######## block 1 ########
### Clock network drawn from the DEF, block 1

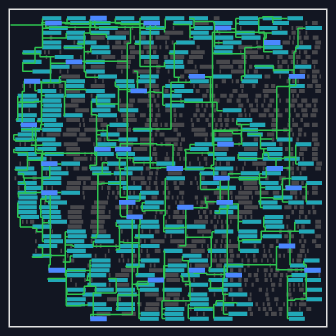
### M3 wires, block 1

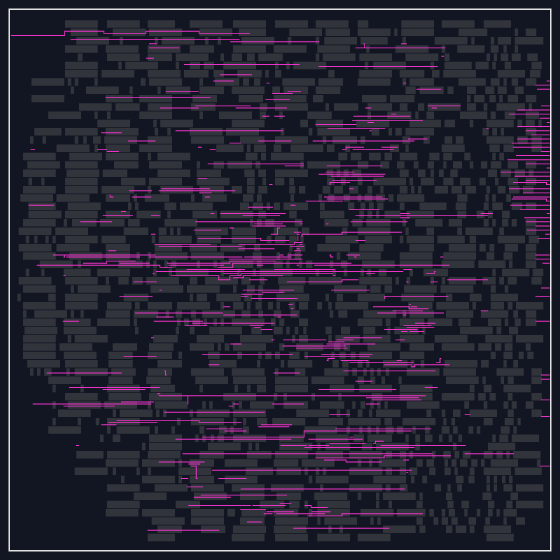
### Sizing map, block 1

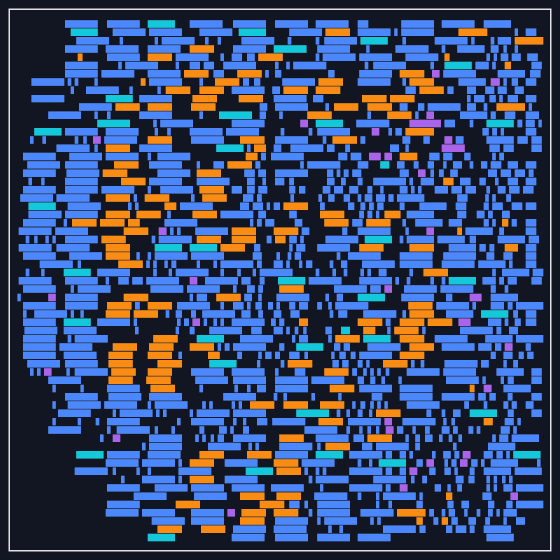
### src/rtl/brick_field_engine.sv
// brick_field_engine
//   Brick memory, per-pixel brick lookup, hit registration, remaining-brick
//   count and the serve/play/miss/clear/game-over flow with level and lives.
//
//   Optional feature macro: BRICK_MULTIHIT_EN
//     defined   : rows 0-1 refill to strength 3, rows 2-3 to 2, others to 1
//     undefined : every brick refills to strength 1
//
//   Ports
//     clk             pixel clock
//     reset_n         asynchronous active-low reset
//     hpos, vpos      beam position (9 bit)
//     frame_start     one-cycle pulse at start of vsync
//     ball_collide    ball overlaps main graphics, aligned to brick_present
//     ball_lost       one-cycle pulse when the ball passes the paddle row
//     serve           serve button, level-sensitive
//     brick_present   registered: beam inside a live brick cell
//     brick_gfx       registered: brick_present minus top/left mortar pixel
//     brick_strength  registered: hits remaining for the current cell
//     hit_pulse       one cycle per registered hit
//     ball_enable     ball may move
//     lives, level    game counters
//     bricks_left     live brick count
//     state           FSM state code (REFILL=0 .. OVER=5)
module brick_field_engine #(
  parameter int BRICKS_H     = 16,
  parameter int BRICKS_V     = 8,
  parameter int BRICK_W_LOG2 = 4,
  parameter int BRICK_H_LOG2 = 3,
  parameter int BRICK_X0     = 8,
  parameter int BRICK_Y0     = 64,
  parameter int START_LIVES  = 3,
  localparam int N_BRICKS    = BRICKS_H * BRICKS_V,
  localparam int BL_W        = $clog2(N_BRICKS + 1)
) (
  input  logic            clk,
  input  logic            reset_n,
  input  logic [8:0]      hpos,
  input  logic [8:0]      vpos,
  input  logic            frame_start,
  input  logic            ball_collide,
  input  logic            ball_lost,
  input  logic            serve,
  output logic            brick_present,
  output logic            brick_gfx,
  output logic [1:0]      brick_strength,
  output logic            hit_pulse,
  output logic            ball_enable,
  output logic [3:0]      lives,
  output logic [3:0]      level,
  output logic [BL_W-1:0] bricks_left,
  output logic [2:0]      state
);

  localparam int IDX_W = $clog2(N_BRICKS);
  localparam int COL_W = $clog2(BRICKS_H);

`ifdef BRICK_MULTIHIT_EN
  localparam logic [1:0] STR_TOP = 2'd3;
  localparam logic [1:0] STR_MID = 2'd2;
`else
  localparam logic [1:0] STR_TOP = 2'd1;
  localparam logic [1:0] STR_MID = 2'd1;
`endif

  typedef enum logic [2:0] {
    S_REFILL = 3'd0,
    S_SERVE  = 3'd1,
    S_PLAY   = 3'd2,
    S_MISS   = 3'd3,
    S_CLEAR  = 3'd4,
    S_OVER   = 3'd5
  } state_t;

  function automatic logic [1:0] init_strength(input logic [IDX_W-1:0] idx);
    logic [IDX_W-1:0] row;
    row = idx >> COL_W;
    if (int'(row) < 2)      return STR_TOP;
    else if (int'(row) < 4) return STR_MID;
    else                    return 2'd1;
  endfunction

  function automatic logic [3:0] sat_inc4(input logic [3:0] v);
    return (v == 4'd15) ? v : v + 4'd1;
  endfunction

  function automatic logic [3:0] sat_dec4(input logic [3:0] v);
    return (v == 4'd0) ? v : v - 4'd1;
  endfunction

  state_t            r_state, w_state_nxt;
  logic [1:0]        r_mem [N_BRICKS];
  logic              r_present, r_gfx, r_hit_pulse, r_hit_lock;
  logic [1:0]        r_strength;
  logic [IDX_W-1:0]  r_idx, r_fill_idx;
  logic [BL_W-1:0]   r_bricks_left;
  logic [3:0]        r_lives, r_level;

  logic [8:0]        w_dx, w_dy, w_col, w_row;
  logic              w_in_field, w_lx_nz, w_ly_nz;
  logic [IDX_W-1:0]  w_idx;
  logic [1:0]        w_rd_str, w_hit_str;
  logic              w_hit, w_last_hit, w_fill_last, w_ball_en;

  // ---- lookup: beam position -> cell index (combinational) ----
  assign w_dx  = hpos - 9'(BRICK_X0);
  assign w_dy  = vpos - 9'(BRICK_Y0);
  assign w_col = w_dx >> BRICK_W_LOG2;
  assign w_row = w_dy >> BRICK_H_LOG2;
  // Compare before subtracting so positions left of / above the field never wrap in.
  assign w_in_field = (hpos >= 9'(BRICK_X0)) && (vpos >= 9'(BRICK_Y0)) &&
                      (w_col < 9'(BRICKS_H)) && (w_row < 9'(BRICKS_V));
  assign w_idx    = IDX_W'(w_row * 9'(BRICKS_H) + w_col);
  assign w_lx_nz  = (w_dx & 9'((1 << BRICK_W_LOG2) - 1)) != 9'd0;
  assign w_ly_nz  = (w_dy & 9'((1 << BRICK_H_LOG2) - 1)) != 9'd0;
  assign w_rd_str = r_mem[w_idx];

  // ---- lookup registers ----
  always_ff @(posedge clk or negedge reset_n) begin
    if (!reset_n) begin
      r_present  <= 1'b0;
      r_gfx      <= 1'b0;
      r_strength <= 2'd0;
      r_idx      <= '0;
    end else begin
      r_present  <= w_in_field && (w_rd_str != 2'd0);
      r_gfx      <= w_in_field && (w_rd_str != 2'd0) && w_lx_nz && w_ly_nz;
      r_strength <= w_in_field ? w_rd_str : 2'd0;
      r_idx      <= w_idx;
    end
  end

  // ---- hit qualification on the registered cell ----
  assign w_hit     = (r_state == S_PLAY) && ball_collide && r_present && !r_hit_lock;
  assign w_hit_str = r_mem[r_idx];
  // The hit that removes the final brick: lets CLEAR take priority over a
  // same-cycle ball_lost before bricks_left has visibly reached zero.
  assign w_last_hit = w_hit && (w_hit_str == 2'd1) && (r_bricks_left == BL_W'(1));

  // ---- brick memory (contents rebuilt by REFILL, so no reset) ----
  always_ff @(posedge clk) begin
    if (r_state == S_REFILL)
      r_mem[r_fill_idx] <= init_strength(r_fill_idx);
    else if (w_hit)
      r_mem[r_idx] <= w_hit_str - 2'd1;
  end

  // ---- FSM next state / outputs ----
  always_comb begin
    w_state_nxt = r_state;
    w_fill_last = 1'b0;
    w_ball_en   = 1'b0;
    case (r_state)
      S_REFILL: begin
        w_fill_last = (r_fill_idx == IDX_W'(N_BRICKS - 1));
        if (w_fill_last) w_state_nxt = S_SERVE;
      end
      S_SERVE: if (serve) w_state_nxt = S_PLAY;
      S_PLAY: begin
        w_ball_en = 1'b1;
        if ((r_bricks_left == '0) || w_last_hit) w_state_nxt = S_CLEAR;
        else if (ball_lost)                      w_state_nxt = S_MISS;
      end
      S_MISS:  if (frame_start) w_state_nxt = (r_lives == 4'd0) ? S_OVER : S_SERVE;
      S_CLEAR: if (frame_start) w_state_nxt = S_REFILL;
      S_OVER:  if (serve)       w_state_nxt = S_REFILL;
      default: w_state_nxt = S_REFILL;
    endcase
  end

  always_ff @(posedge clk or negedge reset_n) begin
    if (!reset_n) r_state <= S_REFILL;
    else          r_state <= w_state_nxt;
  end

  // ---- hit pulse and per-frame hit lock ----
  always_ff @(posedge clk or negedge reset_n) begin
    if (!reset_n) begin
      r_hit_pulse <= 1'b0;
      r_hit_lock  <= 1'b0;
    end else begin
      r_hit_pulse <= w_hit;
      if (w_hit)            r_hit_lock <= 1'b1;
      else if (frame_start) r_hit_lock <= 1'b0;
    end
  end

  // ---- refill index and brick count ----
  always_ff @(posedge clk or negedge reset_n) begin
    if (!reset_n) begin
      r_fill_idx    <= '0;
      r_bricks_left <= '0;
    end else if (r_state == S_REFILL) begin
      if (w_fill_last) begin
        r_fill_idx    <= '0;
        r_bricks_left <= BL_W'(N_BRICKS);
      end else begin
        r_fill_idx <= r_fill_idx + IDX_W'(1);
      end
    end else if (w_hit && (w_hit_str == 2'd1)) begin
      r_bricks_left <= r_bricks_left - BL_W'(1);
    end
  end

  // ---- lives / level, updated on the entering transition ----
  always_ff @(posedge clk or negedge reset_n) begin
    if (!reset_n) begin
      r_lives <= 4'(START_LIVES);
      r_level <= 4'd1;
    end else begin
      if (r_state == S_PLAY && w_state_nxt == S_MISS)  r_lives <= sat_dec4(r_lives);
      if (r_state == S_PLAY && w_state_nxt == S_CLEAR) r_level <= sat_inc4(r_level);
      if (r_state == S_OVER && w_state_nxt == S_REFILL) begin
        r_lives <= 4'(START_LIVES);
        r_level <= 4'd1;
      end
    end
  end

  assign brick_present  = r_present;
  assign brick_gfx      = r_gfx;
  assign brick_strength = r_strength;
  assign hit_pulse      = r_hit_pulse;
  assign ball_enable    = w_ball_en;
  assign lives          = r_lives;
  assign level          = r_level;
  assign bricks_left    = r_bricks_left;
  assign state          = r_state;

endmodule

### config.mk
export PLATFORM = sky130hd
export DESIGN_NAME = brick_field_engine
export DESIGN_NICKNAME = d
export VERILOG_FILES = /design/src/rtl/brick_field_engine.sv
export SDC_FILE = /design/constraint.sdc
export NUM_CORES = 1
export LEC_CHECK = 0
export CAP_MARGIN = 20
export CELL_PAD_IN_SITES_DETAIL_PLACEMENT = 1
export CELL_PAD_IN_SITES_GLOBAL_PLACEMENT = 1
export CORE_MARGIN = 2
export CORE_UTILIZATION = 50
export CTS_CLUSTER_DIAMETER = 80
export DETAILED_ROUTE_END_ITERATION = 8
export PLACE_DENSITY_LB_ADDON = 0.1
export RECOVER_POWER = 25
export SYNTH_ARGS = -nofsm -noshare
export SYNTH_HDL_FRONTEND = slang
export SYNTH_SLANG_ARGS = --single-unit
### constraint.sdc
create_clock -name clk -period 7.52 [get_ports clk]
set_clock_uncertainty 0.05 [all_clocks]
set_input_delay 1.88 -clock clk [delete_from_list [all_inputs] [get_ports clk]]
set_output_delay 1.88 -clock clk [all_outputs]
set_load 0.1 [all_outputs]
==> CHANGELOG.md <==
### Changed

* Status: finished with violations
* Failing checks: max-capacitance violations, max-slew violations
* Commonest cells post-synth: edfxtp_1, nor2_1, nand2_1, mux4_2, nand3_1
* HPWL Detailed at 31000 um
* Maxcap violations at 3
* Max Slew Vio Count at 81
* Final Hold Fails at 0
* WHS Path Cells at 1
* Top cell category: registers
* Slowest stage delay, CP at 0.90 ns
* R2R Path Start: r_idx[0]
* Worst-path clk slew at 0.06 ns
* TritonCTS Sinks at 295
* DIE AREA at 31500 um^2
* XOR Share, Synth at 0.0127
* Storage element area at 8670 um^2
* Initial antenna violation count at 0
About 'Clock network drawn from the DEF' of block 1:
clock drivers: drawn in blue, count 31. clock wires: drawn in green, length 3930 um. flip-flops: drawn in cyan, count 295.
There are 32 routed clock nets.

About 'M3 wires' of block 1:
The wires run mostly horizontal. The layer carries 4050 um of wire. The longest straight run is 87.4 um. The layer holds 8.7% of the routed length. 183 nets have wire on it.
drt total wl: 46700 um
via count: 10300
Global Route met3 Usage: 0.0591

About 'Sizing map' of block 1:
_3 and _4 cells: drawn in purple, cells 33, share 2.9%. _6 and larger: drawn in cyan, cells 37, share 3.2%. _2 cells: drawn in orange, cells 146, share 13%. _0 and _1 cells: drawn in blue, cells 931, share 81%.
post-route cell area: 16900 um^2
fin worst setup slack: 1.50 ns

==> stage by stage <==
stage / setup WS (ns) / cell area [um^2]
5_1_grt: 1.23 / 16900
4_1_cts: 1.95 / 16900
6_report: 1.50 / 16900
3_3_place_gp: 1.33 / 15800
2_1_floorplan: 2.25 / 15000
3_5_place_dp: 1.37 / 15800
==> report_power, final <==
group | internal, uW | total, uW | switching (uW)
sequential | 1840 | 1950 | 108
clock | 891 | 1570 | 677
combinational | 328 | 1090 | 765
total | 3060 | 4610 | 1550
==> registers in the layout, indices dropped and copies added, names as in the netlist <==
signal,flops
lives,4
brick_strength,2
brick_present,1
state,3
level,4
r_fill_idx,7
r_hit_lock,1
r_idx,7
bricks_left,8
brick_gfx,1
hit_pulse,1
r_mem,256
==> worst paths after layout <==
path / to / slack (ns)
worst min-delay path: r_hit_lock / 0.42
worst max-delay path: brick_present / 1.50
max in group asynchronous: r_idx[0] / 3.96
min in group asynchronous: r_idx[1] / 1.90
worst max register to register: lives[3] / 1.66
worst min register to register: r_hit_lock / 0.42
==> critical path: cells and delay by family <==
family	cells	cell delay, ns
buf+inv	5	2.47
mux	2	0.76
simple gates	2	0.19
compound gates	3	0.76
fa+ha+maj	1	0.31

######## block 2 ########
### Clock network drawn from the DEF, block 2

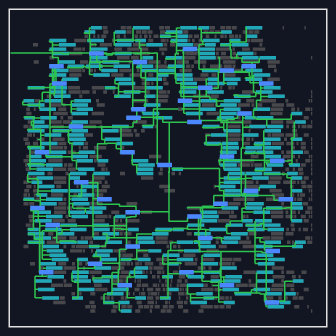
### Sizing map, block 2

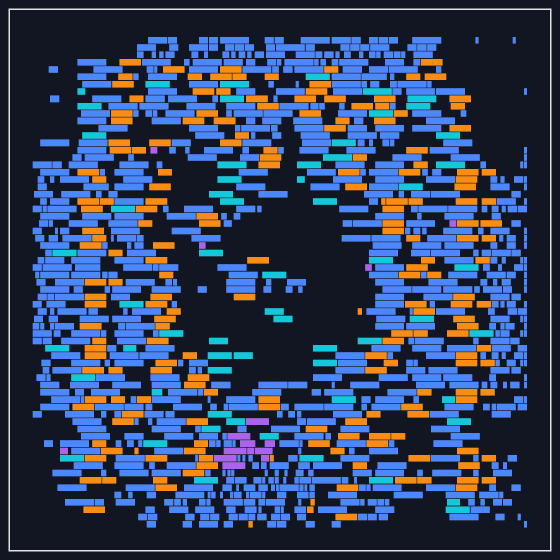
### M3 wires, block 2

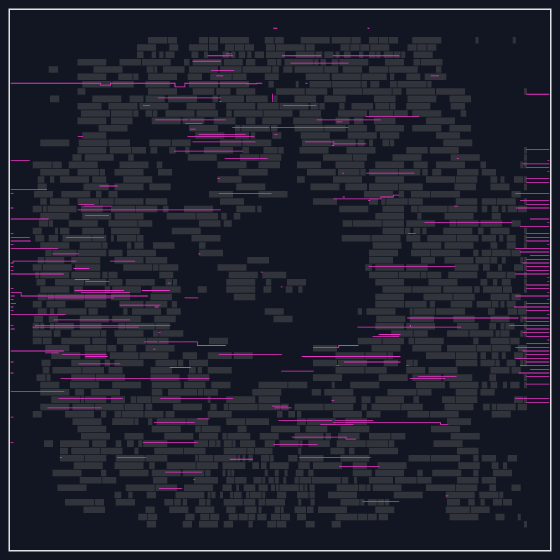
$ cat src/rtl/store_write_buffer_if.sv
// ----------------------------------------------------------------------------
// store_write_buffer_if
// Purpose : Bundles the store-side handshake, the load-forwarding lookup and the
//           data-memory write handshake of the MEM-stage store write buffer.
// Modports:
//   slave  - the store write buffer itself
//            in : st_valid, st_addr, st_data, ld_addr, mem_ack
//            out: st_ready, ld_hit, ld_data, mem_req, mem_addr, mem_wdata
//   master - the surrounding pipeline / memory (opposite directions)
// ----------------------------------------------------------------------------
interface store_write_buffer_if #(
    parameter int ADDR_W = 32,
    parameter int DATA_W = 32
);
    // Store side (EXE/MEM latch -> buffer)
    logic              st_valid;
    logic              st_ready;
    logic [ADDR_W-1:0] st_addr;
    logic [DATA_W-1:0] st_data;

    // Load forwarding lookup
    logic [ADDR_W-1:0] ld_addr;
    logic              ld_hit;
    logic [DATA_W-1:0] ld_data;

    // Data memory write port
    logic              mem_req;
    logic [ADDR_W-1:0] mem_addr;
    logic [DATA_W-1:0] mem_wdata;
    logic              mem_ack;

    modport slave (
        input  st_valid, st_addr, st_data, ld_addr, mem_ack,
        output st_ready, ld_hit, ld_data, mem_req, mem_addr, mem_wdata
    );

    modport master (
        output st_valid, st_addr, st_data, ld_addr, mem_ack,
        input  st_ready, ld_hit, ld_data, mem_req, mem_addr, mem_wdata
    );
endinterface

$ cat src/rtl/store_write_buffer.sv
// ----------------------------------------------------------------------------
// store_write_buffer
// Purpose : Write side of the MEM stage. Queues sw stores in a circular FIFO and
//           drains them in acceptance order into data memory over a req/ack
//           handshake, back-to-back with no bubble while entries remain.
// Ports   :
//   clk    - rising-edge clock
//   rst    - synchronous reset, active-high
//   bus    - store_write_buffer_if.slave (store handshake, load lookup,
//            memory write handshake)
//   count  - occupied entries
//   empty  - count == 0
//   full   - count == DEPTH (st_ready = !full)
// Config  : define STB_LDFWD_EN to build store-to-load forwarding. Without it
//           ld_hit/ld_data are tied to 0 and the pipeline must stall loads
//           until empty.
// ----------------------------------------------------------------------------
module store_write_buffer #(
    parameter int DEPTH  = 4,   // power of two, 2..16
    parameter int ADDR_W = 32,
    parameter int DATA_W = 32
) (
    input  logic                     clk,
    input  logic                     rst,
    store_write_buffer_if.slave      bus,
    output logic [$clog2(DEPTH):0]   count,
    output logic                     empty,
    output logic                     full
);
    localparam int PTR_W = $clog2(DEPTH);
    localparam int CNT_W = PTR_W + 1;

    typedef enum logic {
        IDLE,
        WRITE
    } state_t;

    state_t            state_q, state_n;

    logic [ADDR_W-1:0] addr_mem [DEPTH];
    logic [DATA_W-1:0] data_mem [DEPTH];

    logic [PTR_W-1:0]  wr_ptr_q, rd_ptr_q, rd_ptr_nxt;
    logic [CNT_W-1:0]  count_q;

    logic              mem_req_q,   mem_req_n;
    logic [ADDR_W-1:0] mem_addr_q,  mem_addr_n;
    logic [DATA_W-1:0] mem_wdata_q, mem_wdata_n;

    logic              push, pop;

    assign full  = (count_q == CNT_W'(DEPTH));
    assign empty = (count_q == '0);
    assign count = count_q;

    assign bus.st_ready  = !full;
    assign bus.mem_req   = mem_req_q;
    assign bus.mem_addr  = mem_addr_q;
    assign bus.mem_wdata = mem_wdata_q;

    // A full buffer refuses stores even if the head drains this same cycle.
    assign push = bus.st_valid && !full;
    // Only a request actually on the bus can be acknowledged; stray acks are ignored.
    assign pop  = (state_q == WRITE) && bus.mem_ack;

    // Power-of-two depth, so the natural pointer overflow is the modulo wrap.
    assign rd_ptr_nxt = rd_ptr_q + PTR_W'(1);

    // ------------------------------------------------------------------
    // Entry storage
    // ------------------------------------------------------------------
    // NOTE: the entry arrays carry no reset; an entry is only ever read while
    // count marks it valid, so clearing it would add muxes for no behaviour.
    always_ff @(posedge clk) begin
        if (push) begin
            addr_mem[wr_ptr_q] <= bus.st_addr;
            data_mem[wr_ptr_q] <= bus.st_data;
        end
    end

    // ------------------------------------------------------------------
    // Pointers, occupancy, FSM state and registered memory outputs
    // ------------------------------------------------------------------
    // NOTE: every sequential assignment is non-blocking so all registers
    // sample pre-edge values regardless of statement order.
    always_ff @(posedge clk) begin
        if (rst) begin
            wr_ptr_q    <= '0;
            rd_ptr_q    <= '0;
            count_q     <= '0;
            state_q     <= IDLE;
            mem_req_q   <= 1'b0;
            mem_addr_q  <= '0;
            mem_wdata_q <= '0;
        end else begin
            if (push) wr_ptr_q <= wr_ptr_q + PTR_W'(1);
            if (pop)  rd_ptr_q <= rd_ptr_nxt;

            case ({push, pop})
                2'b10:   count_q <= count_q + CNT_W'(1);
                2'b01:   count_q <= count_q - CNT_W'(1);
                default: count_q <= count_q;
            endcase

            state_q     <= state_n;
            mem_req_q   <= mem_req_n;
            mem_addr_q  <= mem_addr_n;
            mem_wdata_q <= mem_wdata_n;
        end
    end

    // ------------------------------------------------------------------
    // Drain FSM next-state / next-output
    // ------------------------------------------------------------------
    // NOTE: every signal written here gets a default first, which keeps the
    // block purely combinational (no inferred latches) on any path.
    always_comb begin
        state_n     = state_q;
        mem_req_n   = mem_req_q;
        mem_addr_n  = mem_addr_q;
        mem_wdata_n = mem_wdata_q;

        unique case (state_q)
            IDLE: begin
                // Registered count: a store accepted this edge is seen next cycle.
                if (count_q != '0) begin
                    state_n     = WRITE;
                    mem_req_n   = 1'b1;
                    mem_addr_n  = addr_mem[rd_ptr_q];
                    mem_wdata_n = data_mem[rd_ptr_q];
                end
            end
            WRITE: begin
                if (bus.mem_ack) begin
                    if (count_q > CNT_W'(1)) begin
                        // Next older entry already stored: issue it without a bubble.
                        mem_req_n   = 1'b1;
                        mem_addr_n  = addr_mem[rd_ptr_nxt];
                        mem_wdata_n = data_mem[rd_ptr_nxt];
                    end else if (push) begin
                        // Head was the last entry but a store lands this same edge;
                        // take it straight from the input since the array write
                        // is not visible until after the edge.
                        mem_req_n   = 1'b1;
                        mem_addr_n  = bus.st_addr;
                        mem_wdata_n = bus.st_data;
                    end else begin
                        state_n   = IDLE;
                        mem_req_n = 1'b0;
                    end
                end
            end
            default: begin
                state_n   = IDLE;
                mem_req_n = 1'b0;
            end
        endcase
    end

    // ------------------------------------------------------------------
    // Store-to-load forwarding
    // ------------------------------------------------------------------
`ifdef STB_LDFWD_EN
    logic              fwd_hit;
    logic [DATA_W-1:0] fwd_data;

    // Walk oldest to youngest so a later match overrides: youngest wins.
    // The in-flight head stays valid until its ack edge, so it still forwards.
    always_comb begin
        fwd_hit  = 1'b0;
        fwd_data = '0;
        for (int i = 0; i < DEPTH; i++) begin
            logic [PTR_W-1:0] idx;
            idx = rd_ptr_q + PTR_W'(i);
            if ((CNT_W'(i) < count_q) && (addr_mem[idx] == bus.ld_addr)) begin
                fwd_hit  = 1'b1;
                fwd_data = data_mem[idx];
            end
        end
    end

    assign bus.ld_hit  = fwd_hit;
    assign bus.ld_data = fwd_data;
`else
    assign bus.ld_hit  = 1'b0;
    assign bus.ld_data = '0;
`endif

endmodule
$ cat src/flat_wrapper.sv
// flat-port wrapper written by rule: the top's interface ports become plain ports
module store_write_buffer_flat 
#(
    parameter int DEPTH  = 4,                         
    parameter int ADDR_W = 32,
    parameter int DATA_W = 32
)
  (clk, rst, count, empty, full, bus_st_valid, bus_st_addr, bus_st_data, bus_ld_addr, bus_mem_ack, bus_st_ready, bus_ld_hit, bus_ld_data, bus_mem_req, bus_mem_addr, bus_mem_wdata);
  store_write_buffer_if #(.ADDR_W(ADDR_W), .DATA_W(DATA_W)) bus_i ();
  input  logic clk;
  input  logic rst;
  output logic [$clog2(DEPTH):0] count;
  output logic empty;
  output logic full;
  input wire logic [$bits(bus_i.st_valid)-1:0] bus_st_valid;
  input wire logic [$bits(bus_i.st_addr)-1:0] bus_st_addr;
  input wire logic [$bits(bus_i.st_data)-1:0] bus_st_data;
  input wire logic [$bits(bus_i.ld_addr)-1:0] bus_ld_addr;
  input wire logic [$bits(bus_i.mem_ack)-1:0] bus_mem_ack;
  output wire logic [$bits(bus_i.st_ready)-1:0] bus_st_ready;
  output wire logic [$bits(bus_i.ld_hit)-1:0] bus_ld_hit;
  output wire logic [$bits(bus_i.ld_data)-1:0] bus_ld_data;
  output wire logic [$bits(bus_i.mem_req)-1:0] bus_mem_req;
  output wire logic [$bits(bus_i.mem_addr)-1:0] bus_mem_addr;
  output wire logic [$bits(bus_i.mem_wdata)-1:0] bus_mem_wdata;
  assign bus_i.st_valid = bus_st_valid;
  assign bus_i.st_addr = bus_st_addr;
  assign bus_i.st_data = bus_st_data;
  assign bus_i.ld_addr = bus_ld_addr;
  assign bus_i.mem_ack = bus_mem_ack;
  assign bus_st_ready = bus_i.st_ready;
  assign bus_ld_hit = bus_i.ld_hit;
  assign bus_ld_data = bus_i.ld_data;
  assign bus_mem_req = bus_i.mem_req;
  assign bus_mem_addr = bus_i.mem_addr;
  assign bus_mem_wdata = bus_i.mem_wdata;
  store_write_buffer #(.DEPTH(DEPTH), .ADDR_W(ADDR_W), .DATA_W(DATA_W)) u_core (.clk(clk), .rst(rst), .bus(bus_i), .count(count), .empty(empty), .full(full));
endmodule
$ cat config.mk
export PLATFORM = sky130hd
export DESIGN_NAME = store_write_buffer_flat
export DESIGN_NICKNAME = d
export VERILOG_FILES = /design/src/rtl/store_write_buffer_if.sv /design/src/rtl/store_write_buffer.sv /design/src/flat_wrapper.sv
export SDC_FILE = /design/constraint.sdc
export NUM_CORES = 1
export LEC_CHECK = 0
export CAP_MARGIN = 20
export CORE_MARGIN = 8
export CORE_UTILIZATION = 45
export CTS_CLUSTER_DIAMETER = 60
export DETAILED_ROUTE_END_ITERATION = 16
export GPL_TIMING_DRIVEN = 1
export PLACE_DENSITY = 0.76
export RECOVER_POWER = 100
export SLEW_MARGIN = 20
export SYNTH_ARGS = -nofsm -noshare
export SYNTH_HDL_FRONTEND = slang
export SYNTH_SLANG_ARGS = --single-unit
$ cat constraint.sdc
create_clock -name clk -period 4.9 [get_ports clk]
set_clock_uncertainty 0.05 [all_clocks]
set_input_delay 1.47 -clock clk [delete_from_list [all_inputs] [get_ports clk]]
set_output_delay 1.47 -clock clk [all_outputs]
set_load 0.01 [all_outputs]
==> CHANGELOG.md <==
### Changed

* Row cnt at 67
* Status: finished with violations
* Failing checks: max-capacitance violations, max-slew violations
* Worst path cell trace: dlygate4sd3_1 > inv_1 > nand4_1 > clkbuf_2 > a21oi_1 > a211oi_1
* Placed cell areas at 16900 um^2
* Number of synthesis warnings at 0
* Worst Path Buf+Inv at 3
* FF-to-FF path depth at 5
* Hold slack at 0.419 ns
* Final Wtd Congestion at 0.696
* Final ANT Viol Nets at 0
* Post-synthesis cell count at 886
* Max Slew Vio Count at 303
* Number of DRC markers in iteration 0 at 523
* Maxcap violations at 6
## Picture notes: 'Clock network drawn from the DEF' of block 2
flip-flops: drawn in cyan, count 331. clock wires: drawn in green, length 4030 um. clock drivers: drawn in blue, count 38.
There are 39 routed clock nets.

## Picture notes: 'Sizing map' of block 2
_6 and larger: drawn in cyan, cells 60, share 5.8%. _3 and _4 cells: drawn in purple, cells 15, share 1.5%. _0 and _1 cells: drawn in blue, cells 760, share 74%. _2 cells: drawn in orange, cells 192, share 19%.

## Picture notes: 'M3 wires' of block 2
137 nets have wire on it. The wires run mostly horizontal. The layer holds 6.4% of the routed length. The longest straight run is 55.0 um. The layer carries 2370 um of wire.
drt total wl: 37200 um
via count: 8842
Global Route met3 Usage: 0.0378

-- kinds of logic after synthesis --
group / synth area share
other cells: 0.000246
flops: 0.602
buf+inv: 0.0463
fa+ha+maj: 0.00737
compound gates: 0.117
mux: 0.190
xor+xnor: 0.00287
simple gates: 0.0340
-- power by group through the flow --
stage | logic [uW] | clock network (uW) | registers (uW)
after CTS | 3020 | 3070 | 3900
after global placement | 2950 | 0 | 3930
after floorplan | 1890 | 0 | 3840
final | 2850 | 3020 | 3880
after detailed placement | 3010 | 0 | 3950
after global routing | 3080 | 3170 | 3940
-- worst min-delay path: cells and delay by family (launching register included) --
kind	cells	cell delay, ns
DFF	1	0.31
AOI/OAI and AO/OA	1	0.06
and+or+nand+nor	1	0.05
-- stage by stage --
stage,cells,utilization
2_1_floorplan,918,-
3_3_place_gp,1405,0.506
3_5_place_dp,1405,0.506
4_1_cts,1475,0.546
5_1_grt,1477,0.545
6_report,1477,0.545
-- flip-flops by register name, summed over array words and instances (netlist names), 2 cells and up, named ones only --
signal / flops
u_core.addr_mem: 128
u_core.data_mem: 128
u_core.bus.mem_addr: 32
u_core.bus.mem_wdata: 32
u_core.count: 3
u_core.rd_ptr_q: 2
u_core.wr_ptr_q: 2

######## block 3 ########
### M3 wires, block 3

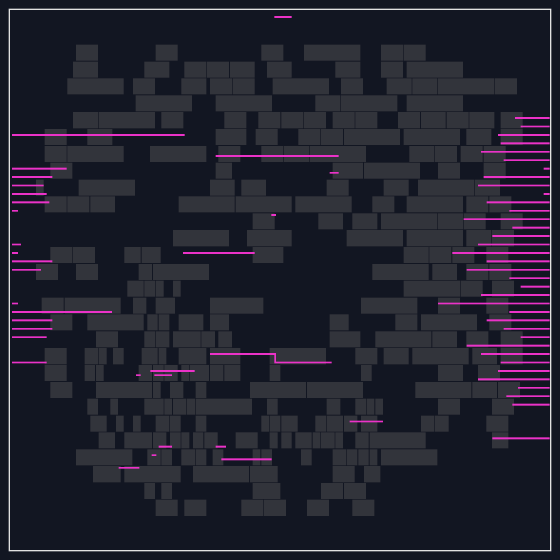
--- config.mk ---
export PLATFORM = sky130hd
export DESIGN_NAME = ram_reader_flat
export DESIGN_NICKNAME = d
export VERILOG_FILES = /design/src/rtl/ram_reader_if.sv /design/src/rtl/ram_reader.sv /design/src/flat_wrapper.sv
export SDC_FILE = /design/constraint.sdc
export NUM_CORES = 1
export LEC_CHECK = 0
export ABC_CLOCK_PERIOD_IN_PS = 3710
export CAP_MARGIN = 20
export CORE_MARGIN = 4
export CORE_UTILIZATION = 35
export DETAILED_ROUTE_END_ITERATION = 8
export PLACE_DENSITY = 0.79
export SKIP_LAST_GASP = 1
export SLEW_MARGIN = 30
export SYNTH_ARGS = -nofsm -noshare
export SYNTH_HDL_FRONTEND = slang
export SYNTH_SLANG_ARGS = --single-unit
--- constraint.sdc ---
create_clock -name clk_i -period 3.71 [get_ports clk_i]
set_input_delay 0.5565 -clock clk_i [delete_from_list [all_inputs] [get_ports clk_i]]
set_output_delay 0.5565 -clock clk_i [all_outputs]
set_load 0.01 [all_outputs]
--- src/rtl/ram_reader_if.sv ---
// Bundles the sample-RAM port, the start/abort controls and the transmit handshake of ram_reader.
// master is the controller side and slave is the RAM/transmitter side.
interface ram_reader_if #(
  parameter int unsigned WIDTH = 32,
  parameter int unsigned DEPTH = 5
);
  logic             start_i;
  logic             abort_i;
  logic [DEPTH-1:0] ptr_i;
  logic [DEPTH:0]   cnt_i;
  logic             en_o;
  logic             we_o;
  logic [DEPTH-1:0] addr_o;
  logic [WIDTH-1:0] q_i;
  logic [WIDTH-1:0] data_o;
  logic             valid_o;
  logic             ready_i;
  logic             busy_o;
  logic             done_o;

  modport master (
    input  start_i, abort_i, ptr_i, cnt_i, q_i, ready_i,
    output en_o, we_o, addr_o, data_o, valid_o, busy_o, done_o
  );

  modport slave (
    output start_i, abort_i, ptr_i, cnt_i, q_i, ready_i,
    input  en_o, we_o, addr_o, data_o, valid_o, busy_o, done_o
  );
endinterface

--- src/rtl/ram_reader.sv ---
// Reads the newest samples out of the circular capture RAM, walking addresses downward,
// and hands each one to the transmitter over a valid/ready handshake.
module ram_reader #(
  parameter int unsigned WIDTH = 32,
  parameter int unsigned DEPTH = 5
) (
  input logic          clk_i,
  input logic          rst_in,
  ram_reader_if.master bus
);

  typedef enum logic [2:0] {
    StIdle,
    StRead,
    StWait,
    StSend,
    StDone
  } state_e;

  localparam logic [DEPTH:0]   FullCnt = {1'b1, {DEPTH{1'b0}}};
  localparam logic [DEPTH:0]   RemOne  = 1;
  localparam logic [DEPTH-1:0] AddrOne = 1;

  state_e           state_q, state_d;
  logic [DEPTH-1:0] addr_q, addr_d;
  logic [DEPTH:0]   rem_q, rem_d;
  logic [WIDTH-1:0] data_q, data_d;
  logic [DEPTH:0]   cnt_clamped;
  logic             en;

  // Counts beyond the buffer size would re-read stale locations, so saturate.
  assign cnt_clamped = (bus.cnt_i > FullCnt) ? FullCnt : bus.cnt_i;

  always_comb begin
    state_d = state_q;
    addr_d  = addr_q;
    rem_d   = rem_q;
    data_d  = data_q;
    if (bus.abort_i) begin
      state_d = StIdle;
    end else begin
      case (state_q)
        StIdle: begin
          if (bus.start_i) begin
            addr_d  = bus.ptr_i;
            rem_d   = cnt_clamped;
            state_d = (cnt_clamped == '0) ? StDone : StRead;
          end
        end
        StRead: state_d = StWait;
        StWait: begin
          data_d  = bus.q_i;
          addr_d  = addr_q - AddrOne;
          rem_d   = rem_q - RemOne;
          state_d = StSend;
        end
        StSend: begin
          if (bus.ready_i) begin
            state_d = (rem_q == '0) ? StDone : StRead;
          end
        end
        StDone:  state_d = StIdle;
        default: state_d = StIdle;
      endcase
    end
  end

  always_ff @(posedge clk_i or negedge rst_in) begin
    if (!rst_in) begin
      state_q <= StIdle;
      addr_q  <= '0;
      rem_q   <= '0;
      data_q  <= '0;
    end else begin
      state_q <= state_d;
      addr_q  <= addr_d;
      rem_q   <= rem_d;
      data_q  <= data_d;
    end
  end

  assign en          = (state_q == StRead);
  assign bus.en_o    = en;
  assign bus.we_o    = 1'b0;
  assign bus.addr_o  = en ? addr_q : '0;
  assign bus.data_o  = data_q;
  assign bus.valid_o = (state_q == StSend);
  assign bus.busy_o  = (state_q != StIdle);
  assign bus.done_o  = (state_q == StDone);

  // READ is always followed by WAIT, so the enable can never stay high back to back.
  en_single_cycle: assert property (@(posedge clk_i) disable iff (!rst_in) en |=> !en);

endmodule

--- src/flat_wrapper.sv ---
// flat-port wrapper written by rule: the top's interface ports become plain ports
module ram_reader_flat 
#(
  parameter int unsigned WIDTH = 32,
  parameter int unsigned DEPTH = 5
)
  (clk_i, rst_in, bus_start_i, bus_abort_i, bus_ptr_i, bus_cnt_i, bus_q_i, bus_ready_i, bus_en_o, bus_we_o, bus_addr_o, bus_data_o, bus_valid_o, bus_busy_o, bus_done_o);
  ram_reader_if #(.WIDTH(WIDTH), .DEPTH(DEPTH)) bus_i ();
  input logic clk_i;
  input logic rst_in;
  input wire logic [$bits(bus_i.start_i)-1:0] bus_start_i;
  input wire logic [$bits(bus_i.abort_i)-1:0] bus_abort_i;
  input wire logic [$bits(bus_i.ptr_i)-1:0] bus_ptr_i;
  input wire logic [$bits(bus_i.cnt_i)-1:0] bus_cnt_i;
  input wire logic [$bits(bus_i.q_i)-1:0] bus_q_i;
  input wire logic [$bits(bus_i.ready_i)-1:0] bus_ready_i;
  output wire logic [$bits(bus_i.en_o)-1:0] bus_en_o;
  output wire logic [$bits(bus_i.we_o)-1:0] bus_we_o;
  output wire logic [$bits(bus_i.addr_o)-1:0] bus_addr_o;
  output wire logic [$bits(bus_i.data_o)-1:0] bus_data_o;
  output wire logic [$bits(bus_i.valid_o)-1:0] bus_valid_o;
  output wire logic [$bits(bus_i.busy_o)-1:0] bus_busy_o;
  output wire logic [$bits(bus_i.done_o)-1:0] bus_done_o;
  assign bus_i.start_i = bus_start_i;
  assign bus_i.abort_i = bus_abort_i;
  assign bus_i.ptr_i = bus_ptr_i;
  assign bus_i.cnt_i = bus_cnt_i;
  assign bus_i.q_i = bus_q_i;
  assign bus_i.ready_i = bus_ready_i;
  assign bus_en_o = bus_i.en_o;
  assign bus_we_o = bus_i.we_o;
  assign bus_addr_o = bus_i.addr_o;
  assign bus_data_o = bus_i.data_o;
  assign bus_valid_o = bus_i.valid_o;
  assign bus_busy_o = bus_i.busy_o;
  assign bus_done_o = bus_i.done_o;
  ram_reader #(.WIDTH(WIDTH), .DEPTH(DEPTH)) u_core (.clk_i(clk_i), .rst_in(rst_in), .bus(bus_i));
endmodule
==> CHANGELOG.md <==
### Changed

* Status: finished, final reports clean
* Syn nets at 237
* Synth Area in Compound Gates at 0.0976
* Kind of critical path: reg -> out
* Number of enable flip-flop cells at 0
* Most common cell after layout, fill and taps aside: clkdlybuf4s50_1
* Initial antenna violation count at 0
* Period Utilization, post-route at 0.781
* Top power group: combinational cells
* TritonCTS Buffers at 5
* Max Slew Vio Count at 0
* Final worst clock skew at 0.00806 ns
* Fin crit period at 2.90 ns
* Unrepaired setup endpoints after global routing: false
* CP max stage cell: dfrtp_1
* Worst setup SP type: flip-flop
* Buffers on Ports at 88
* Adder Share, Synth at 0.0171
* Post-synth area from yosys stat at 2190 um^2
* Top Layer Used: met4
* Global Route met3 Usage at 0.0464
* Met2 WL at 2380 um
* Arrival @ worst endpoint at 2.34 ns
* Worst Path Buf+Inv at 1
* RR Endpoint: u_core.bus.data_o[17]
* Synth top cell by count: dfrtp_1
* FF-to-FF path depth at 3
* Sw Share at 0.322
* Gr busiest metal: met2
* XOR Share, Synth at 0
Notes on 'M3 wires' of block 3 above:
The layer holds 9.4% of the routed length. The wires run mostly horizontal. 61 nets have wire on it.

[worst max path at each step]
stage	endpoint	slack (ns)
2_1_floorplan	bus_addr_o[0]	1.79
3_3_place_gp	u_core.bus.data_o[18]	1.12
3_5_place_dp	u_core.bus.data_o[8]	1.07
4_1_cts	bus_addr_o[1]	0.83
5_1_grt	bus_addr_o[4]	0.60
6_report	bus_addr_o[0]	0.81
[per-stage QoR]
stage | power [uW] | setup WS [ns]
2_1_floorplan | 1310 | 1.79
3_3_place_gp | 1810 | 1.12
3_5_place_dp | 1850 | 1.07
4_1_cts | 2170 | 0.829
5_1_grt | 2290 | 0.603
6_report | 2140 | 0.812
[state kept, by name, summed over array words and instances (netlist names)]
signal,cells
u_core.rem_q,6
u_core.bus.data_o,32
u_core.state_q,3
u_core.addr_q,5
[layout make-up]
type / instances / area, um^2
inverters: 5 / 18.8
fillers: 546 / 2790
repair buffers: 89 / 898
multi-input cells: 124 / 941
clock inverters: 3 / 25.0
flip-flops and latches: 46 / 1150
clock buffers: 5 / 68.8
well taps: 75 / 93.8
[kinds of logic after synthesis]
group           count (synthesis)
simple gates                   53
flops                          46
compound gates                 35
mux                            32
buf+inv                        16
fa+ha+maj                       3
other cells                     1

######## block 4 ########
$ cat config.mk
export PLATFORM = sky130hd
export DESIGN_NAME = pipe_stage_chain_flat
export DESIGN_NICKNAME = d
export VERILOG_FILES = /design/src/rtl/pipe_stage_chain_pkg.sv /design/src/rtl/pipe_stage_chain_if.sv /design/src/rtl/pipe_stage_chain_slot.sv /design/src/rtl/pipe_stage_chain.sv /design/src/flat_wrapper.sv
export SDC_FILE = /design/constraint.sdc
export NUM_CORES = 1
export LEC_CHECK = 0
export CAP_MARGIN = 20
export CELL_PAD_IN_SITES_DETAIL_PLACEMENT = 0
export CELL_PAD_IN_SITES_GLOBAL_PLACEMENT = 1
export CORE_MARGIN = 5
export CORE_UTILIZATION = 39
export DETAILED_ROUTE_END_ITERATION = 6
export GPL_TIMING_DRIVEN = 1
export MAX_ROUTING_LAYER = met4
export PLACE_DENSITY_LB_ADDON = 0.1
export SETUP_SLACK_MARGIN = 0.3
export SLEW_MARGIN = 20
export SYNTH_ARGS = -nofsm -noshare
export SYNTH_HDL_FRONTEND = slang
export SYNTH_SLANG_ARGS = --single-unit
$ cat constraint.sdc
create_clock -name clk -period 2.4 [get_ports clk]
set_clock_uncertainty 0.15 [all_clocks]
set_input_delay 0.24 -clock clk [delete_from_list [all_inputs] [get_ports clk]]
set_output_delay 0.24 -clock clk [all_outputs]
set_load 0.01 [all_outputs]
$ cat src/rtl/pipe_stage_chain_pkg.sv
// Shared definitions for the EX/MEM pipeline register chain: default bundle widths,
// control-bundle field positions, slot operation codes and the counter-width helper.
package pipe_pkg;

   localparam int DATA_W_DEF = 32;
   localparam int CTRL_W_DEF = 6;

   // Control bundle layout: MEM[3:0] in the low nibble, WB[1:0] above it.
   localparam int CTRL_MEM_LSB = 0;
   localparam int CTRL_MEM_W   = 4;
   localparam int CTRL_WB_LSB  = 4;
   localparam int CTRL_WB_W    = 2;

   typedef struct packed {
      logic [CTRL_WB_W-1:0]  wb;
      logic [CTRL_MEM_W-1:0] mem;
   } ctrl_t;

   typedef enum logic [1:0] {
      SLOT_HOLD   = 2'd0,
      SLOT_LOAD   = 2'd1,
      SLOT_BUBBLE = 2'd2,
      SLOT_FLUSH  = 2'd3
   } slot_op_e;

   // Width able to hold values 0..n-1, never narrower than one bit.
   function automatic int clog2_min1(input int n);
      return (n <= 2) ? 1 : $clog2(n);
   endfunction

endpackage

$ cat src/rtl/pipe_stage_chain_if.sv
// Upstream/downstream handshake bundle of the pipeline register chain.
// The master drives entries in and accepts them out; the slave is the chain itself.
interface pipe_stage_chain_if
   import pipe_pkg::*;
#(
   parameter int DATA_W = DATA_W_DEF,
   parameter int CTRL_W = CTRL_W_DEF,
   parameter int CNT_W  = 2
);

   logic              in_valid;
   logic              in_ready;
   logic [DATA_W-1:0] in_data;
   logic [CTRL_W-1:0] in_ctrl;

   logic              out_valid;
   logic              out_ready;
   logic [DATA_W-1:0] out_data;
   logic [CTRL_W-1:0] out_ctrl;

   logic [CNT_W-1:0]  occupancy;

   modport master (
      output in_valid, in_data, in_ctrl, out_ready,
      input  in_ready, out_valid, out_data, out_ctrl, occupancy
   );

   modport slave (
      input  in_valid, in_data, in_ctrl, out_ready,
      output in_ready, out_valid, out_data, out_ctrl, occupancy
   );

endinterface

$ cat src/rtl/pipe_stage_chain_slot.sv
// One register slot of the chain: loads a valid entry, takes a bubble (ctrl cleared,
// data kept), holds on stall, or is killed by flush (valid/ctrl cleared, data kept).
module pipe_slot
   import pipe_pkg::*;
#(
   parameter int DATA_W = DATA_W_DEF,
   parameter int CTRL_W = CTRL_W_DEF
)
(
   input  logic              clk,
   input  logic              reset,
   input  logic              flush_i,
   input  logic              advance_i,
   input  logic              up_valid_i,
   input  logic [DATA_W-1:0] up_data_i,
   input  logic [CTRL_W-1:0] up_ctrl_i,
   output logic              valid_o,
   output logic [DATA_W-1:0] data_o,
   output logic [CTRL_W-1:0] ctrl_o
);

   slot_op_e          op;
   logic              valid_q, valid_d;
   logic [DATA_W-1:0] data_q, data_d;
   logic [CTRL_W-1:0] ctrl_q, ctrl_d;

   always_comb begin
      op = SLOT_HOLD;
      if (flush_i) begin
         op = SLOT_FLUSH;
      end else if (advance_i) begin
         op = up_valid_i ? SLOT_LOAD : SLOT_BUBBLE;
      end
   end

   // Upstream ctrl is only sampled for a valid entry, so an undriven bus never leaks in.
   always_comb begin
      valid_d = valid_q;
      data_d  = data_q;
      ctrl_d  = ctrl_q;
      case (op)
         SLOT_LOAD: begin
            valid_d = 1'b1;
            data_d  = up_data_i;
            ctrl_d  = up_ctrl_i;
         end
         SLOT_BUBBLE, SLOT_FLUSH: begin
            valid_d = 1'b0;
            ctrl_d  = '0;
         end
         default: ;
      endcase
   end

   always_ff @(posedge clk) begin
      if (reset) begin
         valid_q <= 1'b0;
         data_q  <= '0;
         ctrl_q  <= '0;
      end else begin
         valid_q <= valid_d;
         data_q  <= data_d;
         ctrl_q  <= ctrl_d;
      end
   end

   assign valid_o = valid_q;
   assign data_o  = data_q;
   assign ctrl_o  = ctrl_q;

endmodule

$ cat src/rtl/pipe_stage_chain.sv
// EX/MEM pipeline register chain: STAGES slots with valid/ready handshake, bubble
// collapse, combinational stall back-propagation, flush and an occupancy counter.
module pipe_stage_chain
   import pipe_pkg::*;
#(
   parameter int DATA_W = DATA_W_DEF,
   parameter int CTRL_W = CTRL_W_DEF,
   parameter int STAGES = 2
)
(
   input  logic clk,
   input  logic reset,
   input  logic flush,
   pipe_stage_chain_if.slave bus
);

   localparam int CNT_W = clog2_min1(STAGES + 1);
   localparam int LAST  = (STAGES > 0) ? STAGES - 1 : 0;

   if (STAGES < 1) begin : g_bad_stages
      $error("pipe_stage_chain: STAGES must be at least 1");
   end

   logic [LAST:0]     slot_valid;
   logic [LAST:0]     rdy;
   logic [DATA_W-1:0] slot_data [LAST+1];
   logic [CTRL_W-1:0] slot_ctrl [LAST+1];

   for (genvar gi = 0; gi < STAGES; gi++) begin : g_slot
      logic              up_valid;
      logic [DATA_W-1:0] up_data;
      logic [CTRL_W-1:0] up_ctrl;

      if (gi == 0) begin : g_head
         assign up_valid = bus.in_valid;
         assign up_data  = bus.in_data;
         assign up_ctrl  = bus.in_ctrl;
      end else begin : g_body
         assign up_valid = slot_valid[gi-1];
         assign up_data  = slot_data[gi-1];
         assign up_ctrl  = slot_ctrl[gi-1];
      end

      // Unrolled ready chain: a slot may advance unless it and every slot after it are
      // occupied while the output is stalled.
      assign rdy[gi] = bus.out_ready | ~(&slot_valid[LAST:gi]);

      pipe_slot #(
         .DATA_W (DATA_W),
         .CTRL_W (CTRL_W)
      ) u_slot (
         .clk        (clk),
         .reset      (reset),
         .flush_i    (flush),
         .advance_i  (rdy[gi]),
         .up_valid_i (up_valid),
         .up_data_i  (up_data),
         .up_ctrl_i  (up_ctrl),
         .valid_o    (slot_valid[gi]),
         .data_o     (slot_data[gi]),
         .ctrl_o     (slot_ctrl[gi])
      );
   end

   logic             in_fire;
   logic             out_fire;
   logic [CNT_W-1:0] occ_q, occ_d;

   assign in_fire  = bus.in_valid & rdy[0];
   assign out_fire = slot_valid[LAST] & bus.out_ready;

   always_comb begin
      occ_d = occ_q + CNT_W'(in_fire) - CNT_W'(out_fire);
   end

   always_ff @(posedge clk) begin
      if (reset) begin
         occ_q <= '0;
      end else if (flush) begin
         occ_q <= '0;
      end else begin
         occ_q <= occ_d;
      end
      if (!reset && !flush) begin
         assert (!(in_fire && !out_fire && occ_q == CNT_W'(STAGES)));
         assert (!(out_fire && !in_fire && occ_q == '0));
      end
   end

   assign bus.in_ready  = rdy[0];
   assign bus.out_valid = slot_valid[LAST];
   assign bus.out_data  = slot_data[LAST];
   assign bus.out_ctrl  = slot_ctrl[LAST];
   assign bus.occupancy = occ_q;

endmodule

$ cat src/flat_wrapper.sv
// flat-port wrapper written by rule: the top's interface ports become plain ports
module pipe_stage_chain_flat import pipe_pkg::*;
#(
   parameter int DATA_W = DATA_W_DEF,
   parameter int CTRL_W = CTRL_W_DEF,
   parameter int STAGES = 2
)
  (clk, reset, flush, bus_in_valid, bus_in_data, bus_in_ctrl, bus_out_ready, bus_in_ready, bus_out_valid, bus_out_data, bus_out_ctrl, bus_occupancy);
  pipe_stage_chain_if #(.DATA_W(DATA_W), .CTRL_W(CTRL_W), .CNT_W(clog2_min1((2) + 1))) bus_i ();
  input  logic clk;
  input  logic reset;
  input  logic flush;
  input wire logic [$bits(bus_i.in_valid)-1:0] bus_in_valid;
  input wire logic [$bits(bus_i.in_data)-1:0] bus_in_data;
  input wire logic [$bits(bus_i.in_ctrl)-1:0] bus_in_ctrl;
  input wire logic [$bits(bus_i.out_ready)-1:0] bus_out_ready;
  output wire logic [$bits(bus_i.in_ready)-1:0] bus_in_ready;
  output wire logic [$bits(bus_i.out_valid)-1:0] bus_out_valid;
  output wire logic [$bits(bus_i.out_data)-1:0] bus_out_data;
  output wire logic [$bits(bus_i.out_ctrl)-1:0] bus_out_ctrl;
  output wire logic [$bits(bus_i.occupancy)-1:0] bus_occupancy;
  assign bus_i.in_valid = bus_in_valid;
  assign bus_i.in_data = bus_in_data;
  assign bus_i.in_ctrl = bus_in_ctrl;
  assign bus_i.out_ready = bus_out_ready;
  assign bus_in_ready = bus_i.in_ready;
  assign bus_out_valid = bus_i.out_valid;
  assign bus_out_data = bus_i.out_data;
  assign bus_out_ctrl = bus_i.out_ctrl;
  assign bus_occupancy = bus_i.occupancy;
  pipe_stage_chain #(.DATA_W(DATA_W), .CTRL_W(CTRL_W), .STAGES(STAGES)) u_core (.clk(clk), .reset(reset), .flush(flush), .bus(bus_i));
endmodule
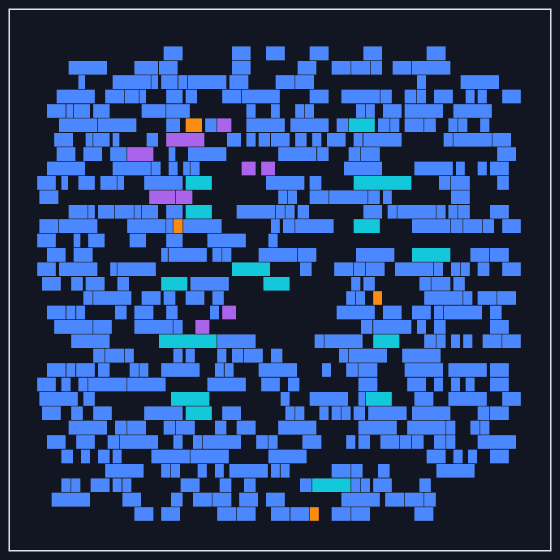
*Sizing map, block 4*
_2 cells: drawn in orange, cells 4, share 0.94%. _3 and _4 cells: drawn in purple, cells 9, share 2.1%. _0 and _1 cells: drawn in blue, cells 399, share 93%. _6 and larger: drawn in cyan, cells 15, share 3.5%.

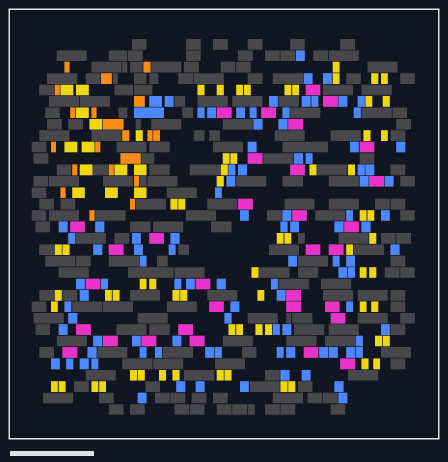
*Selected gate families, block 4*
Bar = 20 um.
inverting AOI/OAI gates: drawn in yellow, cells 77, where all over the die. NAND gates: drawn in blue, cells 99. multiplexers: drawn in magenta, cells 32. NOR gates: drawn in orange, cells 20.

==> CHANGELOG.md <==
### Changed

* Status: finished, final reports clean
* Met2 WL at 3550 um
* Tool Warnings at 28
* Most common cell after layout, fill and taps aside: clkdlybuf4s50_1
* Synth flops at 80
* Late-Pin Clk Latency at 0.33 ns
* Signal buf overhead at 0.215
* TAP cells at 105
* Worst EP required at 2.01 ns
* Gr usage total at 0.157
* Yosys cell types at 25
* Seq_cells at 80
* Slowest stage delay, CP at 0.56 ns
* Final Wtd Congestion at 0.746
* Clk pwr at 1040 uW
* Global Route met3 Usage at 0.0287
* Seq power at 1380 uW
* Max Slew Vio Count at 0
* Final Hold Fails at 0
registers in the layout, indices dropped and copies added, names as in the netlist:
name                          cells
u_core.g_slot.u_slot.data_o      64
u_core.g_slot.u_slot.valid_o      2
u_core.g_slot.u_slot.ctrl_o      12
u_core.bus.occupancy              2
worst max-delay path by stage:
stage | start | endpoint | slack (ns)
floorplan | u_core.g_slot[1].u_slot.valid_o | u_core.bus.occupancy[1] | 0.77
global placement | flush | u_core.g_slot[1].u_slot.ctrl_o[0] | 0.31
detailed placement | flush | u_core.g_slot[1].u_slot.ctrl_o[5] | 0.30
CTS | bus_out_ready | bus_in_ready | 0.43
global route | bus_out_ready | bus_in_ready | 0.38
finish | bus_out_ready | bus_in_ready | 0.42
worst max-delay path: cells and delay by family:
| kind | cells | cell delay (ns) |
|---|---|---|
| buffers and inverters | 2 | 1.12 |
| and+or+nand+nor | 1 | 0.22 |
Yosys cell counts, types with 2 or more instances:
library cell,count
ha_1,2
dfxtp_1,80
mux2i_1,32
nor3b_1,2
buf_2,8
a21oi_1,33
buf_4,3
clkbuf_1,16
buf_6,4
nor2_1,13
a32oi_1,12
and2_1,2
nor3_1,3
o21ai_0,32
nand2b_1,66
nand3_1,32
inv_1,2

######## block 5 ########
### Sizing map, block 5

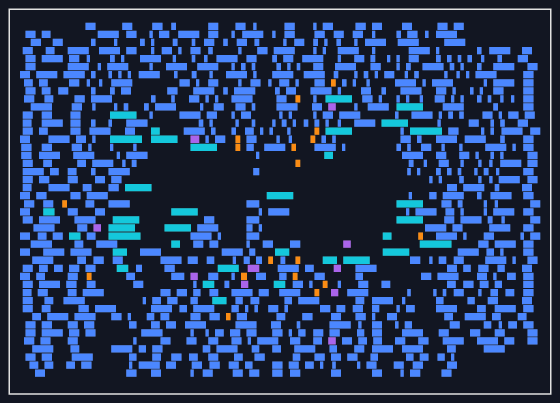
### Clock network drawn from the DEF, block 5

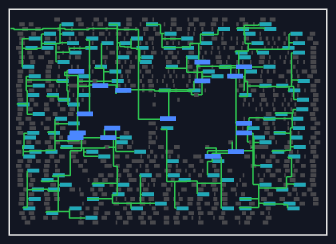
## config.mk

```make
export PLATFORM = sky130hd
export DESIGN_NAME = mem_port_arbiter
export DESIGN_NICKNAME = d
export VERILOG_FILES = /design/src/rtl/mem_port_arbiter.sv
export SDC_FILE = /design/constraint.sdc
export NUM_CORES = 1
export LEC_CHECK = 0
export ABC_CLOCK_PERIOD_IN_PS = 3850
export CELL_PAD_IN_SITES_DETAIL_PLACEMENT = 2
export CELL_PAD_IN_SITES_GLOBAL_PLACEMENT = 2
export CORE_ASPECT_RATIO = 0.7
export CORE_MARGIN = 3
export CORE_UTILIZATION = 23
export DETAILED_ROUTE_END_ITERATION = 8
export GPL_TIMING_DRIVEN = 0
export PLACE_DENSITY = 0.93
export SYNTH_ARGS = -nofsm -noshare
export SYNTH_HDL_FRONTEND = slang
export SYNTH_SLANG_ARGS = --single-unit
export TNS_END_PERCENT = 20
```

## constraint.sdc

```tcl
create_clock -name clk -period 3.85 [get_ports clk]
set_clock_uncertainty 0.2 [all_clocks]
set_input_delay 0.385 -clock clk [delete_from_list [all_inputs] [get_ports clk]]
set_output_delay 0.385 -clock clk [all_outputs]
set_load 0.01 [all_outputs]
```

## src/rtl/mem_port_arbiter.sv

```systemverilog
`default_nettype none
// ============================================================================
//  Module      : mem_port_arbiter
//  Description : Shares one single-ported unified memory between the
//                instruction-fetch and memory-access stages. Data requests
//                win by default; after FAIR_LIMIT consecutive data grants
//                taken while fetch was waiting, fetch is forced through.
//                Memory side is a variable-latency valid/ack handshake.
//                Optional feature macro: MEM_ARB_TIMEOUT_EN (abort a memory
//                access after TIMEOUT cycles without ack, return a NOP and
//                raise the sticky err flag).
//  Revision    : 1.0 - initial release
// ============================================================================
module mem_port_arbiter #(
    // Must be at least 1; fetch is forced through after this many data wins.
    parameter int FAIR_LIMIT = 3
`ifdef MEM_ARB_TIMEOUT_EN
    ,
    parameter int TIMEOUT    = 16
`endif
) (
    input  logic        clk,
    input  logic        reset,
    // fetch requester
    input  logic        i_req,
    input  logic [31:0] i_addr,
    output logic [31:0] i_rdata,
    output logic        i_ready,
    // data requester
    input  logic        d_req,
    input  logic        d_we,
    input  logic [31:0] d_addr,
    input  logic [31:0] d_wdata,
    output logic [31:0] d_rdata,
    output logic        d_ready,
    // memory side
    output logic        mem_valid,
    output logic        mem_we,
    output logic [31:0] mem_addr,
    output logic [31:0] mem_wdata,
    input  logic [31:0] mem_rdata,
    input  logic        mem_ack,
    // status
    output logic        err
);

    localparam int                    c_FAIR_W   = $clog2(FAIR_LIMIT + 1);
    localparam logic [c_FAIR_W-1:0]   c_FAIR_MAX = c_FAIR_W'(FAIR_LIMIT);
    localparam logic [c_FAIR_W-1:0]   c_FAIR_ONE = c_FAIR_W'(1);
    localparam logic [31:0]           c_NOP      = 32'h0000_0013;

    localparam logic [1:0] c_IDLE   = 2'd0;
    localparam logic [1:0] c_BUSY_I = 2'd1;
    localparam logic [1:0] c_BUSY_D = 2'd2;

    logic [1:0]          r_state;
    logic [c_FAIR_W-1:0] r_fairCnt;
    logic                r_memValid;
    logic                r_memWe;
    logic [31:0]         r_memAddr;
    logic [31:0]         r_memWdata;
    logic [31:0]         r_iRdata;
    logic [31:0]         r_dRdata;
    logic                r_iReady;
    logic                r_dReady;

    logic                w_grantD;
    logic                w_grantI;
    logic                w_abort;
    logic                w_done;

    // Grant decision, only meaningful while idle: data wins unless fetch is
    // also waiting and data has already used up its fairness allowance.
    always_comb begin
        w_grantD = 1'b0;
        w_grantI = 1'b0;
        if (r_state == c_IDLE) begin
            if (d_req && (!i_req || (r_fairCnt < c_FAIR_MAX))) begin
                w_grantD = 1'b1;
            end else if (i_req) begin
                w_grantI = 1'b1;
            end
        end
    end

`ifdef MEM_ARB_TIMEOUT_EN
    localparam int                  c_WAIT_W    = $clog2(TIMEOUT + 1);
    localparam logic [c_WAIT_W-1:0] c_WAIT_LAST = c_WAIT_W'(TIMEOUT - 1);
    localparam logic [c_WAIT_W-1:0] c_WAIT_ONE  = c_WAIT_W'(1);

    logic [c_WAIT_W-1:0] r_waitCnt;
    logic                r_err;

    // The abort fires on the TIMEOUT-th busy cycle that passes without ack.
    assign w_abort = (r_state != c_IDLE) && !mem_ack && (r_waitCnt == c_WAIT_LAST);

    // Busy-cycle counter, restarted on every grant.
    always_ff @(posedge clk) begin
        if (reset) begin
            r_waitCnt <= '0;
        end else if (w_grantD || w_grantI) begin
            r_waitCnt <= '0;
        end else if ((r_state != c_IDLE) && !w_abort) begin
            r_waitCnt <= r_waitCnt + c_WAIT_ONE;
        end
    end

    // Sticky timeout flag; only reset clears it.
    always_ff @(posedge clk) begin
        if (reset) begin
            r_err <= 1'b0;
        end else if (w_abort) begin
            r_err <= 1'b1;
        end
    end

    assign err = r_err;
`else
    assign w_abort = 1'b0;
    assign err     = 1'b0;
`endif

    // A busy transaction ends either on ack or on a timeout abort.
    assign w_done = mem_ack || w_abort;

    // Main arbiter FSM with registered memory-side and requester-side outputs.
    always_ff @(posedge clk) begin
        if (reset) begin
            r_state    <= c_IDLE;
            r_fairCnt  <= '0;
            r_memValid <= 1'b0;
            r_memWe    <= 1'b0;
            r_memAddr  <= '0;
            r_memWdata <= '0;
            r_iRdata   <= '0;
            r_dRdata   <= '0;
            r_iReady   <= 1'b0;
            r_dReady   <= 1'b0;
        end else begin
            r_iReady <= 1'b0;
            r_dReady <= 1'b0;
            case (r_state)
                c_IDLE: begin
                    // Any ack seen here is stale or spurious and is dropped.
                    if (w_grantD) begin
                        r_state    <= c_BUSY_D;
                        r_memValid <= 1'b1;
                        r_memWe    <= d_we;
                        r_memAddr  <= d_addr;
                        r_memWdata <= d_wdata;
                        // Only data wins taken over a waiting fetch count
                        // toward the fairness limit; the compare above keeps
                        // this from passing FAIR_LIMIT.
                        r_fairCnt  <= i_req ? (r_fairCnt + c_FAIR_ONE) : '0;
                    end else if (w_grantI) begin
                        r_state    <= c_BUSY_I;
                        r_memValid <= 1'b1;
                        r_memWe    <= 1'b0;
                        r_memAddr  <= i_addr;
                        r_memWdata <= '0;
                        r_fairCnt  <= '0;
                    end
                end
                c_BUSY_I: begin
                    if (w_done) begin
                        r_iRdata   <= mem_ack ? mem_rdata : c_NOP;
                        r_iReady   <= 1'b1;
                        r_memValid <= 1'b0;
                        r_memWe    <= 1'b0;
                        r_state    <= c_IDLE;
                    end
                end
                c_BUSY_D: begin
                    if (w_done) begin
                        // Stores leave the last load result in place.
                        if (!r_memWe) begin
                            r_dRdata <= mem_ack ? mem_rdata : c_NOP;
                        end
                        r_dReady   <= 1'b1;
                        r_memValid <= 1'b0;
                        r_memWe    <= 1'b0;
                        r_state    <= c_IDLE;
                    end
                end
                default: begin
                    r_state    <= c_IDLE;
                    r_memValid <= 1'b0;
                    r_memWe    <= 1'b0;
                end
            endcase
        end
    end

    assign mem_valid = r_memValid;
    assign mem_we    = r_memWe;
    assign mem_addr  = r_memAddr;
    assign mem_wdata = r_memWdata;
    assign i_rdata   = r_iRdata;
    assign i_ready   = r_iReady;
    assign d_rdata   = r_dRdata;
    assign d_ready   = r_dReady;

endmodule
`default_nettype wire
```

==> CHANGELOG.md <==
### Changed

* Status: finished, final reports clean
* Signal buf overhead at 0.340
* Yosys cell types at 29
* Fin util at 0.410
* Slowest stage delay, CP at 0.46 ns
* Worst EP required at 3.91 ns
* Clk buf depth at 2
* # DRC at 0
* Simple-gate portion of the synthesized area at 0.117
* Pre-CTS setup slack at 1.41 ns
* Yosys cell count at 538
* Maxcap violations at 0
* Placed cell areas at 7990 um^2
* M2 GR Usage at 0.340
* Seq_cells at 136
* Initial Utilization at 0.237
* Pin count of the biggest net entering global routing at 17
* Core Area at 21000 um^2
* Cell family with most CP delay: buffers and inverters
* Worst setup SP type: flip-flop
* Post-Syn Area at 4990 um^2
* Layout cells sized above 1 at 0.0754
* Total grt overflow at 0
* Storage element area at 2720 um^2
* Clk pwr at 1780 uW
## Picture notes: 'Sizing map' of block 5
_6 and larger: drawn in cyan, cells 35, share 4.2%. _0 and _1 cells: drawn in blue, cells 772, share 92%. _2 cells: drawn in orange, cells 18, share 2.2%. _3 and _4 cells: drawn in purple, cells 10, share 1.2%.

## Picture notes: 'Clock network drawn from the DEF' of block 5
flip-flops: drawn in cyan, count 136. clock drivers: drawn in blue, count 17. clock wires: drawn in green, length 2070 um.
Position of the flops: all over the die. There are 18 routed clock nets.

[worst paths after layout]
check / from / end / cells after the start
worst max-delay path: r_state[0] / mem_addr[19] / 6
worst min-delay path: i_rdata[29] / i_rdata[29] / 2
worst max register to register: r_state[0] / mem_addr[19] / 6
worst min register to register: i_rdata[29] / i_rdata[29] / 2
[sequential cells by signal, indices dropped and copies added (netlist names)]
signal,cells
d_rdata,32
d_ready,1
i_rdata,32
i_ready,1
mem_addr,32
mem_valid,1
mem_wdata,32
mem_we,1
r_fairCnt,2
r_state,2
[kinds of logic (layout without fill, tap and decap cells)]
logic type / count (synthesis) / after routing
compound gates: 172 / 172
fa+ha+maj: 4 / 4
buf+inv: 82 / 379
flops: 136 / 136
other cells: 1 / 1
simple gates: 143 / 143
[cells in the final DEF, fill, tap and decap left out, types with 2 or more instances in the layout]
master             n
buf_6              5
clkbuf_8           4
a22o_1            34
nor2_1             2
bufinv_16          4
inv_6              4
buf_2             16
a211oi_1          33
clkdlybuf4s50_1  265
clkbuf_1          14
buf_1              4
a21oi_1           66
inv_1             36
a32o_1             3
nor2b_1            2
o32ai_1           32
clkinvlp_4         3
nand2_1          131
nand2b_1           2
clkbuf_16         17
dfxtp_1          136
ha_1               4
buf_4              5

######## block 6 ########
### Clock network drawn from the DEF, block 6

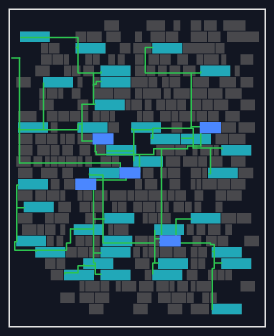
### M3 wires, block 6

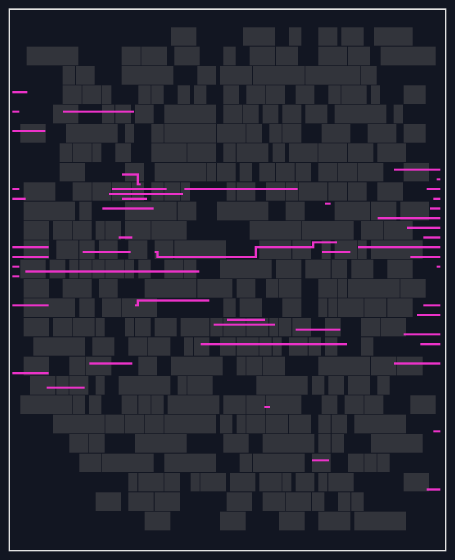
### Routing congestion map, block 6

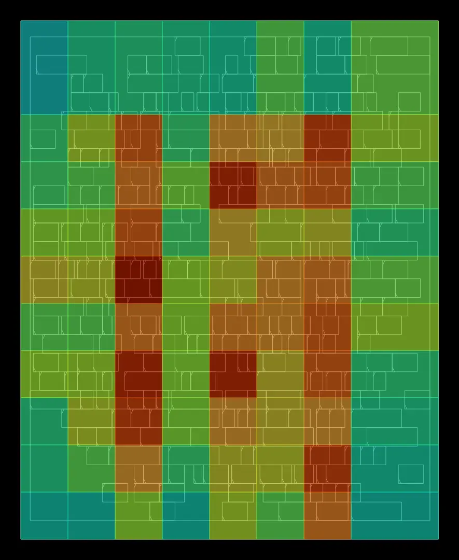
--- src/rtl/hazard_ctrl_pkg.sv ---
// Shared constants for the hazard path: dependency-detector forwarding codes
// and the helper that turns them into a load-use decision.
package hazard_ctrl_pkg;

    localparam int DEP_W = 6;

    localparam logic [DEP_W-1:0] DEP_NONE      = 6'd0;
    localparam logic [DEP_W-1:0] DEP_ALU_EX    = 6'd1;
    localparam logic [DEP_W-1:0] DEP_ALU_MEM   = 6'd2;
    localparam logic [DEP_W-1:0] DEP_MEMRD_EX  = 6'd3;
    localparam logic [DEP_W-1:0] DEP_MEMRD_MEM = 6'd4;
    localparam logic [DEP_W-1:0] DEP_WB        = 6'd5;

    // Only a load still in EX cannot be forwarded in time; every other code forwards.
    function automatic logic is_load_use(input logic [DEP_W-1:0] rs, input logic [DEP_W-1:0] rt);
        return (rs == DEP_MEMRD_EX) || (rt == DEP_MEMRD_EX);
    endfunction

endpackage

--- src/rtl/hazard_ctrl_if.sv ---
// Bundle between the ID-stage dependency detector (master) and the hazard
// controller (slave): hazard indications in, pipeline register controls out.
interface hazard_ctrl_if #(
    parameter int CNT_W = 16
);
    import hazard_ctrl_pkg::*;

    logic [DEP_W-1:0] dep_code_rs;
    logic [DEP_W-1:0] dep_code_rt;
    logic             redirect_ID;
    logic             halt_ID;
    logic             pc_write;
    logic             ifid_write;
    logic             ifid_flush;
    logic             idex_bubble;
    logic             halted;
    logic [CNT_W-1:0] stall_count;
    logic [CNT_W-1:0] flush_count;

    modport master (
        output dep_code_rs, dep_code_rt, redirect_ID, halt_ID,
        input  pc_write, ifid_write, ifid_flush, idex_bubble, halted,
        input  stall_count, flush_count
    );

    modport slave (
        input  dep_code_rs, dep_code_rt, redirect_ID, halt_ID,
        output pc_write, ifid_write, ifid_flush, idex_bubble, halted,
        output stall_count, flush_count
    );

endinterface

--- src/rtl/hazard_ctrl_sat_counter.sv ---
// Saturating up-counter with synchronous clear; holds at all-ones instead of wrapping.
module sat_counter #(
    parameter int W = 16
) (
    input  logic         clk,
    input  logic         clr,
    input  logic         inc,
    output logic [W-1:0] count
);

    logic [W-1:0] count_q;
    logic [W-1:0] count_d;

    always_comb begin
        count_d = count_q;
        if (clr) begin
            count_d = '0;
        end else if (inc && (count_q != {W{1'b1}})) begin
            count_d = count_q + 1'b1;
        end
    end

    always_ff @(posedge clk) begin
        count_q <= count_d;
    end

    assign count = count_q;

endmodule

--- src/rtl/hazard_ctrl.sv ---
// Pipeline hazard controller: one-cycle load-use stall, redirect flush,
// HLT drain-then-freeze, plus saturating stall/flush performance counters.
module hazard_ctrl
    import hazard_ctrl_pkg::*;
#(
    parameter int CNT_W     = 16,
    parameter int DRAIN_CYC = 3
) (
    input logic          clk,
    input logic          reset,
    hazard_ctrl_if.slave hz
);

    // state    | meaning
    // ST_RUN      | normal flow, load-use stalls allowed
    // ST_LD_STALL | cycle after a stall; load now in MEM, load-use ignored
    // ST_DRAIN    | HLT past ID, letting EX/MEM/WB empty
    // ST_HALTED   | pipeline frozen until reset
    typedef enum logic [1:0] {
        ST_RUN,
        ST_LD_STALL,
        ST_DRAIN,
        ST_HALTED
    } hz_state_e;

    hz_state_e  state_q, state_d;
    logic [1:0] drain_q, drain_d;

    logic load_use;
    logic stall_inc;
    logic flush_inc;
    logic pc_write, ifid_write, ifid_flush, idex_bubble;

    assign load_use = is_load_use(hz.dep_code_rs, hz.dep_code_rt);

    always_comb begin
        state_d     = state_q;
        drain_d     = drain_q;
        pc_write    = 1'b1;
        ifid_write  = 1'b1;
        ifid_flush  = 1'b0;
        idex_bubble = 1'b0;
        stall_inc   = 1'b0;
        flush_inc   = 1'b0;

        unique case (state_q)
            ST_RUN, ST_LD_STALL: begin
                if (load_use && (state_q == ST_RUN)) begin
                    pc_write    = 1'b0;
                    ifid_write  = 1'b0;
                    idex_bubble = 1'b1;
                    stall_inc   = 1'b1;
                    state_d     = ST_LD_STALL;
                end else if (hz.halt_ID) begin
                    pc_write   = 1'b0;
                    ifid_write = 1'b0;
                    drain_d    = 2'(DRAIN_CYC);
                    state_d    = ST_DRAIN;
                end else begin
                    if (hz.redirect_ID) begin
                        ifid_flush = 1'b1;
                        flush_inc  = 1'b1;
                    end
                    state_d = ST_RUN;
                end
            end
            ST_DRAIN: begin
                pc_write    = 1'b0;
                ifid_write  = 1'b0;
                idex_bubble = 1'b1;
                drain_d     = drain_q - 2'd1;
                if (drain_q == 2'd1) begin
                    state_d = ST_HALTED;
                end
            end
            default: begin
                pc_write    = 1'b0;
                ifid_write  = 1'b0;
                idex_bubble = 1'b1;
            end
        endcase

        // Reset overrides everything, including the combinational controls.
        if (reset) begin
            state_d     = ST_RUN;
            drain_d     = 2'd0;
            pc_write    = 1'b0;
            ifid_write  = 1'b0;
            ifid_flush  = 1'b0;
            idex_bubble = 1'b1;
            stall_inc   = 1'b0;
            flush_inc   = 1'b0;
        end
    end

    always_ff @(posedge clk) begin
        state_q <= state_d;
        drain_q <= drain_d;
    end

    assign hz.pc_write    = pc_write;
    assign hz.ifid_write  = ifid_write;
    assign hz.ifid_flush  = ifid_flush;
    assign hz.idex_bubble = idex_bubble;
    assign hz.halted      = (state_q == ST_HALTED) && !reset;

    sat_counter #(.W(CNT_W)) u_stall_cnt (
        .clk   (clk),
        .clr   (reset),
        .inc   (stall_inc),
        .count (hz.stall_count)
    );

    sat_counter #(.W(CNT_W)) u_flush_cnt (
        .clk   (clk),
        .clr   (reset),
        .inc   (flush_inc),
        .count (hz.flush_count)
    );

endmodule
--- src/flat_wrapper.sv ---
// flat-port wrapper written by rule: the top's interface ports become plain ports
module hazard_ctrl_flat import hazard_ctrl_pkg::*;
#(
    parameter int CNT_W     = 16,
    parameter int DRAIN_CYC = 3
)
  (clk, reset, hz_dep_code_rs, hz_dep_code_rt, hz_redirect_ID, hz_halt_ID, hz_pc_write, hz_ifid_write, hz_ifid_flush, hz_idex_bubble, hz_halted, hz_stall_count, hz_flush_count);
  hazard_ctrl_if #(.CNT_W(CNT_W)) hz_i ();
  input logic clk;
  input logic reset;
  input wire logic [$bits(hz_i.dep_code_rs)-1:0] hz_dep_code_rs;
  input wire logic [$bits(hz_i.dep_code_rt)-1:0] hz_dep_code_rt;
  input wire logic [$bits(hz_i.redirect_ID)-1:0] hz_redirect_ID;
  input wire logic [$bits(hz_i.halt_ID)-1:0] hz_halt_ID;
  output wire logic [$bits(hz_i.pc_write)-1:0] hz_pc_write;
  output wire logic [$bits(hz_i.ifid_write)-1:0] hz_ifid_write;
  output wire logic [$bits(hz_i.ifid_flush)-1:0] hz_ifid_flush;
  output wire logic [$bits(hz_i.idex_bubble)-1:0] hz_idex_bubble;
  output wire logic [$bits(hz_i.halted)-1:0] hz_halted;
  output wire logic [$bits(hz_i.stall_count)-1:0] hz_stall_count;
  output wire logic [$bits(hz_i.flush_count)-1:0] hz_flush_count;
  assign hz_i.dep_code_rs = hz_dep_code_rs;
  assign hz_i.dep_code_rt = hz_dep_code_rt;
  assign hz_i.redirect_ID = hz_redirect_ID;
  assign hz_i.halt_ID = hz_halt_ID;
  assign hz_pc_write = hz_i.pc_write;
  assign hz_ifid_write = hz_i.ifid_write;
  assign hz_ifid_flush = hz_i.ifid_flush;
  assign hz_idex_bubble = hz_i.idex_bubble;
  assign hz_halted = hz_i.halted;
  assign hz_stall_count = hz_i.stall_count;
  assign hz_flush_count = hz_i.flush_count;
  hazard_ctrl #(.CNT_W(CNT_W), .DRAIN_CYC(DRAIN_CYC)) u_core (.clk(clk), .reset(reset), .hz(hz_i));
endmodule
--- config.mk ---
export PLATFORM = sky130hd
export DESIGN_NAME = hazard_ctrl_flat
export DESIGN_NICKNAME = d
export VERILOG_FILES = /design/src/rtl/hazard_ctrl_pkg.sv /design/src/rtl/hazard_ctrl_if.sv /design/src/rtl/hazard_ctrl_sat_counter.sv /design/src/rtl/hazard_ctrl.sv /design/src/flat_wrapper.sv
export SDC_FILE = /design/constraint.sdc
export NUM_CORES = 1
export LEC_CHECK = 0
export CAP_MARGIN = 20
export CORE_ASPECT_RATIO = 1.25
export CORE_UTILIZATION = 45
export CTS_BUF_LIST = sky130_fd_sc_hd__clkbuf_4 sky130_fd_sc_hd__clkbuf_8
export DETAILED_ROUTE_END_ITERATION = 10
export PLACE_DENSITY = 0.78
export SLEW_MARGIN = 20
export SYNTH_ARGS = -nofsm -noshare
export SYNTH_HDL_FRONTEND = slang
export SYNTH_SLANG_ARGS = --single-unit
--- constraint.sdc ---
create_clock -name clk -period 2.6 [get_ports clk]
set_input_delay 0.65 -clock clk [delete_from_list [all_inputs] [get_ports clk]]
set_output_delay 0.65 -clock clk [all_outputs]
set_load 0.005 [all_outputs]
==> CHANGELOG.md <==
### Changed

* PD cells at 386 nW/um^2
* Vias in the first global route at 1794
* Tool Warnings at 28
* Synth top cell by count: dfxtp_1
* Worst Hold Class: reg -> reg
* Syn nets at 247
* Status: finished, final reports clean
* Top logic family: simple AND/OR/NAND/NOR gates
* FF-to-FF path depth at 7
* Final Total Pwr at 1090 uW
* Initial Utilization at 0.475
* Post-synth area from yosys stat at 1960 um^2
* Crit path capture: hz_ifid_flush
* Via/cell ratio at 5.93
* Max VDD drop at 0.261 mV
* Simple-gate portion of the synthesized area at 0.320
* CTS Hold Buffers Added at 0
* Top-area cell type share of the netlist area at 0.368
## Picture notes: 'Clock network drawn from the DEF' of block 6
flip-flops: drawn in cyan, count 36. clock wires: drawn in green, length 481 um. clock drivers: drawn in blue, count 5.
There are 6 routed clock nets.
Late-Pin Clk Latency: 0.28 ns
Clk pwr share: 0.397
final worst clock skew: 0.00450 ns
clk pwr: 433 uW

## Picture notes: 'M3 wires' of block 6
The longest straight run is 24.1 um. 44 nets have wire on it. The layer carries 275 um of wire. The wires run mostly horizontal. The layer holds 5.3% of the routed length.

## Picture notes: 'Routing congestion map' of block 6
Avg WL per Cell: 14.7 um
Global Route met3 Usage: 0.0407
fin util: 0.684
gr busiest metal: met2

## power breakdown
part / switching, uW / internal (uW) / total, uW
logic: 46.1 / 49.3 / 95.4
clock network: 196 / 237 / 433
registers: 6.06 / 558 / 564
total: 248 / 844 / 1090
## sequential cells by signal, indices dropped and copies added (netlist names)
signal	flops
u_core.state_q	2
u_core.u_stall_cnt.count	16
u_core.drain_q	2
u_core.u_flush_cnt.count	16
## stage by stage
stage / TNS, ns / worst slack [ns]
floorplan: -0.134 / -0.134
global placement: -4.71 / -0.584
detailed placement: -5.85 / -0.595
CTS: -0.0707 / -0.0386
global route: -0.00253 / -0.00177
finish: 0 / 0.0446
## routing by layer
metal,part of all wire,vias up,GRT usage
met2,0.50,72,0.386
met5,0,-,0
met4,0.019,0,0.109
met3,0.052,8,0.0407
li1,-,1050,-
met1,0.43,993,0.262
## layout make-up
type                            count  area (um^2)
Fill cell                         364         1300
Multi-Input combinational cell    172         1200
Sequential cell                    36          721
Timing Repair Buffer               79          713
Clock buffer                        8         97.6
Tap cell                           56         70.1
Inverter                            7         26.3
## worst max-delay path: stages
cell,delay (ns)
clkdlybuf4s15_1,0.18
or4_4,0.49
nor4_4,0.24
or3_4,0.19
inv_2,0.03
buf_2,0.11

######## block 7 ########
### M3 wires, block 7

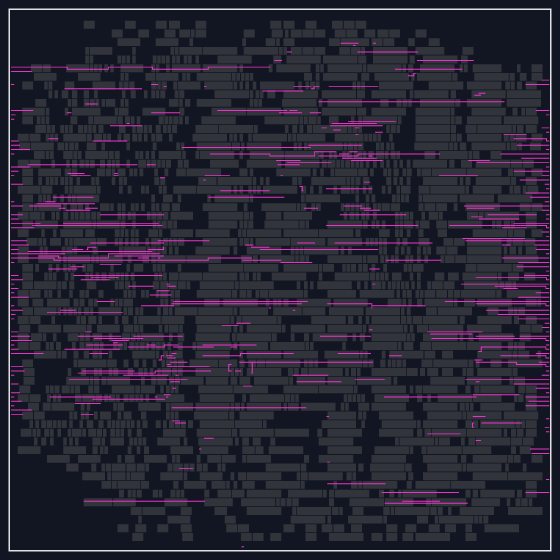
<file path="config.mk">
export PLATFORM = sky130hd
export DESIGN_NAME = fetch_unit
export DESIGN_NICKNAME = d
export VERILOG_FILES = /design/src/rtl/fetch_pkg.sv /design/src/rtl/fetch_queue.sv /design/src/rtl/fifo.sv /design/src/rtl/fetch_unit.sv
export SDC_FILE = /design/constraint.sdc
export NUM_CORES = 1
export LEC_CHECK = 0
export ABC_AREA = 1
export ABC_CLOCK_PERIOD_IN_PS = 5600
export CAP_MARGIN = 20
export CORE_MARGIN = 2
export CORE_UTILIZATION = 55
export DETAILED_ROUTE_END_ITERATION = 6
export PLACE_DENSITY_LB_ADDON = 0.25
export REMOVE_ABC_BUFFERS = 1
export SYNTH_ARGS = -nofsm -noshare
export SYNTH_HDL_FRONTEND = slang
export SYNTH_SLANG_ARGS = --single-unit
</file>
<file path="constraint.sdc">
create_clock -name clk -period 5.6 [get_ports clk]
set_clock_uncertainty 0.15 [all_clocks]
set_input_delay 0.56 -clock clk [delete_from_list [all_inputs] [get_ports clk]]
set_output_delay 0.56 -clock clk [all_outputs]
set_load 0.03 [all_outputs]
</file>
<file path="src/rtl/fetch_pkg.sv">
// Shared fetch-stage types: FSM state, queue entry layout and PC step helper.
// Latency: n/a (types and constants only).
// Backpressure: n/a.
package fetch_pkg;

    localparam int unsigned WORD_BYTES = 4;

    typedef enum logic [1:0] {
        IDLE = 2'd0,
        REQ  = 2'd1,
        DROP = 2'd2
    } state_t;

    // One prefetched instruction together with the address it came from.
    typedef struct packed {
        logic [31:0] instr;
        logic [31:0] pc;
    } entry_t;

    // Next sequential word address; wraps naturally at 2^32.
    function automatic logic [31:0] next_word(input logic [31:0] pc);
        return pc + 32'(WORD_BYTES);
    endfunction

endpackage

</file>
<file path="src/rtl/fetch_queue.sv">
// Prefetch queue holding {instr, pc} entries between instruction memory and decode.
// Latency: an entry pushed at an edge is presented at the head after that edge.
// Backpressure: the caller guarantees space before pushing; flush beats push and pop.
module fetch_queue
    import fetch_pkg::*;
#(
    parameter int unsigned DEPTH = 4
) (
    input  logic                   clk,        // rising-edge clock
    input  logic                   rst_n,      // synchronous, active-low
    input  logic                   push,       // enqueue push_entry
    input  entry_t                 push_entry,
    input  logic                   pop,        // dequeue the head
    input  logic                   flush,      // discard everything queued
    output entry_t                 head,       // oldest entry
    output logic [$clog2(DEPTH):0] count       // occupancy
);
    logic [$bits(entry_t)-1:0] head_raw;

    fifo #(
        .WIDTH ($bits(entry_t)),
        .DEPTH (DEPTH)
    ) u_fifo (
        .clk      (clk),
        .rst_n    (rst_n),
        .push_vld (push),
        .push_dat (push_entry),
        .pop_vld  (pop),
        .flush    (flush),
        .head_dat (head_raw),
        .count    (count)
    );

    assign head = entry_t'(head_raw);

endmodule

</file>
<file path="src/rtl/fifo.sv">
// Generic synchronous FIFO with flush; the head word is read straight from storage.
// Latency: a word pushed at an edge is visible at the head after that edge.
// Backpressure: pop when empty and push when full (without a same-cycle pop) are ignored; flush wins.
module fifo #(
    parameter int unsigned WIDTH = 32,
    parameter int unsigned DEPTH = 4
) (
    input  logic                   clk,       // rising-edge clock
    input  logic                   rst_n,     // synchronous, active-low
    input  logic                   push_vld,  // write push_dat this cycle
    input  logic [WIDTH-1:0]       push_dat,
    input  logic                   pop_vld,   // retire the head this cycle
    input  logic                   flush,     // empty the FIFO, overrides push/pop
    output logic [WIDTH-1:0]       head_dat,  // oldest entry, meaningful when count != 0
    output logic [$clog2(DEPTH):0] count      // current occupancy
);
    localparam int unsigned AW = $clog2(DEPTH);

    logic [WIDTH-1:0] mem [DEPTH];
    logic [AW-1:0]    wr_ptr;
    logic [AW-1:0]    rd_ptr;
    logic             pop_ok;
    logic             push_ok;

    assign pop_ok   = pop_vld && (count != '0);
    // A full FIFO may still accept a push when the head leaves in the same cycle.
    assign push_ok  = push_vld && ((count < (AW + 1)'(DEPTH)) || pop_ok);
    assign head_dat = mem[rd_ptr];

    always_ff @(posedge clk) begin
        if (!rst_n || flush) begin
            wr_ptr <= '0;
            rd_ptr <= '0;
            count  <= '0;
        end else begin
            // DEPTH is a power of two, so pointers wrap by plain overflow.
            if (push_ok) wr_ptr <= wr_ptr + AW'(1);
            if (pop_ok)  rd_ptr <= rd_ptr + AW'(1);
            case ({push_ok, pop_ok})
                2'b10:   count <= count + (AW + 1)'(1);
                2'b01:   count <= count - (AW + 1)'(1);
                default: count <= count;
            endcase
        end
    end

    // Storage is data only and needs no reset.
    always_ff @(posedge clk) begin
        if (rst_n && !flush && push_ok) mem[wr_ptr] <= push_dat;
    end

endmodule

</file>
<file path="src/rtl/fetch_unit.sv">
// Instruction fetch: owns the fetch PC, requests words from imem, queues them for decode.
// Latency: reset release -> imem_req next edge; imem_ack edge -> out_valid after that edge.
// Backpressure: stops requesting when the queue would be full; redirects flush and drop stale data.
module fetch_unit
    import fetch_pkg::*;
#(
    parameter int unsigned DEPTH    = 4,
    parameter logic [31:0] RESET_PC = 32'h0000_0000
) (
    input  logic        clk,            // rising-edge clock
    input  logic        rst_n,          // synchronous, active-low
    output logic        imem_req,       // request outstanding, held until ack
    output logic [31:0] imem_addr,      // word address of the request
    input  logic        imem_ack,       // imem_rdata valid for the current request
    input  logic [31:0] imem_rdata,
    input  logic        redirect_valid, // taken branch, one-cycle pulse
    input  logic [31:0] redirect_pc,    // branch target, low bits ignored
    output logic        out_valid,      // queue head valid
    input  logic        out_ready,      // decode takes the head
    output logic [31:0] out_instr,
    output logic [31:0] out_pc,
    output logic [31:0] out_pc_plus4
);
    localparam int unsigned CW = $clog2(DEPTH) + 1;

    state_t        state;
    logic [31:0]   fpc;
    logic [31:0]   redirect_aligned;
    logic [CW-1:0] count;
    logic [CW-1:0] count_next;
    logic          push;
    logic          pop;
    logic          space;
    entry_t        push_entry;
    entry_t        head;

    assign redirect_aligned = redirect_pc & ~32'h3;

    assign out_valid = (count != '0);
    assign pop       = out_valid && out_ready;
    // Only data for a live request is kept; a redirect in the same cycle discards it.
    assign push      = (state == REQ) && imem_ack && !redirect_valid;

    assign push_entry = '{instr: imem_rdata, pc: fpc};

    // Occupancy after this cycle decides whether another request may be in flight.
    always_comb begin
        count_next = count;
        if (redirect_valid) begin
            count_next = '0;
        end else begin
            if (push) count_next = count_next + CW'(1);
            if (pop)  count_next = count_next - CW'(1);
        end
    end

    assign space = (count_next < CW'(DEPTH));

    fetch_queue #(
        .DEPTH (DEPTH)
    ) u_queue (
        .clk        (clk),
        .rst_n      (rst_n),
        .push       (push),
        .push_entry (push_entry),
        .pop        (pop),
        .flush      (redirect_valid),
        .head       (head),
        .count      (count)
    );

    assign out_instr    = head.instr;
    assign out_pc       = head.pc;
    assign out_pc_plus4 = next_word(head.pc);

    always_ff @(posedge clk) begin
        if (!rst_n) begin
            state     <= IDLE;
            fpc       <= RESET_PC;
            imem_req  <= 1'b0;
            imem_addr <= RESET_PC;
        end else begin
            if (redirect_valid) fpc <= redirect_aligned;

            unique case (state)
                IDLE: begin
                    // A redirect here only moves fpc; issue on the following cycle.
                    if (!redirect_valid && space) begin
                        state     <= REQ;
                        imem_req  <= 1'b1;
                        imem_addr <= fpc;
                    end
                end

                REQ: begin
                    if (redirect_valid) begin
                        if (imem_ack) begin
                            state    <= IDLE;
                            imem_req <= 1'b0;
                        end else begin
                            // Request must still complete; its data will be thrown away.
                            state <= DROP;
                        end
                    end else if (imem_ack) begin
                        fpc <= next_word(fpc);
                        if (space) begin
                            imem_addr <= next_word(fpc);
                        end else begin
                            state    <= IDLE;
                            imem_req <= 1'b0;
                        end
                    end
                end

                DROP: begin
                    // Address and req stay put until the stale word arrives.
                    if (imem_ack) begin
                        state    <= IDLE;
                        imem_req <= 1'b0;
                    end
                end

                default: begin
                    state    <= IDLE;
                    imem_req <= 1'b0;
                end
            endcase
        end
    end

endmodule

</file>
==> CHANGELOG.md <==
### Changed

* Status: finished, final reports clean
* Largest registers: u_queue.u_fifo.mem: 256 flops, fpc: 32 flops, imem_addr: 32 flops
* First-pass GRT wire length at 58800 um
* Top logic family: simple AND/OR/NAND/NOR gates
* CTS H-tree depth at 2
* Core Area at 26900 um^2
* Worst Path Buf+Inv at 3
* Pin count of the biggest net entering global routing at 100
* Hold slack at 0.313 ns
* Row cnt at 60
* Via/cell ratio at 5.55
* Post-synthesis cell count at 1603
* Total grt overflow at 0
* Worst-path clk slew at 0.06 ns
* Drt total wl at 37700 um
* Post_cts resized at 0
* Fraction of synthesis flops using an asynchronous set or reset pin at 0
* Die Ht at 169 um
* Storage element area at 9210 um^2
* Slowest stage delay, CP at 0.77 ns
* Sw Pwr at 1320 uW
* Post-synth area from yosys stat at 15000 um^2
* CP max stage cell: inv_4
* Worst path cell trace: inv_4 > nor2_1 > nor2_1 > o21ai_0 > nand2_1 > ha_1 > inv_1 > nor2_1 > nand2_1 > nor2_1 > nand3_1 > xnor2_1 > clkdlybuf4s50_1
About 'M3 wires' of block 7:
The layer holds 8.5% of the routed length. 237 nets have wire on it. The layer carries 3210 um of wire.

## power groups by stage
stage               clock network (uW)  logic, uW  registers (uW)
finish                            2220        512            2760
global route                      2350        558            2770
CTS                               2250        509            2760
detailed placement                   0        505            2810
global placement                     0        495            2810
floorplan                            0        247            2840
## layer usage
metal / vias to the layer above / GRT usage
met1: 5606 / 0.350
met2: 513 / 0.440
met4: 0 / 0.0870
met3: 75 / 0.0424
met5: - / 0
li1: 5707 / -
## worst paths after layout
path | start | to | slack (ns) | cells after the start
setup / recovery | flip-flop | out_pc_plus4[26] | 0.53 | 13
hold reg to reg | imem_addr[5] | imem_addr[5] | 0.31 | 2
setup reg to reg | state[0] | u_queue.u_fifo.mem[3][51] | 1.89 | 7
hold / removal | imem_addr[5] | imem_addr[5] | 0.31 | 2
## area by class of cell
class,instances,share of cell area
clock buffer,42,0.0503
clock inverter,20,0.0103
inverter,138,0.0284
multi-input combinational,1059,0.271
sequential,332,0.502
tap,341,0.0233
timing repair buffer,211,0.114
## tightest hold or removal path: stages, from the launching register on
cell,delay [ns]
dfxtp_1,0.31
nand2_1,0.06
a21oi_1,0.05

######## block 8 ########
### Routing congestion map, block 8

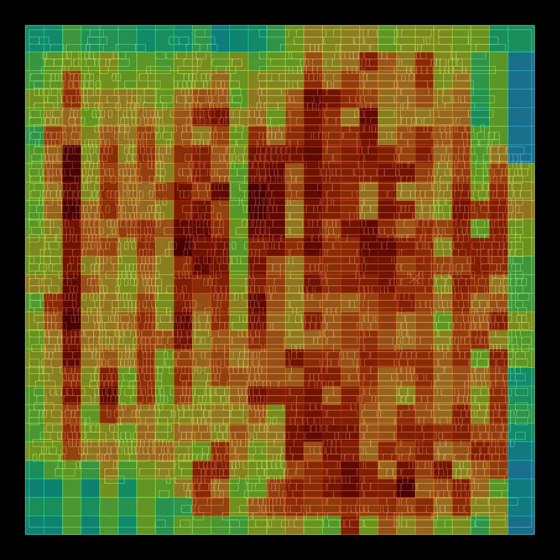
### Selected gate families, block 8

Bar = 50 um.
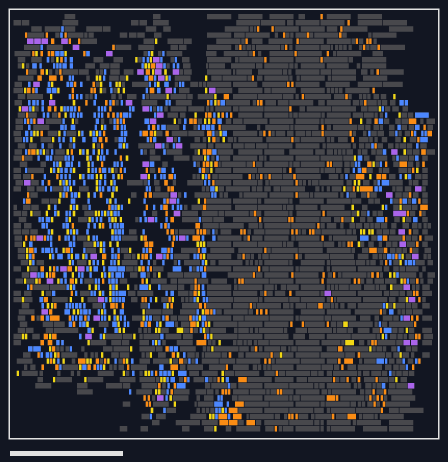
`src/rtl/uvmt_cv32e40s_obi_phase_tracker_pkg.sv`:
```
// Shared constants and types for the OBI phase tracker and the OBI stall assume/assert support logic.
package uvmt_cv32e40s_pkg;

  localparam int unsigned OBI_MAX_OUTSTANDING = 8;
  localparam int unsigned OBI_CNT_W           = 32;

  typedef struct packed {
    logic addr;         // req && gnt handshake
    logic rsp_counted;  // rvalid matched to an outstanding address phase
    logic orphan;       // rvalid with nothing outstanding
    logic overflow;     // push into a full timestamp FIFO without a pop
  } obi_ph_ev_t;

endpackage

```
`src/rtl/uvmt_cv32e40s_obi_ts_fifo.sv`:
```
// In-order timestamp FIFO; pops on empty are ignored, pushes on full succeed only with a concurrent pop.
module uvmt_cv32e40s_obi_ts_fifo #(
  parameter int unsigned DEPTH = 8,
  parameter int unsigned W     = 32
) (
  input  logic         clk_i,
  input  logic         rst_i,
  input  logic         push_i,
  input  logic         pop_i,
  input  logic [W-1:0] wdata_i,
  output logic [W-1:0] rdata_o,
  output logic         full_o,
  output logic         empty_o
);

  localparam int unsigned PW = (DEPTH > 1) ? $clog2(DEPTH) : 1;
  localparam int unsigned CW = $clog2(DEPTH + 1);

  logic [W-1:0]  mem [DEPTH];
  logic [PW-1:0] wr_ptr;
  logic [PW-1:0] rd_ptr;
  logic [CW-1:0] count;
  logic          do_push;
  logic          do_pop;

  assign full_o  = (count == CW'(DEPTH));
  assign empty_o = (count == '0);
  assign rdata_o = mem[rd_ptr];

  always_comb begin
    do_pop  = pop_i && !empty_o;
    // A full FIFO still accepts a push when the head leaves in the same cycle.
    do_push = push_i && (!full_o || do_pop);
  end

  always_ff @(posedge clk_i) begin
    if (do_push) begin
      mem[wr_ptr] <= wdata_i;
    end
  end

  always_ff @(posedge clk_i) begin
    if (rst_i) begin
      wr_ptr <= '0;
      rd_ptr <= '0;
      count  <= '0;
    end else begin
      if (do_push) begin
        wr_ptr <= (wr_ptr == PW'(DEPTH - 1)) ? '0 : wr_ptr + PW'(1);
      end
      if (do_pop) begin
        rd_ptr <= (rd_ptr == PW'(DEPTH - 1)) ? '0 : rd_ptr + PW'(1);
      end
      case ({do_push, do_pop})
        2'b10:   count <= count + CW'(1);
        2'b01:   count <= count - CW'(1);
        default: count <= count;
      endcase
    end
  end

endmodule

```
`src/rtl/uvmt_cv32e40s_obi_phase_tracker.sv`:
```
// Counts OBI address/response phases per bus and reports the age of the oldest outstanding transaction.
module uvmt_cv32e40s_obi_phase_tracker
  import uvmt_cv32e40s_pkg::*;
#(
  parameter int unsigned MAX_OUTSTANDING = OBI_MAX_OUTSTANDING,
  parameter int unsigned CNT_W           = OBI_CNT_W
) (
  input  logic             clk_i,
  input  logic             rst_i,
  input  logic             obi_req_i,
  input  logic             obi_gnt_i,
  input  logic             obi_rvalid_i,
  output logic [CNT_W-1:0] addr_ph_occurances_o,
  output logic [CNT_W-1:0] rsp_ph_occurances_o,
  output logic [CNT_W-1:0] outstanding_o,
  output logic [CNT_W-1:0] oldest_age_o,
  output logic             err_overflow_o,
  output logic             err_orphan_rsp_o
);

  logic [CNT_W-1:0] cycle_cnt;
  logic [CNT_W-1:0] addr_cnt;
  logic [CNT_W-1:0] rsp_cnt;
  logic [CNT_W-1:0] head_ts;
  logic             err_ovf_q;
  logic             err_orph_q;
  logic             fifo_full;
  logic             fifo_empty;
  obi_ph_ev_t       ev;

  assign outstanding_o        = addr_cnt - rsp_cnt;
  assign addr_ph_occurances_o = addr_cnt;
  assign rsp_ph_occurances_o  = rsp_cnt;
  assign err_overflow_o       = err_ovf_q;
  assign err_orphan_rsp_o     = err_orph_q;
  assign oldest_age_o         = fifo_empty ? '0 : cycle_cnt - head_ts;

  // Outstanding is judged before this cycle's grant, so a response alongside
  // the grant of the only transaction is treated as orphaned.
  always_comb begin
    ev             = '0;
    ev.addr        = obi_req_i && obi_gnt_i;
    ev.rsp_counted = obi_rvalid_i && (outstanding_o != '0);
    ev.orphan      = obi_rvalid_i && (outstanding_o == '0);
    ev.overflow    = ev.addr && fifo_full && !ev.rsp_counted;
  end

  always_ff @(posedge clk_i) begin
    if (rst_i) begin
      cycle_cnt  <= '0;
      addr_cnt   <= '0;
      rsp_cnt    <= '0;
      err_ovf_q  <= 1'b0;
      err_orph_q <= 1'b0;
    end else begin
      cycle_cnt <= cycle_cnt + CNT_W'(1);
      if (ev.addr) begin
        addr_cnt <= addr_cnt + CNT_W'(1);
      end
      if (ev.rsp_counted) begin
        rsp_cnt <= rsp_cnt + CNT_W'(1);
      end
      if (ev.overflow) begin
        err_ovf_q <= 1'b1;
      end
      if (ev.orphan) begin
        err_orph_q <= 1'b1;
      end
    end
  end

  uvmt_cv32e40s_obi_ts_fifo #(
    .DEPTH (MAX_OUTSTANDING),
    .W     (CNT_W)
  ) u_ts_fifo (
    .clk_i   (clk_i),
    .rst_i   (rst_i),
    .push_i  (ev.addr),
    .pop_i   (ev.rsp_counted),
    .wdata_i (cycle_cnt),
    .rdata_o (head_ts),
    .full_o  (fifo_full),
    .empty_o (fifo_empty)
  );

endmodule

```
`config.mk`:
```
export PLATFORM = sky130hd
export DESIGN_NAME = uvmt_cv32e40s_obi_phase_tracker
export DESIGN_NICKNAME = d
export VERILOG_FILES = /design/src/rtl/uvmt_cv32e40s_obi_phase_tracker_pkg.sv /design/src/rtl/uvmt_cv32e40s_obi_ts_fifo.sv /design/src/rtl/uvmt_cv32e40s_obi_phase_tracker.sv
export SDC_FILE = /design/constraint.sdc
export NUM_CORES = 1
export LEC_CHECK = 0
export ABC_AREA = 1
export CAP_MARGIN = 20
export CORE_UTILIZATION = 56
export CTS_BUF_LIST = sky130_fd_sc_hd__clkbuf_8
export DETAILED_ROUTE_END_ITERATION = 6
export PLACE_DENSITY = 0.83
export SYNTH_ARGS = -nofsm -noshare
export SYNTH_HDL_FRONTEND = slang
export SYNTH_SLANG_ARGS = --single-unit
```
`constraint.sdc`:
```
create_clock -name clk_i -period 4.75 [get_ports clk_i]
set_clock_uncertainty 0.15 [all_clocks]
set_input_delay 0.95 -clock clk_i [delete_from_list [all_inputs] [get_ports clk_i]]
set_output_delay 0.95 -clock clk_i [all_outputs]
set_load 0.02 [all_outputs]
```
==> CHANGELOG.md <==
### Changed

* Failing checks: design-rule violations, negative setup slack
* # DRC at 1
* Final Wtd Congestion at 0.991
* DIE AREA at 35800 um^2
* Pre-CTS setup slack at -0.259 ns
* First-pass GRT wire length at 97200 um
* Arrival @ worst endpoint at 4.08 ns
* Worst relative slew slack at 0.239
* Initial Utilization at 0.568
* Max VDD drop at 0.309 mV
* CTS H-tree depth at 2
* TritonCTS Sinks at 367
* Final setup violation count at 21
* Fin worst setup slack at -0.429 ns
* Worst Hold Class: reg -> reg
* Fill count at 2524
* Router iterations before antenna repair at 7
* Status: finished with violations
About 'Routing congestion map' of block 8:
fin util: 0.716
Global Route met3 Usage: 0.0625

About 'Selected gate families' of block 8:
inverters: drawn in yellow, cells 298, where all over the die. NOR gates: drawn in orange, cells 413, where all over the die. XOR/XNOR gates: drawn in purple, cells 59, where all over the die. NAND gates: drawn in blue, cells 591.
Non-Filler Instances: 3154
most common cell after layout, fill and taps aside: nand2_1

how the worst min path moves through the flow:
stage	startpoint	endpoint	slack (ns)	cells after the start
5_1_grt	err_orphan_rsp_o	err_orphan_rsp_o	0.35	2
3_5_place_dp	err_orphan_rsp_o	err_orphan_rsp_o	0.31	2
3_3_place_gp	err_orphan_rsp_o	err_orphan_rsp_o	0.29	2
6_report	err_orphan_rsp_o	err_orphan_rsp_o	0.32	2
4_1_cts	err_orphan_rsp_o	err_orphan_rsp_o	0.33	2
2_1_floorplan	u_ts_fifo.rd_ptr[1]	flip-flop	0.31	2
repair_timing:
action | CTS | global route
setup endpoints to repair | 26 | 28
buffers inserted | 15 | 15
cloned | 7 | 2
pin swaps | 29 | 46
hold buffers | 0 | 0
gates resized | 188 | 115
state kept, by name, indices dropped and copies added (netlist names), named ones only:
register              flops
u_ts_fifo.mem           256
err_orphan_rsp_o          1
err_overflow_o            1
u_ts_fifo.wr_ptr          3
cycle_cnt                32
rsp_ph_occurances_o      32
addr_ph_occurances_o     32
u_ts_fifo.rd_ptr          3
u_ts_fifo.count           4

######## block 9 ########
==> src/rtl/hazard_pkg.sv <==
// Shared scoreboard types and helpers for the hazard/forwarding unit.
// Destination indices are zero-extended to SB_DST_W inside entries.
package hazard_pkg;

  localparam int SB_DST_W = 8;
  localparam logic [SB_DST_W-1:0] REG_ZERO = '0;

  typedef struct packed {
    logic                valid;
    logic [SB_DST_W-1:0] dst;
    logic                wen;
    logic                is_load;
  } sb_entry_t;

  function automatic int idx_w(input int n);
    return (n <= 2) ? 1 : $clog2(n);
  endfunction

  function automatic logic is_writer(input sb_entry_t e);
    return e.valid && e.wen && (e.dst != REG_ZERO);
  endfunction

endpackage

==> src/rtl/hazard_fwd_unit_if.sv <==
// Decode/EX/stage-data bundle between the pipeline and the
// hazard/forwarding unit.
interface hazard_fwd_unit_if #(
  parameter int DATA_W  = 32,
  parameter int REG_AW  = 5,
  parameter int NSTAGES = 3,
  parameter int NSRC    = 2,
  parameter int CNT_W   = 16
);
  logic                      id_valid;
  logic [NSRC*REG_AW-1:0]    id_src_sel;
  logic [NSRC-1:0]           id_src_used;
  logic [REG_AW-1:0]         id_dst;
  logic                      id_wen;
  logic                      id_is_load;
  logic                      ex_redirect;
  logic                      mem_busy;
  logic [NSTAGES*DATA_W-1:0] stage_data;
  logic [NSTAGES-1:0]        stage_data_ok;
  logic                      stall_id;
  logic                      flush_if;
  logic                      flush_id;
  logic                      freeze;
  logic [NSRC-1:0]           fwd_hit;
  logic [NSRC*DATA_W-1:0]    fwd_data;
  logic [CNT_W-1:0]          stall_cnt;
  logic [CNT_W-1:0]          flush_cnt;

  modport master (
    output id_valid, id_src_sel, id_src_used,
    output id_dst, id_wen, id_is_load,
    output ex_redirect, mem_busy,
    output stage_data, stage_data_ok,
    input  stall_id, flush_if, flush_id, freeze,
    input  fwd_hit, fwd_data, stall_cnt, flush_cnt
  );

  modport slave (
    input  id_valid, id_src_sel, id_src_used,
    input  id_dst, id_wen, id_is_load,
    input  ex_redirect, mem_busy,
    input  stage_data, stage_data_ok,
    output stall_id, flush_if, flush_id, freeze,
    output fwd_hit, fwd_data, stall_cnt, flush_cnt
  );
endinterface

==> src/rtl/hazard_fwd_unit_fwd_match.sv <==
// Priority match of one EX source against the older scoreboard
// entries (MEM and beyond); the youngest ready writer wins.
module fwd_match
  import hazard_pkg::*;
#(
  parameter int REG_AW = 5,
  parameter int NOLD   = 2,
  parameter int IDX_W  = 2
) (
  input  sb_entry_t         ent [NOLD],
  input  logic [NOLD-1:0]   ok,
  input  logic [REG_AW-1:0] sel,
  input  logic              used,
  output logic              hit,
  output logic [IDX_W-1:0]  idx
);

  logic [SB_DST_W-1:0] key;

  assign key = SB_DST_W'(sel);

  // Walk oldest to youngest so the youngest match is written last.
  always_comb begin
    hit = 1'b0;
    idx = '0;
    for (int k = NOLD - 1; k >= 0; k--) begin
      if (used && key != REG_ZERO &&
          is_writer(ent[k]) &&
          ent[k].dst == key && ok[k]) begin
        hit = 1'b1;
        idx = IDX_W'(k + 1);
      end
    end
  end

endmodule

==> src/rtl/hazard_fwd_unit.sv <==
// Scoreboard-based hazard and forwarding unit: EX operand forwarding,
// load-use stall, redirect flush, memory-wait freeze, perf counters.
module hazard_fwd_unit
  import hazard_pkg::*;
#(
  parameter int DATA_W     = 32,
  parameter int REG_AW     = 5,
  parameter int NSTAGES    = 3,
  parameter int NSRC       = 2,
  parameter int LOAD_STAGE = 2,
  parameter int CNT_W      = 16
) (
  input logic              CLK,
  input logic              RST,
  hazard_fwd_unit_if.slave bus
);

  localparam int IDX_W = idx_w(NSTAGES);
  localparam int NOLD  = NSTAGES - 1;

  sb_entry_t sb_q   [NSTAGES];
  sb_entry_t sb_d   [NSTAGES];
  sb_entry_t sb_old [NOLD];
  sb_entry_t id_ent;

  logic [NSRC*REG_AW-1:0] ex_sel_q, ex_sel_d;
  logic [NSRC-1:0]        ex_used_q, ex_used_d;
  logic [CNT_W-1:0]       stall_cnt_q, stall_cnt_d;
  logic [CNT_W-1:0]       flush_cnt_q, flush_cnt_d;

  logic [SB_DST_W-1:0] id_key [NSRC];
  logic                load_use;
  logic                redirect;
  logic                stall;
  logic                push;
  logic [NSRC-1:0]     hit;
  logic [IDX_W-1:0]    idx [NSRC];
  logic                unused_stage0;

  // The EX entry never has a result to forward.
  assign unused_stage0 = ^{bus.stage_data[DATA_W-1:0],
                           bus.stage_data_ok[0]};

  always_comb begin
    for (int i = 0; i < NSRC; i++) begin
      id_key[i] = SB_DST_W'(bus.id_src_sel[i*REG_AW +: REG_AW]);
    end
  end

  always_comb begin
    load_use = 1'b0;
    for (int i = 0; i < NSRC; i++) begin
      for (int k = 0; k < NSTAGES; k++) begin
        if (k + 1 < LOAD_STAGE &&
            bus.id_src_used[i] &&
            id_key[i] != REG_ZERO &&
            is_writer(sb_q[k]) &&
            sb_q[k].is_load &&
            sb_q[k].dst == id_key[i]) begin
          load_use = 1'b1;
        end
      end
    end
  end

  assign redirect = bus.ex_redirect && !bus.mem_busy;
  assign stall    = bus.id_valid && load_use &&
                    !bus.mem_busy && !bus.ex_redirect;
  assign push     = bus.id_valid && !stall && !bus.ex_redirect;

  assign bus.freeze    = bus.mem_busy;
  assign bus.flush_if  = redirect;
  assign bus.flush_id  = redirect;
  assign bus.stall_id  = stall;
  assign bus.stall_cnt = stall_cnt_q;
  assign bus.flush_cnt = flush_cnt_q;

  assign id_ent = {1'b1, SB_DST_W'(bus.id_dst),
                   bus.id_wen, bus.id_is_load};

  always_comb begin
    sb_d        = sb_q;
    ex_sel_d    = ex_sel_q;
    ex_used_d   = ex_used_q;
    stall_cnt_d = stall_cnt_q;
    flush_cnt_d = flush_cnt_q;
    if (!bus.mem_busy) begin
      sb_d[0] = push ? id_ent : '0;
      for (int k = 1; k < NSTAGES; k++) begin
        sb_d[k] = sb_q[k-1];
      end
      ex_sel_d  = push ? bus.id_src_sel : '0;
      ex_used_d = push ? bus.id_src_used : '0;
      if (stall && !(&stall_cnt_q)) begin
        stall_cnt_d = stall_cnt_q + CNT_W'(1);
      end
      if (redirect && !(&flush_cnt_q)) begin
        flush_cnt_d = flush_cnt_q + CNT_W'(1);
      end
    end
  end

  always_ff @(posedge CLK or posedge RST) begin
    if (RST) begin
      for (int k = 0; k < NSTAGES; k++) begin
        sb_q[k] <= '0;
      end
      ex_sel_q    <= '0;
      ex_used_q   <= '0;
      stall_cnt_q <= '0;
      flush_cnt_q <= '0;
    end else begin
      sb_q        <= sb_d;
      ex_sel_q    <= ex_sel_d;
      ex_used_q   <= ex_used_d;
      stall_cnt_q <= stall_cnt_d;
      flush_cnt_q <= flush_cnt_d;
    end
  end

  always_comb begin
    for (int k = 0; k < NOLD; k++) begin
      sb_old[k] = sb_q[k+1];
    end
  end

  for (genvar i = 0; i < NSRC; i++) begin : g_src
    fwd_match #(
      .REG_AW (REG_AW),
      .NOLD   (NOLD),
      .IDX_W  (IDX_W)
    ) u_match (
      .ent  (sb_old),
      .ok   (bus.stage_data_ok[NSTAGES-1:1]),
      .sel  (ex_sel_q[i*REG_AW +: REG_AW]),
      .used (ex_used_q[i]),
      .hit  (hit[i]),
      .idx  (idx[i])
    );

    assign bus.fwd_data[i*DATA_W +: DATA_W] =
      hit[i] ? bus.stage_data[int'(idx[i])*DATA_W +: DATA_W]
             : '0;
  end

  assign bus.fwd_hit = hit;

endmodule

==> src/flat_wrapper.sv <==
// flat-port wrapper written by rule: the top's interface ports become plain ports
module hazard_fwd_unit_flat import hazard_pkg::*;
#(
  parameter int DATA_W     = 32,
  parameter int REG_AW     = 5,
  parameter int NSTAGES    = 3,
  parameter int NSRC       = 2,
  parameter int LOAD_STAGE = 2,
  parameter int CNT_W      = 16
)
  (CLK, RST, bus_id_valid, bus_id_src_sel, bus_id_src_used, bus_id_dst, bus_id_wen, bus_id_is_load, bus_ex_redirect, bus_mem_busy, bus_stage_data, bus_stage_data_ok, bus_stall_id, bus_flush_if, bus_flush_id, bus_freeze, bus_fwd_hit, bus_fwd_data, bus_stall_cnt, bus_flush_cnt);
  hazard_fwd_unit_if #(.DATA_W(DATA_W), .REG_AW(REG_AW), .NSTAGES(NSTAGES), .NSRC(NSRC), .CNT_W(CNT_W)) bus_i ();
  input logic CLK;
  input logic RST;
  input wire logic [$bits(bus_i.id_valid)-1:0] bus_id_valid;
  input wire logic [$bits(bus_i.id_src_sel)-1:0] bus_id_src_sel;
  input wire logic [$bits(bus_i.id_src_used)-1:0] bus_id_src_used;
  input wire logic [$bits(bus_i.id_dst)-1:0] bus_id_dst;
  input wire logic [$bits(bus_i.id_wen)-1:0] bus_id_wen;
  input wire logic [$bits(bus_i.id_is_load)-1:0] bus_id_is_load;
  input wire logic [$bits(bus_i.ex_redirect)-1:0] bus_ex_redirect;
  input wire logic [$bits(bus_i.mem_busy)-1:0] bus_mem_busy;
  input wire logic [$bits(bus_i.stage_data)-1:0] bus_stage_data;
  input wire logic [$bits(bus_i.stage_data_ok)-1:0] bus_stage_data_ok;
  output wire logic [$bits(bus_i.stall_id)-1:0] bus_stall_id;
  output wire logic [$bits(bus_i.flush_if)-1:0] bus_flush_if;
  output wire logic [$bits(bus_i.flush_id)-1:0] bus_flush_id;
  output wire logic [$bits(bus_i.freeze)-1:0] bus_freeze;
  output wire logic [$bits(bus_i.fwd_hit)-1:0] bus_fwd_hit;
  output wire logic [$bits(bus_i.fwd_data)-1:0] bus_fwd_data;
  output wire logic [$bits(bus_i.stall_cnt)-1:0] bus_stall_cnt;
  output wire logic [$bits(bus_i.flush_cnt)-1:0] bus_flush_cnt;
  assign bus_i.id_valid = bus_id_valid;
  assign bus_i.id_src_sel = bus_id_src_sel;
  assign bus_i.id_src_used = bus_id_src_used;
  assign bus_i.id_dst = bus_id_dst;
  assign bus_i.id_wen = bus_id_wen;
  assign bus_i.id_is_load = bus_id_is_load;
  assign bus_i.ex_redirect = bus_ex_redirect;
  assign bus_i.mem_busy = bus_mem_busy;
  assign bus_i.stage_data = bus_stage_data;
  assign bus_i.stage_data_ok = bus_stage_data_ok;
  assign bus_stall_id = bus_i.stall_id;
  assign bus_flush_if = bus_i.flush_if;
  assign bus_flush_id = bus_i.flush_id;
  assign bus_freeze = bus_i.freeze;
  assign bus_fwd_hit = bus_i.fwd_hit;
  assign bus_fwd_data = bus_i.fwd_data;
  assign bus_stall_cnt = bus_i.stall_cnt;
  assign bus_flush_cnt = bus_i.flush_cnt;
  hazard_fwd_unit #(.DATA_W(DATA_W), .REG_AW(REG_AW), .NSTAGES(NSTAGES), .NSRC(NSRC), .LOAD_STAGE(LOAD_STAGE), .CNT_W(CNT_W)) u_core (.CLK(CLK), .RST(RST), .bus(bus_i));
endmodule
==> config.mk <==
export PLATFORM = sky130hd
export DESIGN_NAME = hazard_fwd_unit_flat
export DESIGN_NICKNAME = d
export VERILOG_FILES = /design/src/rtl/hazard_pkg.sv /design/src/rtl/hazard_fwd_unit_if.sv /design/src/rtl/hazard_fwd_unit_fwd_match.sv /design/src/rtl/hazard_fwd_unit.sv /design/src/flat_wrapper.sv
export SDC_FILE = /design/constraint.sdc
export NUM_CORES = 1
export LEC_CHECK = 0
export CAP_MARGIN = 15
export CORE_ASPECT_RATIO = 0.75
export CORE_MARGIN = 5
export CORE_UTILIZATION = 30
export CTS_CLUSTER_DIAMETER = 100
export DETAILED_ROUTE_END_ITERATION = 10
export PLACE_DENSITY = 0.72
export SYNTH_ARGS = -nofsm -noshare
export SYNTH_HDL_FRONTEND = slang
export SYNTH_SLANG_ARGS = --single-unit
==> constraint.sdc <==
create_clock -name CLK -period 6.1 [get_ports CLK]
set_input_delay 0.61 -clock CLK [delete_from_list [all_inputs] [get_ports CLK]]
set_output_delay 0.61 -clock CLK [all_outputs]
set_load 0.05 [all_outputs]
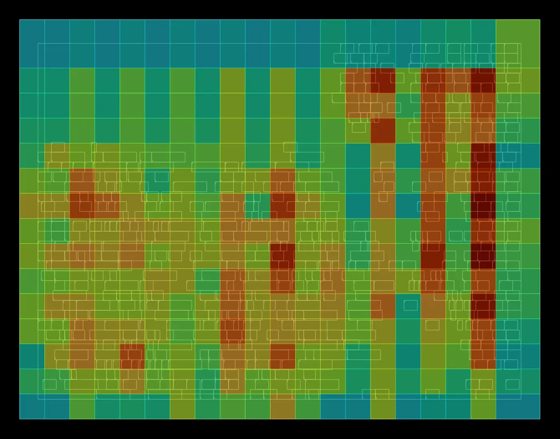
*Routing congestion map, block 9*
gr busiest metal: met2
M2 GR Usage: 0.297
gr usage total: 0.166
GR met1 Demand/Resource: 0.190

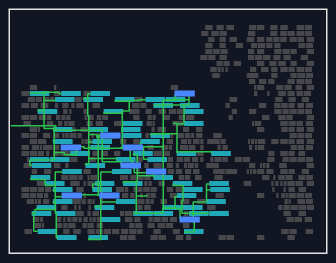
*Clock network drawn from the DEF, block 9*
clock drivers: drawn in blue, count 9. clock wires: drawn in green, length 856 um. flip-flops: drawn in cyan, count 66.
There are 10 routed clock nets.

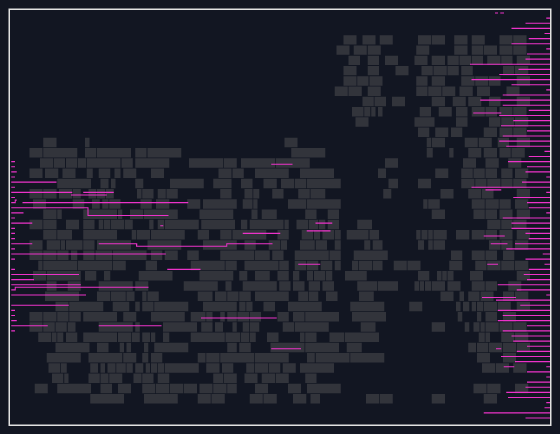
*M3 wires, block 9*
124 nets have wire on it. The wires run mostly horizontal.

==> CHANGELOG.md <==
### Changed

* Most frequent cells in the layout: clkdlybuf4s50_1, a22o_1, dfrtp_1, nand2_1, xor2_1
* Share of power burned in registers at 0.410
* Syn nets at 511
* Status: finished, final reports clean
* Layout cells sized above 1 at 0.0958
* Final worst clock skew at 0.00480 ns
* Sw Share at 0.295
* Yosys cell types at 42
* CP max stage cell: clkdlybuf4s50_1
* Post-Syn Area at 3990 um^2
* Slowest stage delay, CP at 0.82 ns
* HPWL Detailed at 10600 um
* CTS Hold Buffers Added at 0
* Initial Utilization at 0.307
* Synth area leaders: dfrtp_1, a22o_1, xor2_1, xnor2_1, mux2_2
* TritonCTS Buffers at 9
[metal layers]
layer  GRT usage  up-vias  share of wire
li1            -     1809              -
met1       0.190     1846           0.39
met2       0.297      148           0.51
met3      0.0457       16          0.082
met4      0.0645        0          0.019
met5           0        -              0
[cells in the mapped netlist, drive strengths merged, types with 3 or more instances]
cell	number
a22o	73
and3	4
and4	4
buf	14
clkbuf	11
dfrtp	66
inv	5
mux2	14
nand2	35
nand2b	5
nand3	17
nand4	8
nor2	6
nor2b	3
nor3	20
nor4	7
o21ai	14
or4	7
xnor2	25
xor2	32
[through the flow]
step            util  hold WS [ns]  std cells  instance area, um^2
6_report       0.486         0.487        749                 6330
4_1_cts        0.484         0.487        744                 6300
3_5_place_dp   0.463         0.473        729                 6030
5_1_grt        0.486         0.511        749                 6330
2_1_floorplan      -         0.463        386                 3990
3_3_place_gp   0.463         0.476        729                 6030
[cells by family after synthesis]
kind of cell / Yosys count / synth area share
AOI/OAI and AO/OA: 95 / 0.197
xor gates and xnor gates: 57 / 0.125
adders and majority gates: 2 / 0.00626
buffers and inverters: 30 / 0.0413
DFF: 66 / 0.414
muxes: 14 / 0.0395
and+or+nand+nor: 122 / 0.178

######## block 10 ########
`config.mk`:
```
export PLATFORM = sky130hd
export DESIGN_NAME = sram2rw_param
export DESIGN_NICKNAME = d
export VERILOG_FILES = /design/src/rtl/sram_pkg.sv /design/src/rtl/sram_rd_pipe.sv /design/src/rtl/sram2rw_param.sv
export SDC_FILE = /design/constraint.sdc
export NUM_CORES = 1
export LEC_CHECK = 0
export CORE_MARGIN = 2
export CORE_UTILIZATION = 60
export CTS_BUF_LIST = sky130_fd_sc_hd__clkbuf_2
export DETAILED_ROUTE_END_ITERATION = 7
export PLACE_DENSITY = 0.83
export SLEW_MARGIN = 20
export SYNTH_ARGS = -nofsm -noshare
export SYNTH_HDL_FRONTEND = slang
export SYNTH_SLANG_ARGS = --single-unit
```
`constraint.sdc`:
```
create_clock -name CE -period 2.5 [get_ports CE]
set_clock_uncertainty 0.1 [all_clocks]
set_input_delay 0.25 -clock CE [delete_from_list [all_inputs] [get_ports CE]]
set_output_delay 0.25 -clock CE [all_outputs]
set_load 0.05 [all_outputs]
```
`src/rtl/sram_pkg.sv`:
```
// Shared types and elaboration helpers for the parametrised two-port SRAM model.
package sram_pkg;

    typedef enum logic {ST_INIT, ST_READY} state_t;

    localparam int MAX_W = 256;

    function automatic int clog2(input int n);
        int r;
        r = 0;
        for (int v = n - 1; v > 0; v = v >> 1) r++;
        return (r < 1) ? 1 : r;
    endfunction

    // Active-low slice mask in, active-high per-bit enable out
    function automatic logic [MAX_W-1:0] mask_expand(input logic [MAX_W-1:0] wmb, input int gran);
        logic [MAX_W-1:0] en;
        logic [MAX_W-1:0] bits;
        logic [MAX_W-1:0] slice;
        en    = '0;
        bits  = wmb;
        slice = {MAX_W{1'b1}} >> (MAX_W - gran);
        for (int k = 0; k < MAX_W; k++) begin
            if (!bits[0]) en = en | (slice << (k * gran));
            bits = bits >> 1;
        end
        return en;
    endfunction

endpackage

```
`src/rtl/sram_rd_pipe.sv`:
```
// Per-port read output register chain; one or two stages selected by READ_LAT.
module sram_rd_pipe #(
    parameter int WIDTH    = 4,
    parameter int READ_LAT = 1
) (
    input  logic             clk,
    input  logic             rst_n,
    input  logic             re,
    input  logic [WIDTH-1:0] rdata,
    output logic [WIDTH-1:0] dout
);

    logic [WIDTH-1:0] data_p1;

    generate
        if (READ_LAT == 2) begin : g_lat2
            logic [WIDTH-1:0] data_p0;
            logic             vld_p0;

            // stage 0: array sample; stage 1: output, loaded only behind a valid read
            always_ff @(posedge clk) begin
                if (!rst_n) begin
                    data_p0 <= '0;
                    vld_p0  <= 1'b0;
                    data_p1 <= '0;
                end else begin
                    vld_p0 <= re;
                    if (re)     data_p0 <= rdata;
                    if (vld_p0) data_p1 <= data_p0;
                end
            end
        end else begin : g_lat1
            always_ff @(posedge clk) begin
                if (!rst_n)  data_p1 <= '0;
                else if (re) data_p1 <= rdata;
            end
        end
    endgenerate

    assign dout = data_p1;

endmodule

```
`src/rtl/sram2rw_param.sv`:
```
// Two-port read/write SRAM behavioural model with masked writes, zero-init sweep and read pipeline.
module sram2rw_param
    import sram_pkg::*;
#(
    parameter  int WIDTH     = 4,
    parameter  int DEPTH     = 16,
    parameter  int MASK_GRAN = 1,
    parameter  int READ_LAT  = 1,
    parameter  int INIT_ZERO = 1,
    localparam int AW        = clog2(DEPTH),
    localparam int MW        = WIDTH / MASK_GRAN
) (
    input  logic             CE,
    input  logic             RSTB,
    input  logic             CSB1,
    input  logic             CSB2,
    input  logic             WEB1,
    input  logic             WEB2,
    input  logic             OEB1,
    input  logic             OEB2,
    input  logic [AW-1:0]    A1,
    input  logic [AW-1:0]    A2,
    input  logic [WIDTH-1:0] I1,
    input  logic [WIDTH-1:0] I2,
    input  logic [MW-1:0]    WMB1,
    input  logic [MW-1:0]    WMB2,
    output logic [WIDTH-1:0] O1,
    output logic [WIDTH-1:0] O2,
    output logic             INIT_DONE,
    output logic             COLL
);

    localparam logic [AW:0]   DEPTH_L = (AW + 1)'(DEPTH);
    localparam logic [AW-1:0] LAST    = AW'(DEPTH - 1);

    logic [WIDTH-1:0] mem [DEPTH];

    state_t           state, state_nxt;
    logic [AW-1:0]    cnt, cnt_nxt;
    logic             done_nxt, coll_nxt;
    logic             ready, in1, in2, re1, re2, we1, we2, wcoll;
    logic [WIDTH-1:0] en1, en2, rdata1, rdata2;

    assign ready  = (state == ST_READY);
    assign in1    = ({1'b0, A1} < DEPTH_L);
    assign in2    = ({1'b0, A2} < DEPTH_L);
    assign re1    = ready & ~CSB1 & ~OEB1;
    assign re2    = ready & ~CSB2 & ~OEB2;
    assign we1    = ready & ~CSB1 & ~WEB1 & in1;
    assign we2    = ready & ~CSB2 & ~WEB2 & in2;
    assign wcoll  = we1 & we2 & (A1 == A2);
    assign en1    = WIDTH'(mask_expand(MAX_W'(WMB1), MASK_GRAN));
    assign en2    = WIDTH'(mask_expand(MAX_W'(WMB2), MASK_GRAN));
    assign rdata1 = in1 ? mem[A1] : '0;
    assign rdata2 = in2 ? mem[A2] : '0;

    always_comb begin
        state_nxt = state;
        cnt_nxt   = cnt;
        done_nxt  = INIT_DONE;
        coll_nxt  = wcoll;
        case (state)
            ST_INIT: begin
                if (cnt == LAST) begin
                    state_nxt = ST_READY;
                    done_nxt  = 1'b1;
                end else begin
                    cnt_nxt = cnt + 1'b1;
                end
            end
            default: done_nxt = 1'b1;
        endcase
    end

    always_ff @(posedge CE) begin
        if (!RSTB) begin
            state     <= (INIT_ZERO != 0) ? ST_INIT : ST_READY;
            cnt       <= '0;
            INIT_DONE <= 1'b0;
            COLL      <= 1'b0;
        end else begin
            state     <= state_nxt;
            cnt       <= cnt_nxt;
            INIT_DONE <= done_nxt;
            COLL      <= coll_nxt;
        end
    end

    // Port 1 owns any slice both ports enable on a shared address
    always_ff @(posedge CE) begin
        if (RSTB) begin
            if (state == ST_INIT) begin
                mem[cnt] <= '0;
            end else if (wcoll) begin
                mem[A1] <= (mem[A1] & ~(en1 | en2)) | (I1 & en1) | (I2 & en2 & ~en1);
            end else begin
                if (we1) mem[A1] <= (mem[A1] & ~en1) | (I1 & en1);
                if (we2) mem[A2] <= (mem[A2] & ~en2) | (I2 & en2);
            end
        end
    end

    sram_rd_pipe #(.WIDTH(WIDTH), .READ_LAT(READ_LAT)) u_pipe1 (
        .clk   (CE),
        .rst_n (RSTB),
        .re    (re1),
        .rdata (rdata1),
        .dout  (O1)
    );

    sram_rd_pipe #(.WIDTH(WIDTH), .READ_LAT(READ_LAT)) u_pipe2 (
        .clk   (CE),
        .rst_n (RSTB),
        .re    (re2),
        .rdata (rdata2),
        .dout  (O2)
    );

endmodule

```
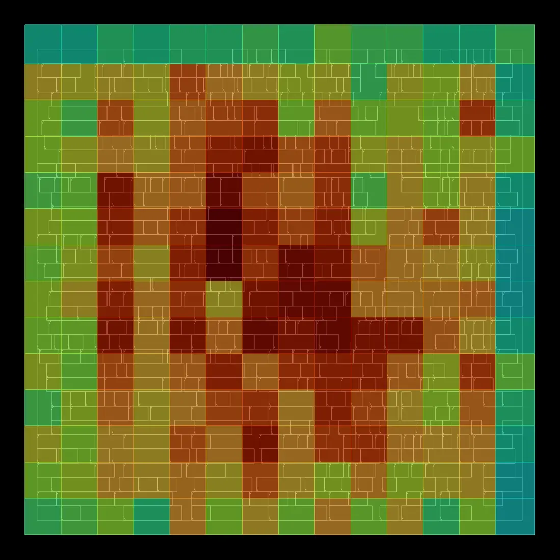
*Routing congestion map, block 10*
M2 GR Usage: 0.527
gr usage total: 0.357

flip-flops by register name (all words and copies together), names as in the netlist:
name,flops
COLL,1
INIT_DONE,1
cnt,4
mem,64
ready,1
u_pipe1.dout,4
u_pipe2.dout,4
worst min-delay path by stage:
stage,from,to,cells after the start
after floorplan,OEB1,u_pipe1.dout[0],3
after global placement,INIT_DONE,INIT_DONE,2
after detailed placement,INIT_DONE,INIT_DONE,2
after CTS,OEB1,u_pipe1.dout[1],3
after global routing,OEB1,u_pipe1.dout[3],3
final,OEB1,u_pipe1.dout[1],3
metrics by stage:
step	power (uW)	instance area [um^2]	TNS (ns)	hold WS [ns]	utilization
2_1_floorplan	1680	5200	0	0.368	-
6_report	2710	6350	0	0.310	0.765
3_3_place_gp	1880	6210	-12.74	0.342	0.749
3_5_place_dp	1880	6210	-16.63	0.360	0.749
5_1_grt	2770	6350	0	0.341	0.765
4_1_cts	2690	6350	0	0.303	0.765
power by group through the flow:
stage | logic (uW) | registers [uW] | clock network, uW
6_report | 431 | 1440 | 839
3_5_place_dp | 419 | 1470 | 0
3_3_place_gp | 414 | 1460 | 0
2_1_floorplan | 229 | 1460 | 0
4_1_cts | 422 | 1440 | 830
5_1_grt | 453 | 1440 | 874
==> CHANGELOG.md <==
### Changed

* CP max stage cell: edfxtp_1
* Status: finished, final reports clean
* Average cell area after synthesis at 12.2 um^2
* Max Slew Vio Count at 0
* Router iterations before antenna repair at 5
* Layout cells sized above 1 at 0.258
* Seq_cells at 79
* Synth top cell by count: mux2i_1
* Commonest cells post-synth: mux2i_1, edfxtp_1, nand3_1, nand2_1, mux4_2
* Buffers, non-clock at 118
* Initial antenna violation count at 0
* Clk_buf instances at 9
* Post_cts resized at 0
* CTS tree: done
* Seq area share at 0.350
* Fill count at 553
* Most frequent cells in the layout: mux2i_1, buf_4, edfxtp_1, clkdlybuf4s50_1, nand3_1
* Signal buf overhead at 0.169
* Number of enable flip-flop cells at 64
* Worst relative slew slack at 0.595
* #MultiIn Comb at 310
* # DRC at 0
* Row cnt at 33
* Crit path capture: mem[14][2]
* Area leader, netlist: edfxtp_1
* Clk buf depth at 2
* Pin count of the biggest net entering global routing at 17
* Register share after synthesis at 0.427
* HPWL Detailed at 12700 um


==> gallery <==
Routing congestion map.
(a)
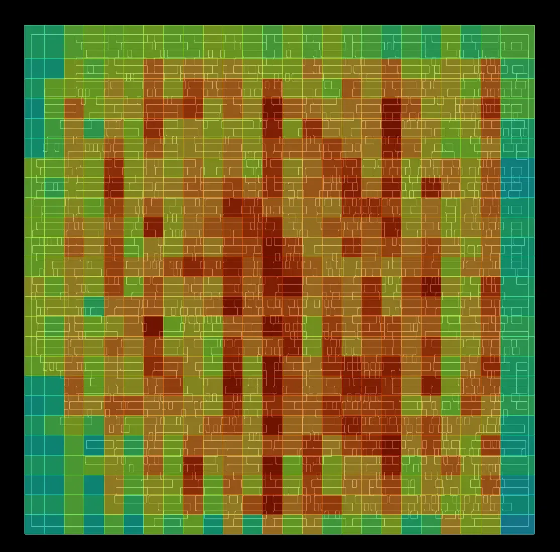
(b)
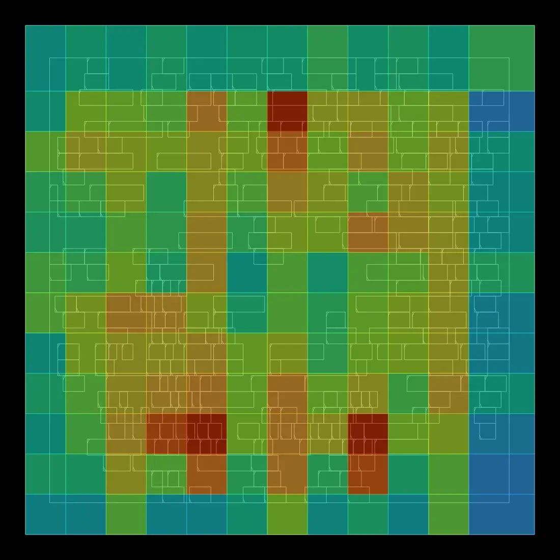
(c)
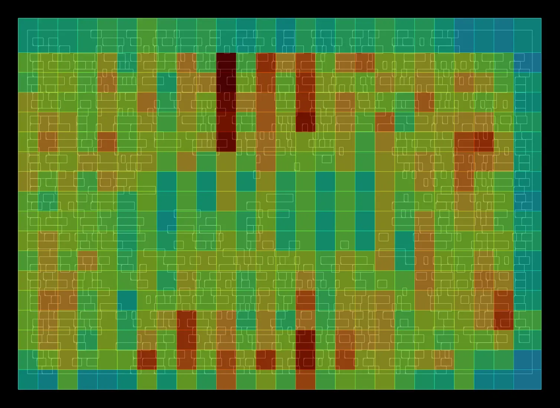
(d)
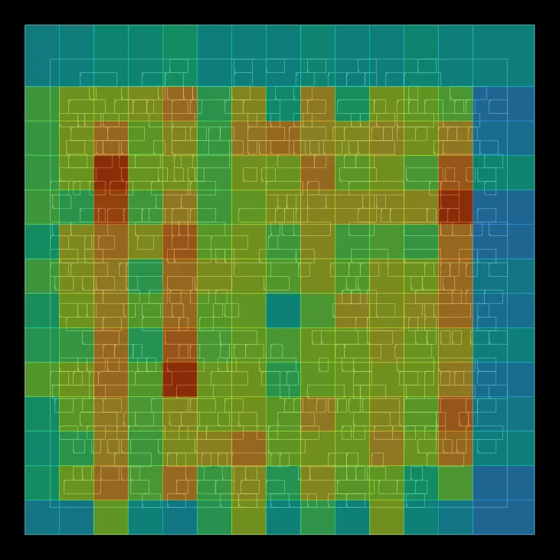
(e)
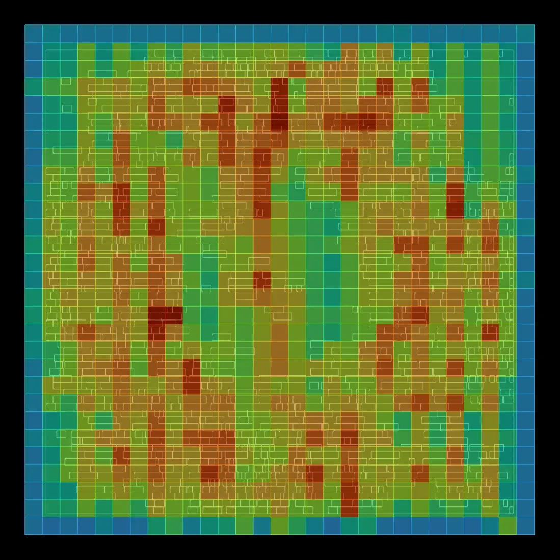
(f)
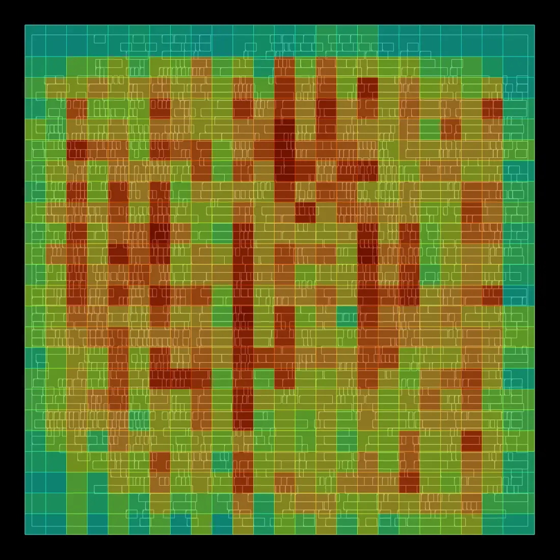
(b): block 3
(a): block 1
(d): block 4
(c): block 5
(e): block 2
(f): block 7


==> layout pictures side by side <==
Sizing map.
picture 1
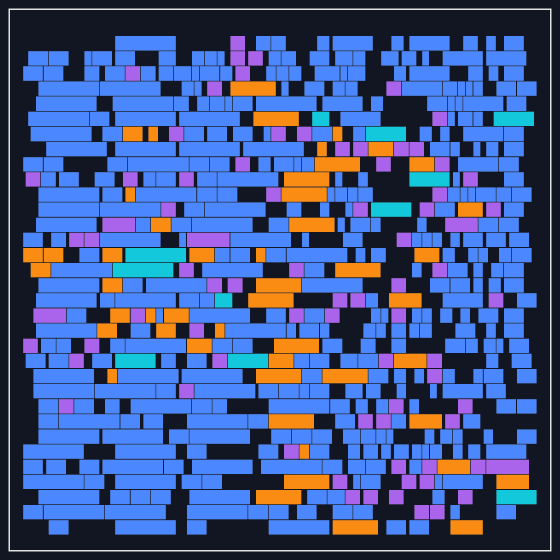
picture 2
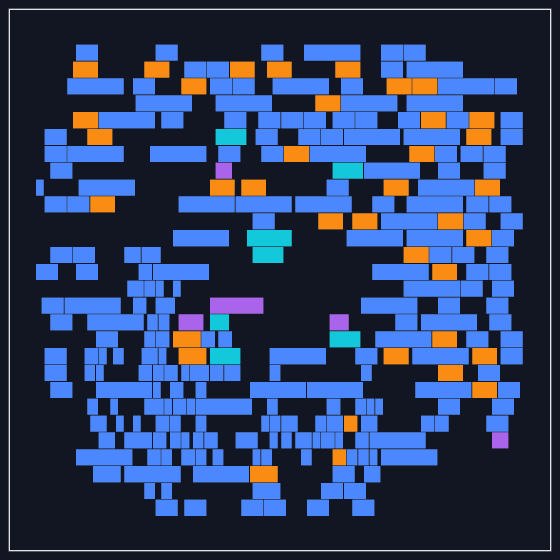
picture 3
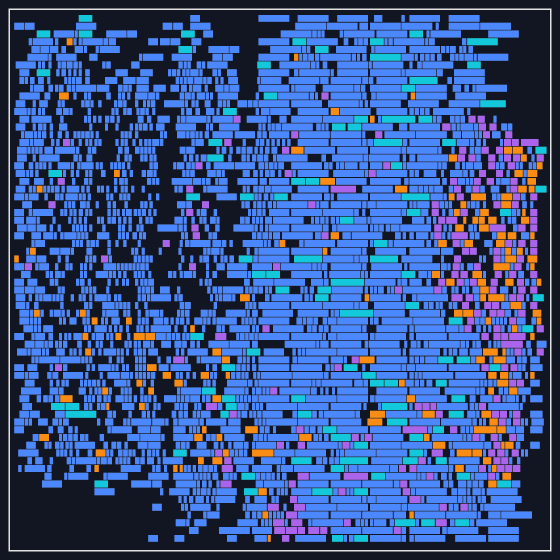
picture 4
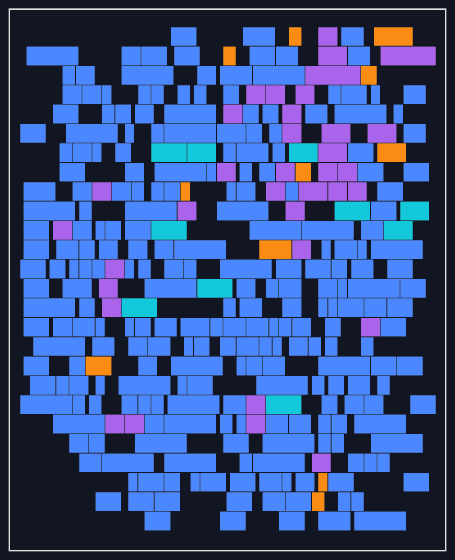
picture 5
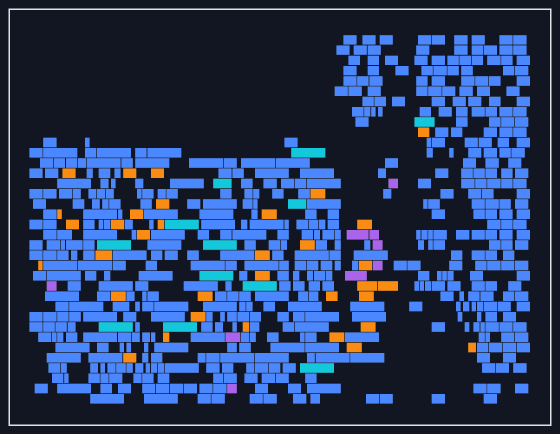
For block 6, see picture 4.
For block 9, see picture 5.
For block 10, see picture 1.
For block 3, see picture 2.
For block 8, see picture 3.
The one with the most cells is picture 3.

Key to picture 4:
_0 and _1 cells: drawn in blue, cells 246, share 81%. _3 and _4 cells: drawn in purple, cells 35, share 12%. _6 and larger: drawn in cyan, cells 10, share 3.3%. _2 cells: drawn in orange, cells 11, share 3.6%.

Power figures rest on the tool's default switching activity, not on a simulated workload.
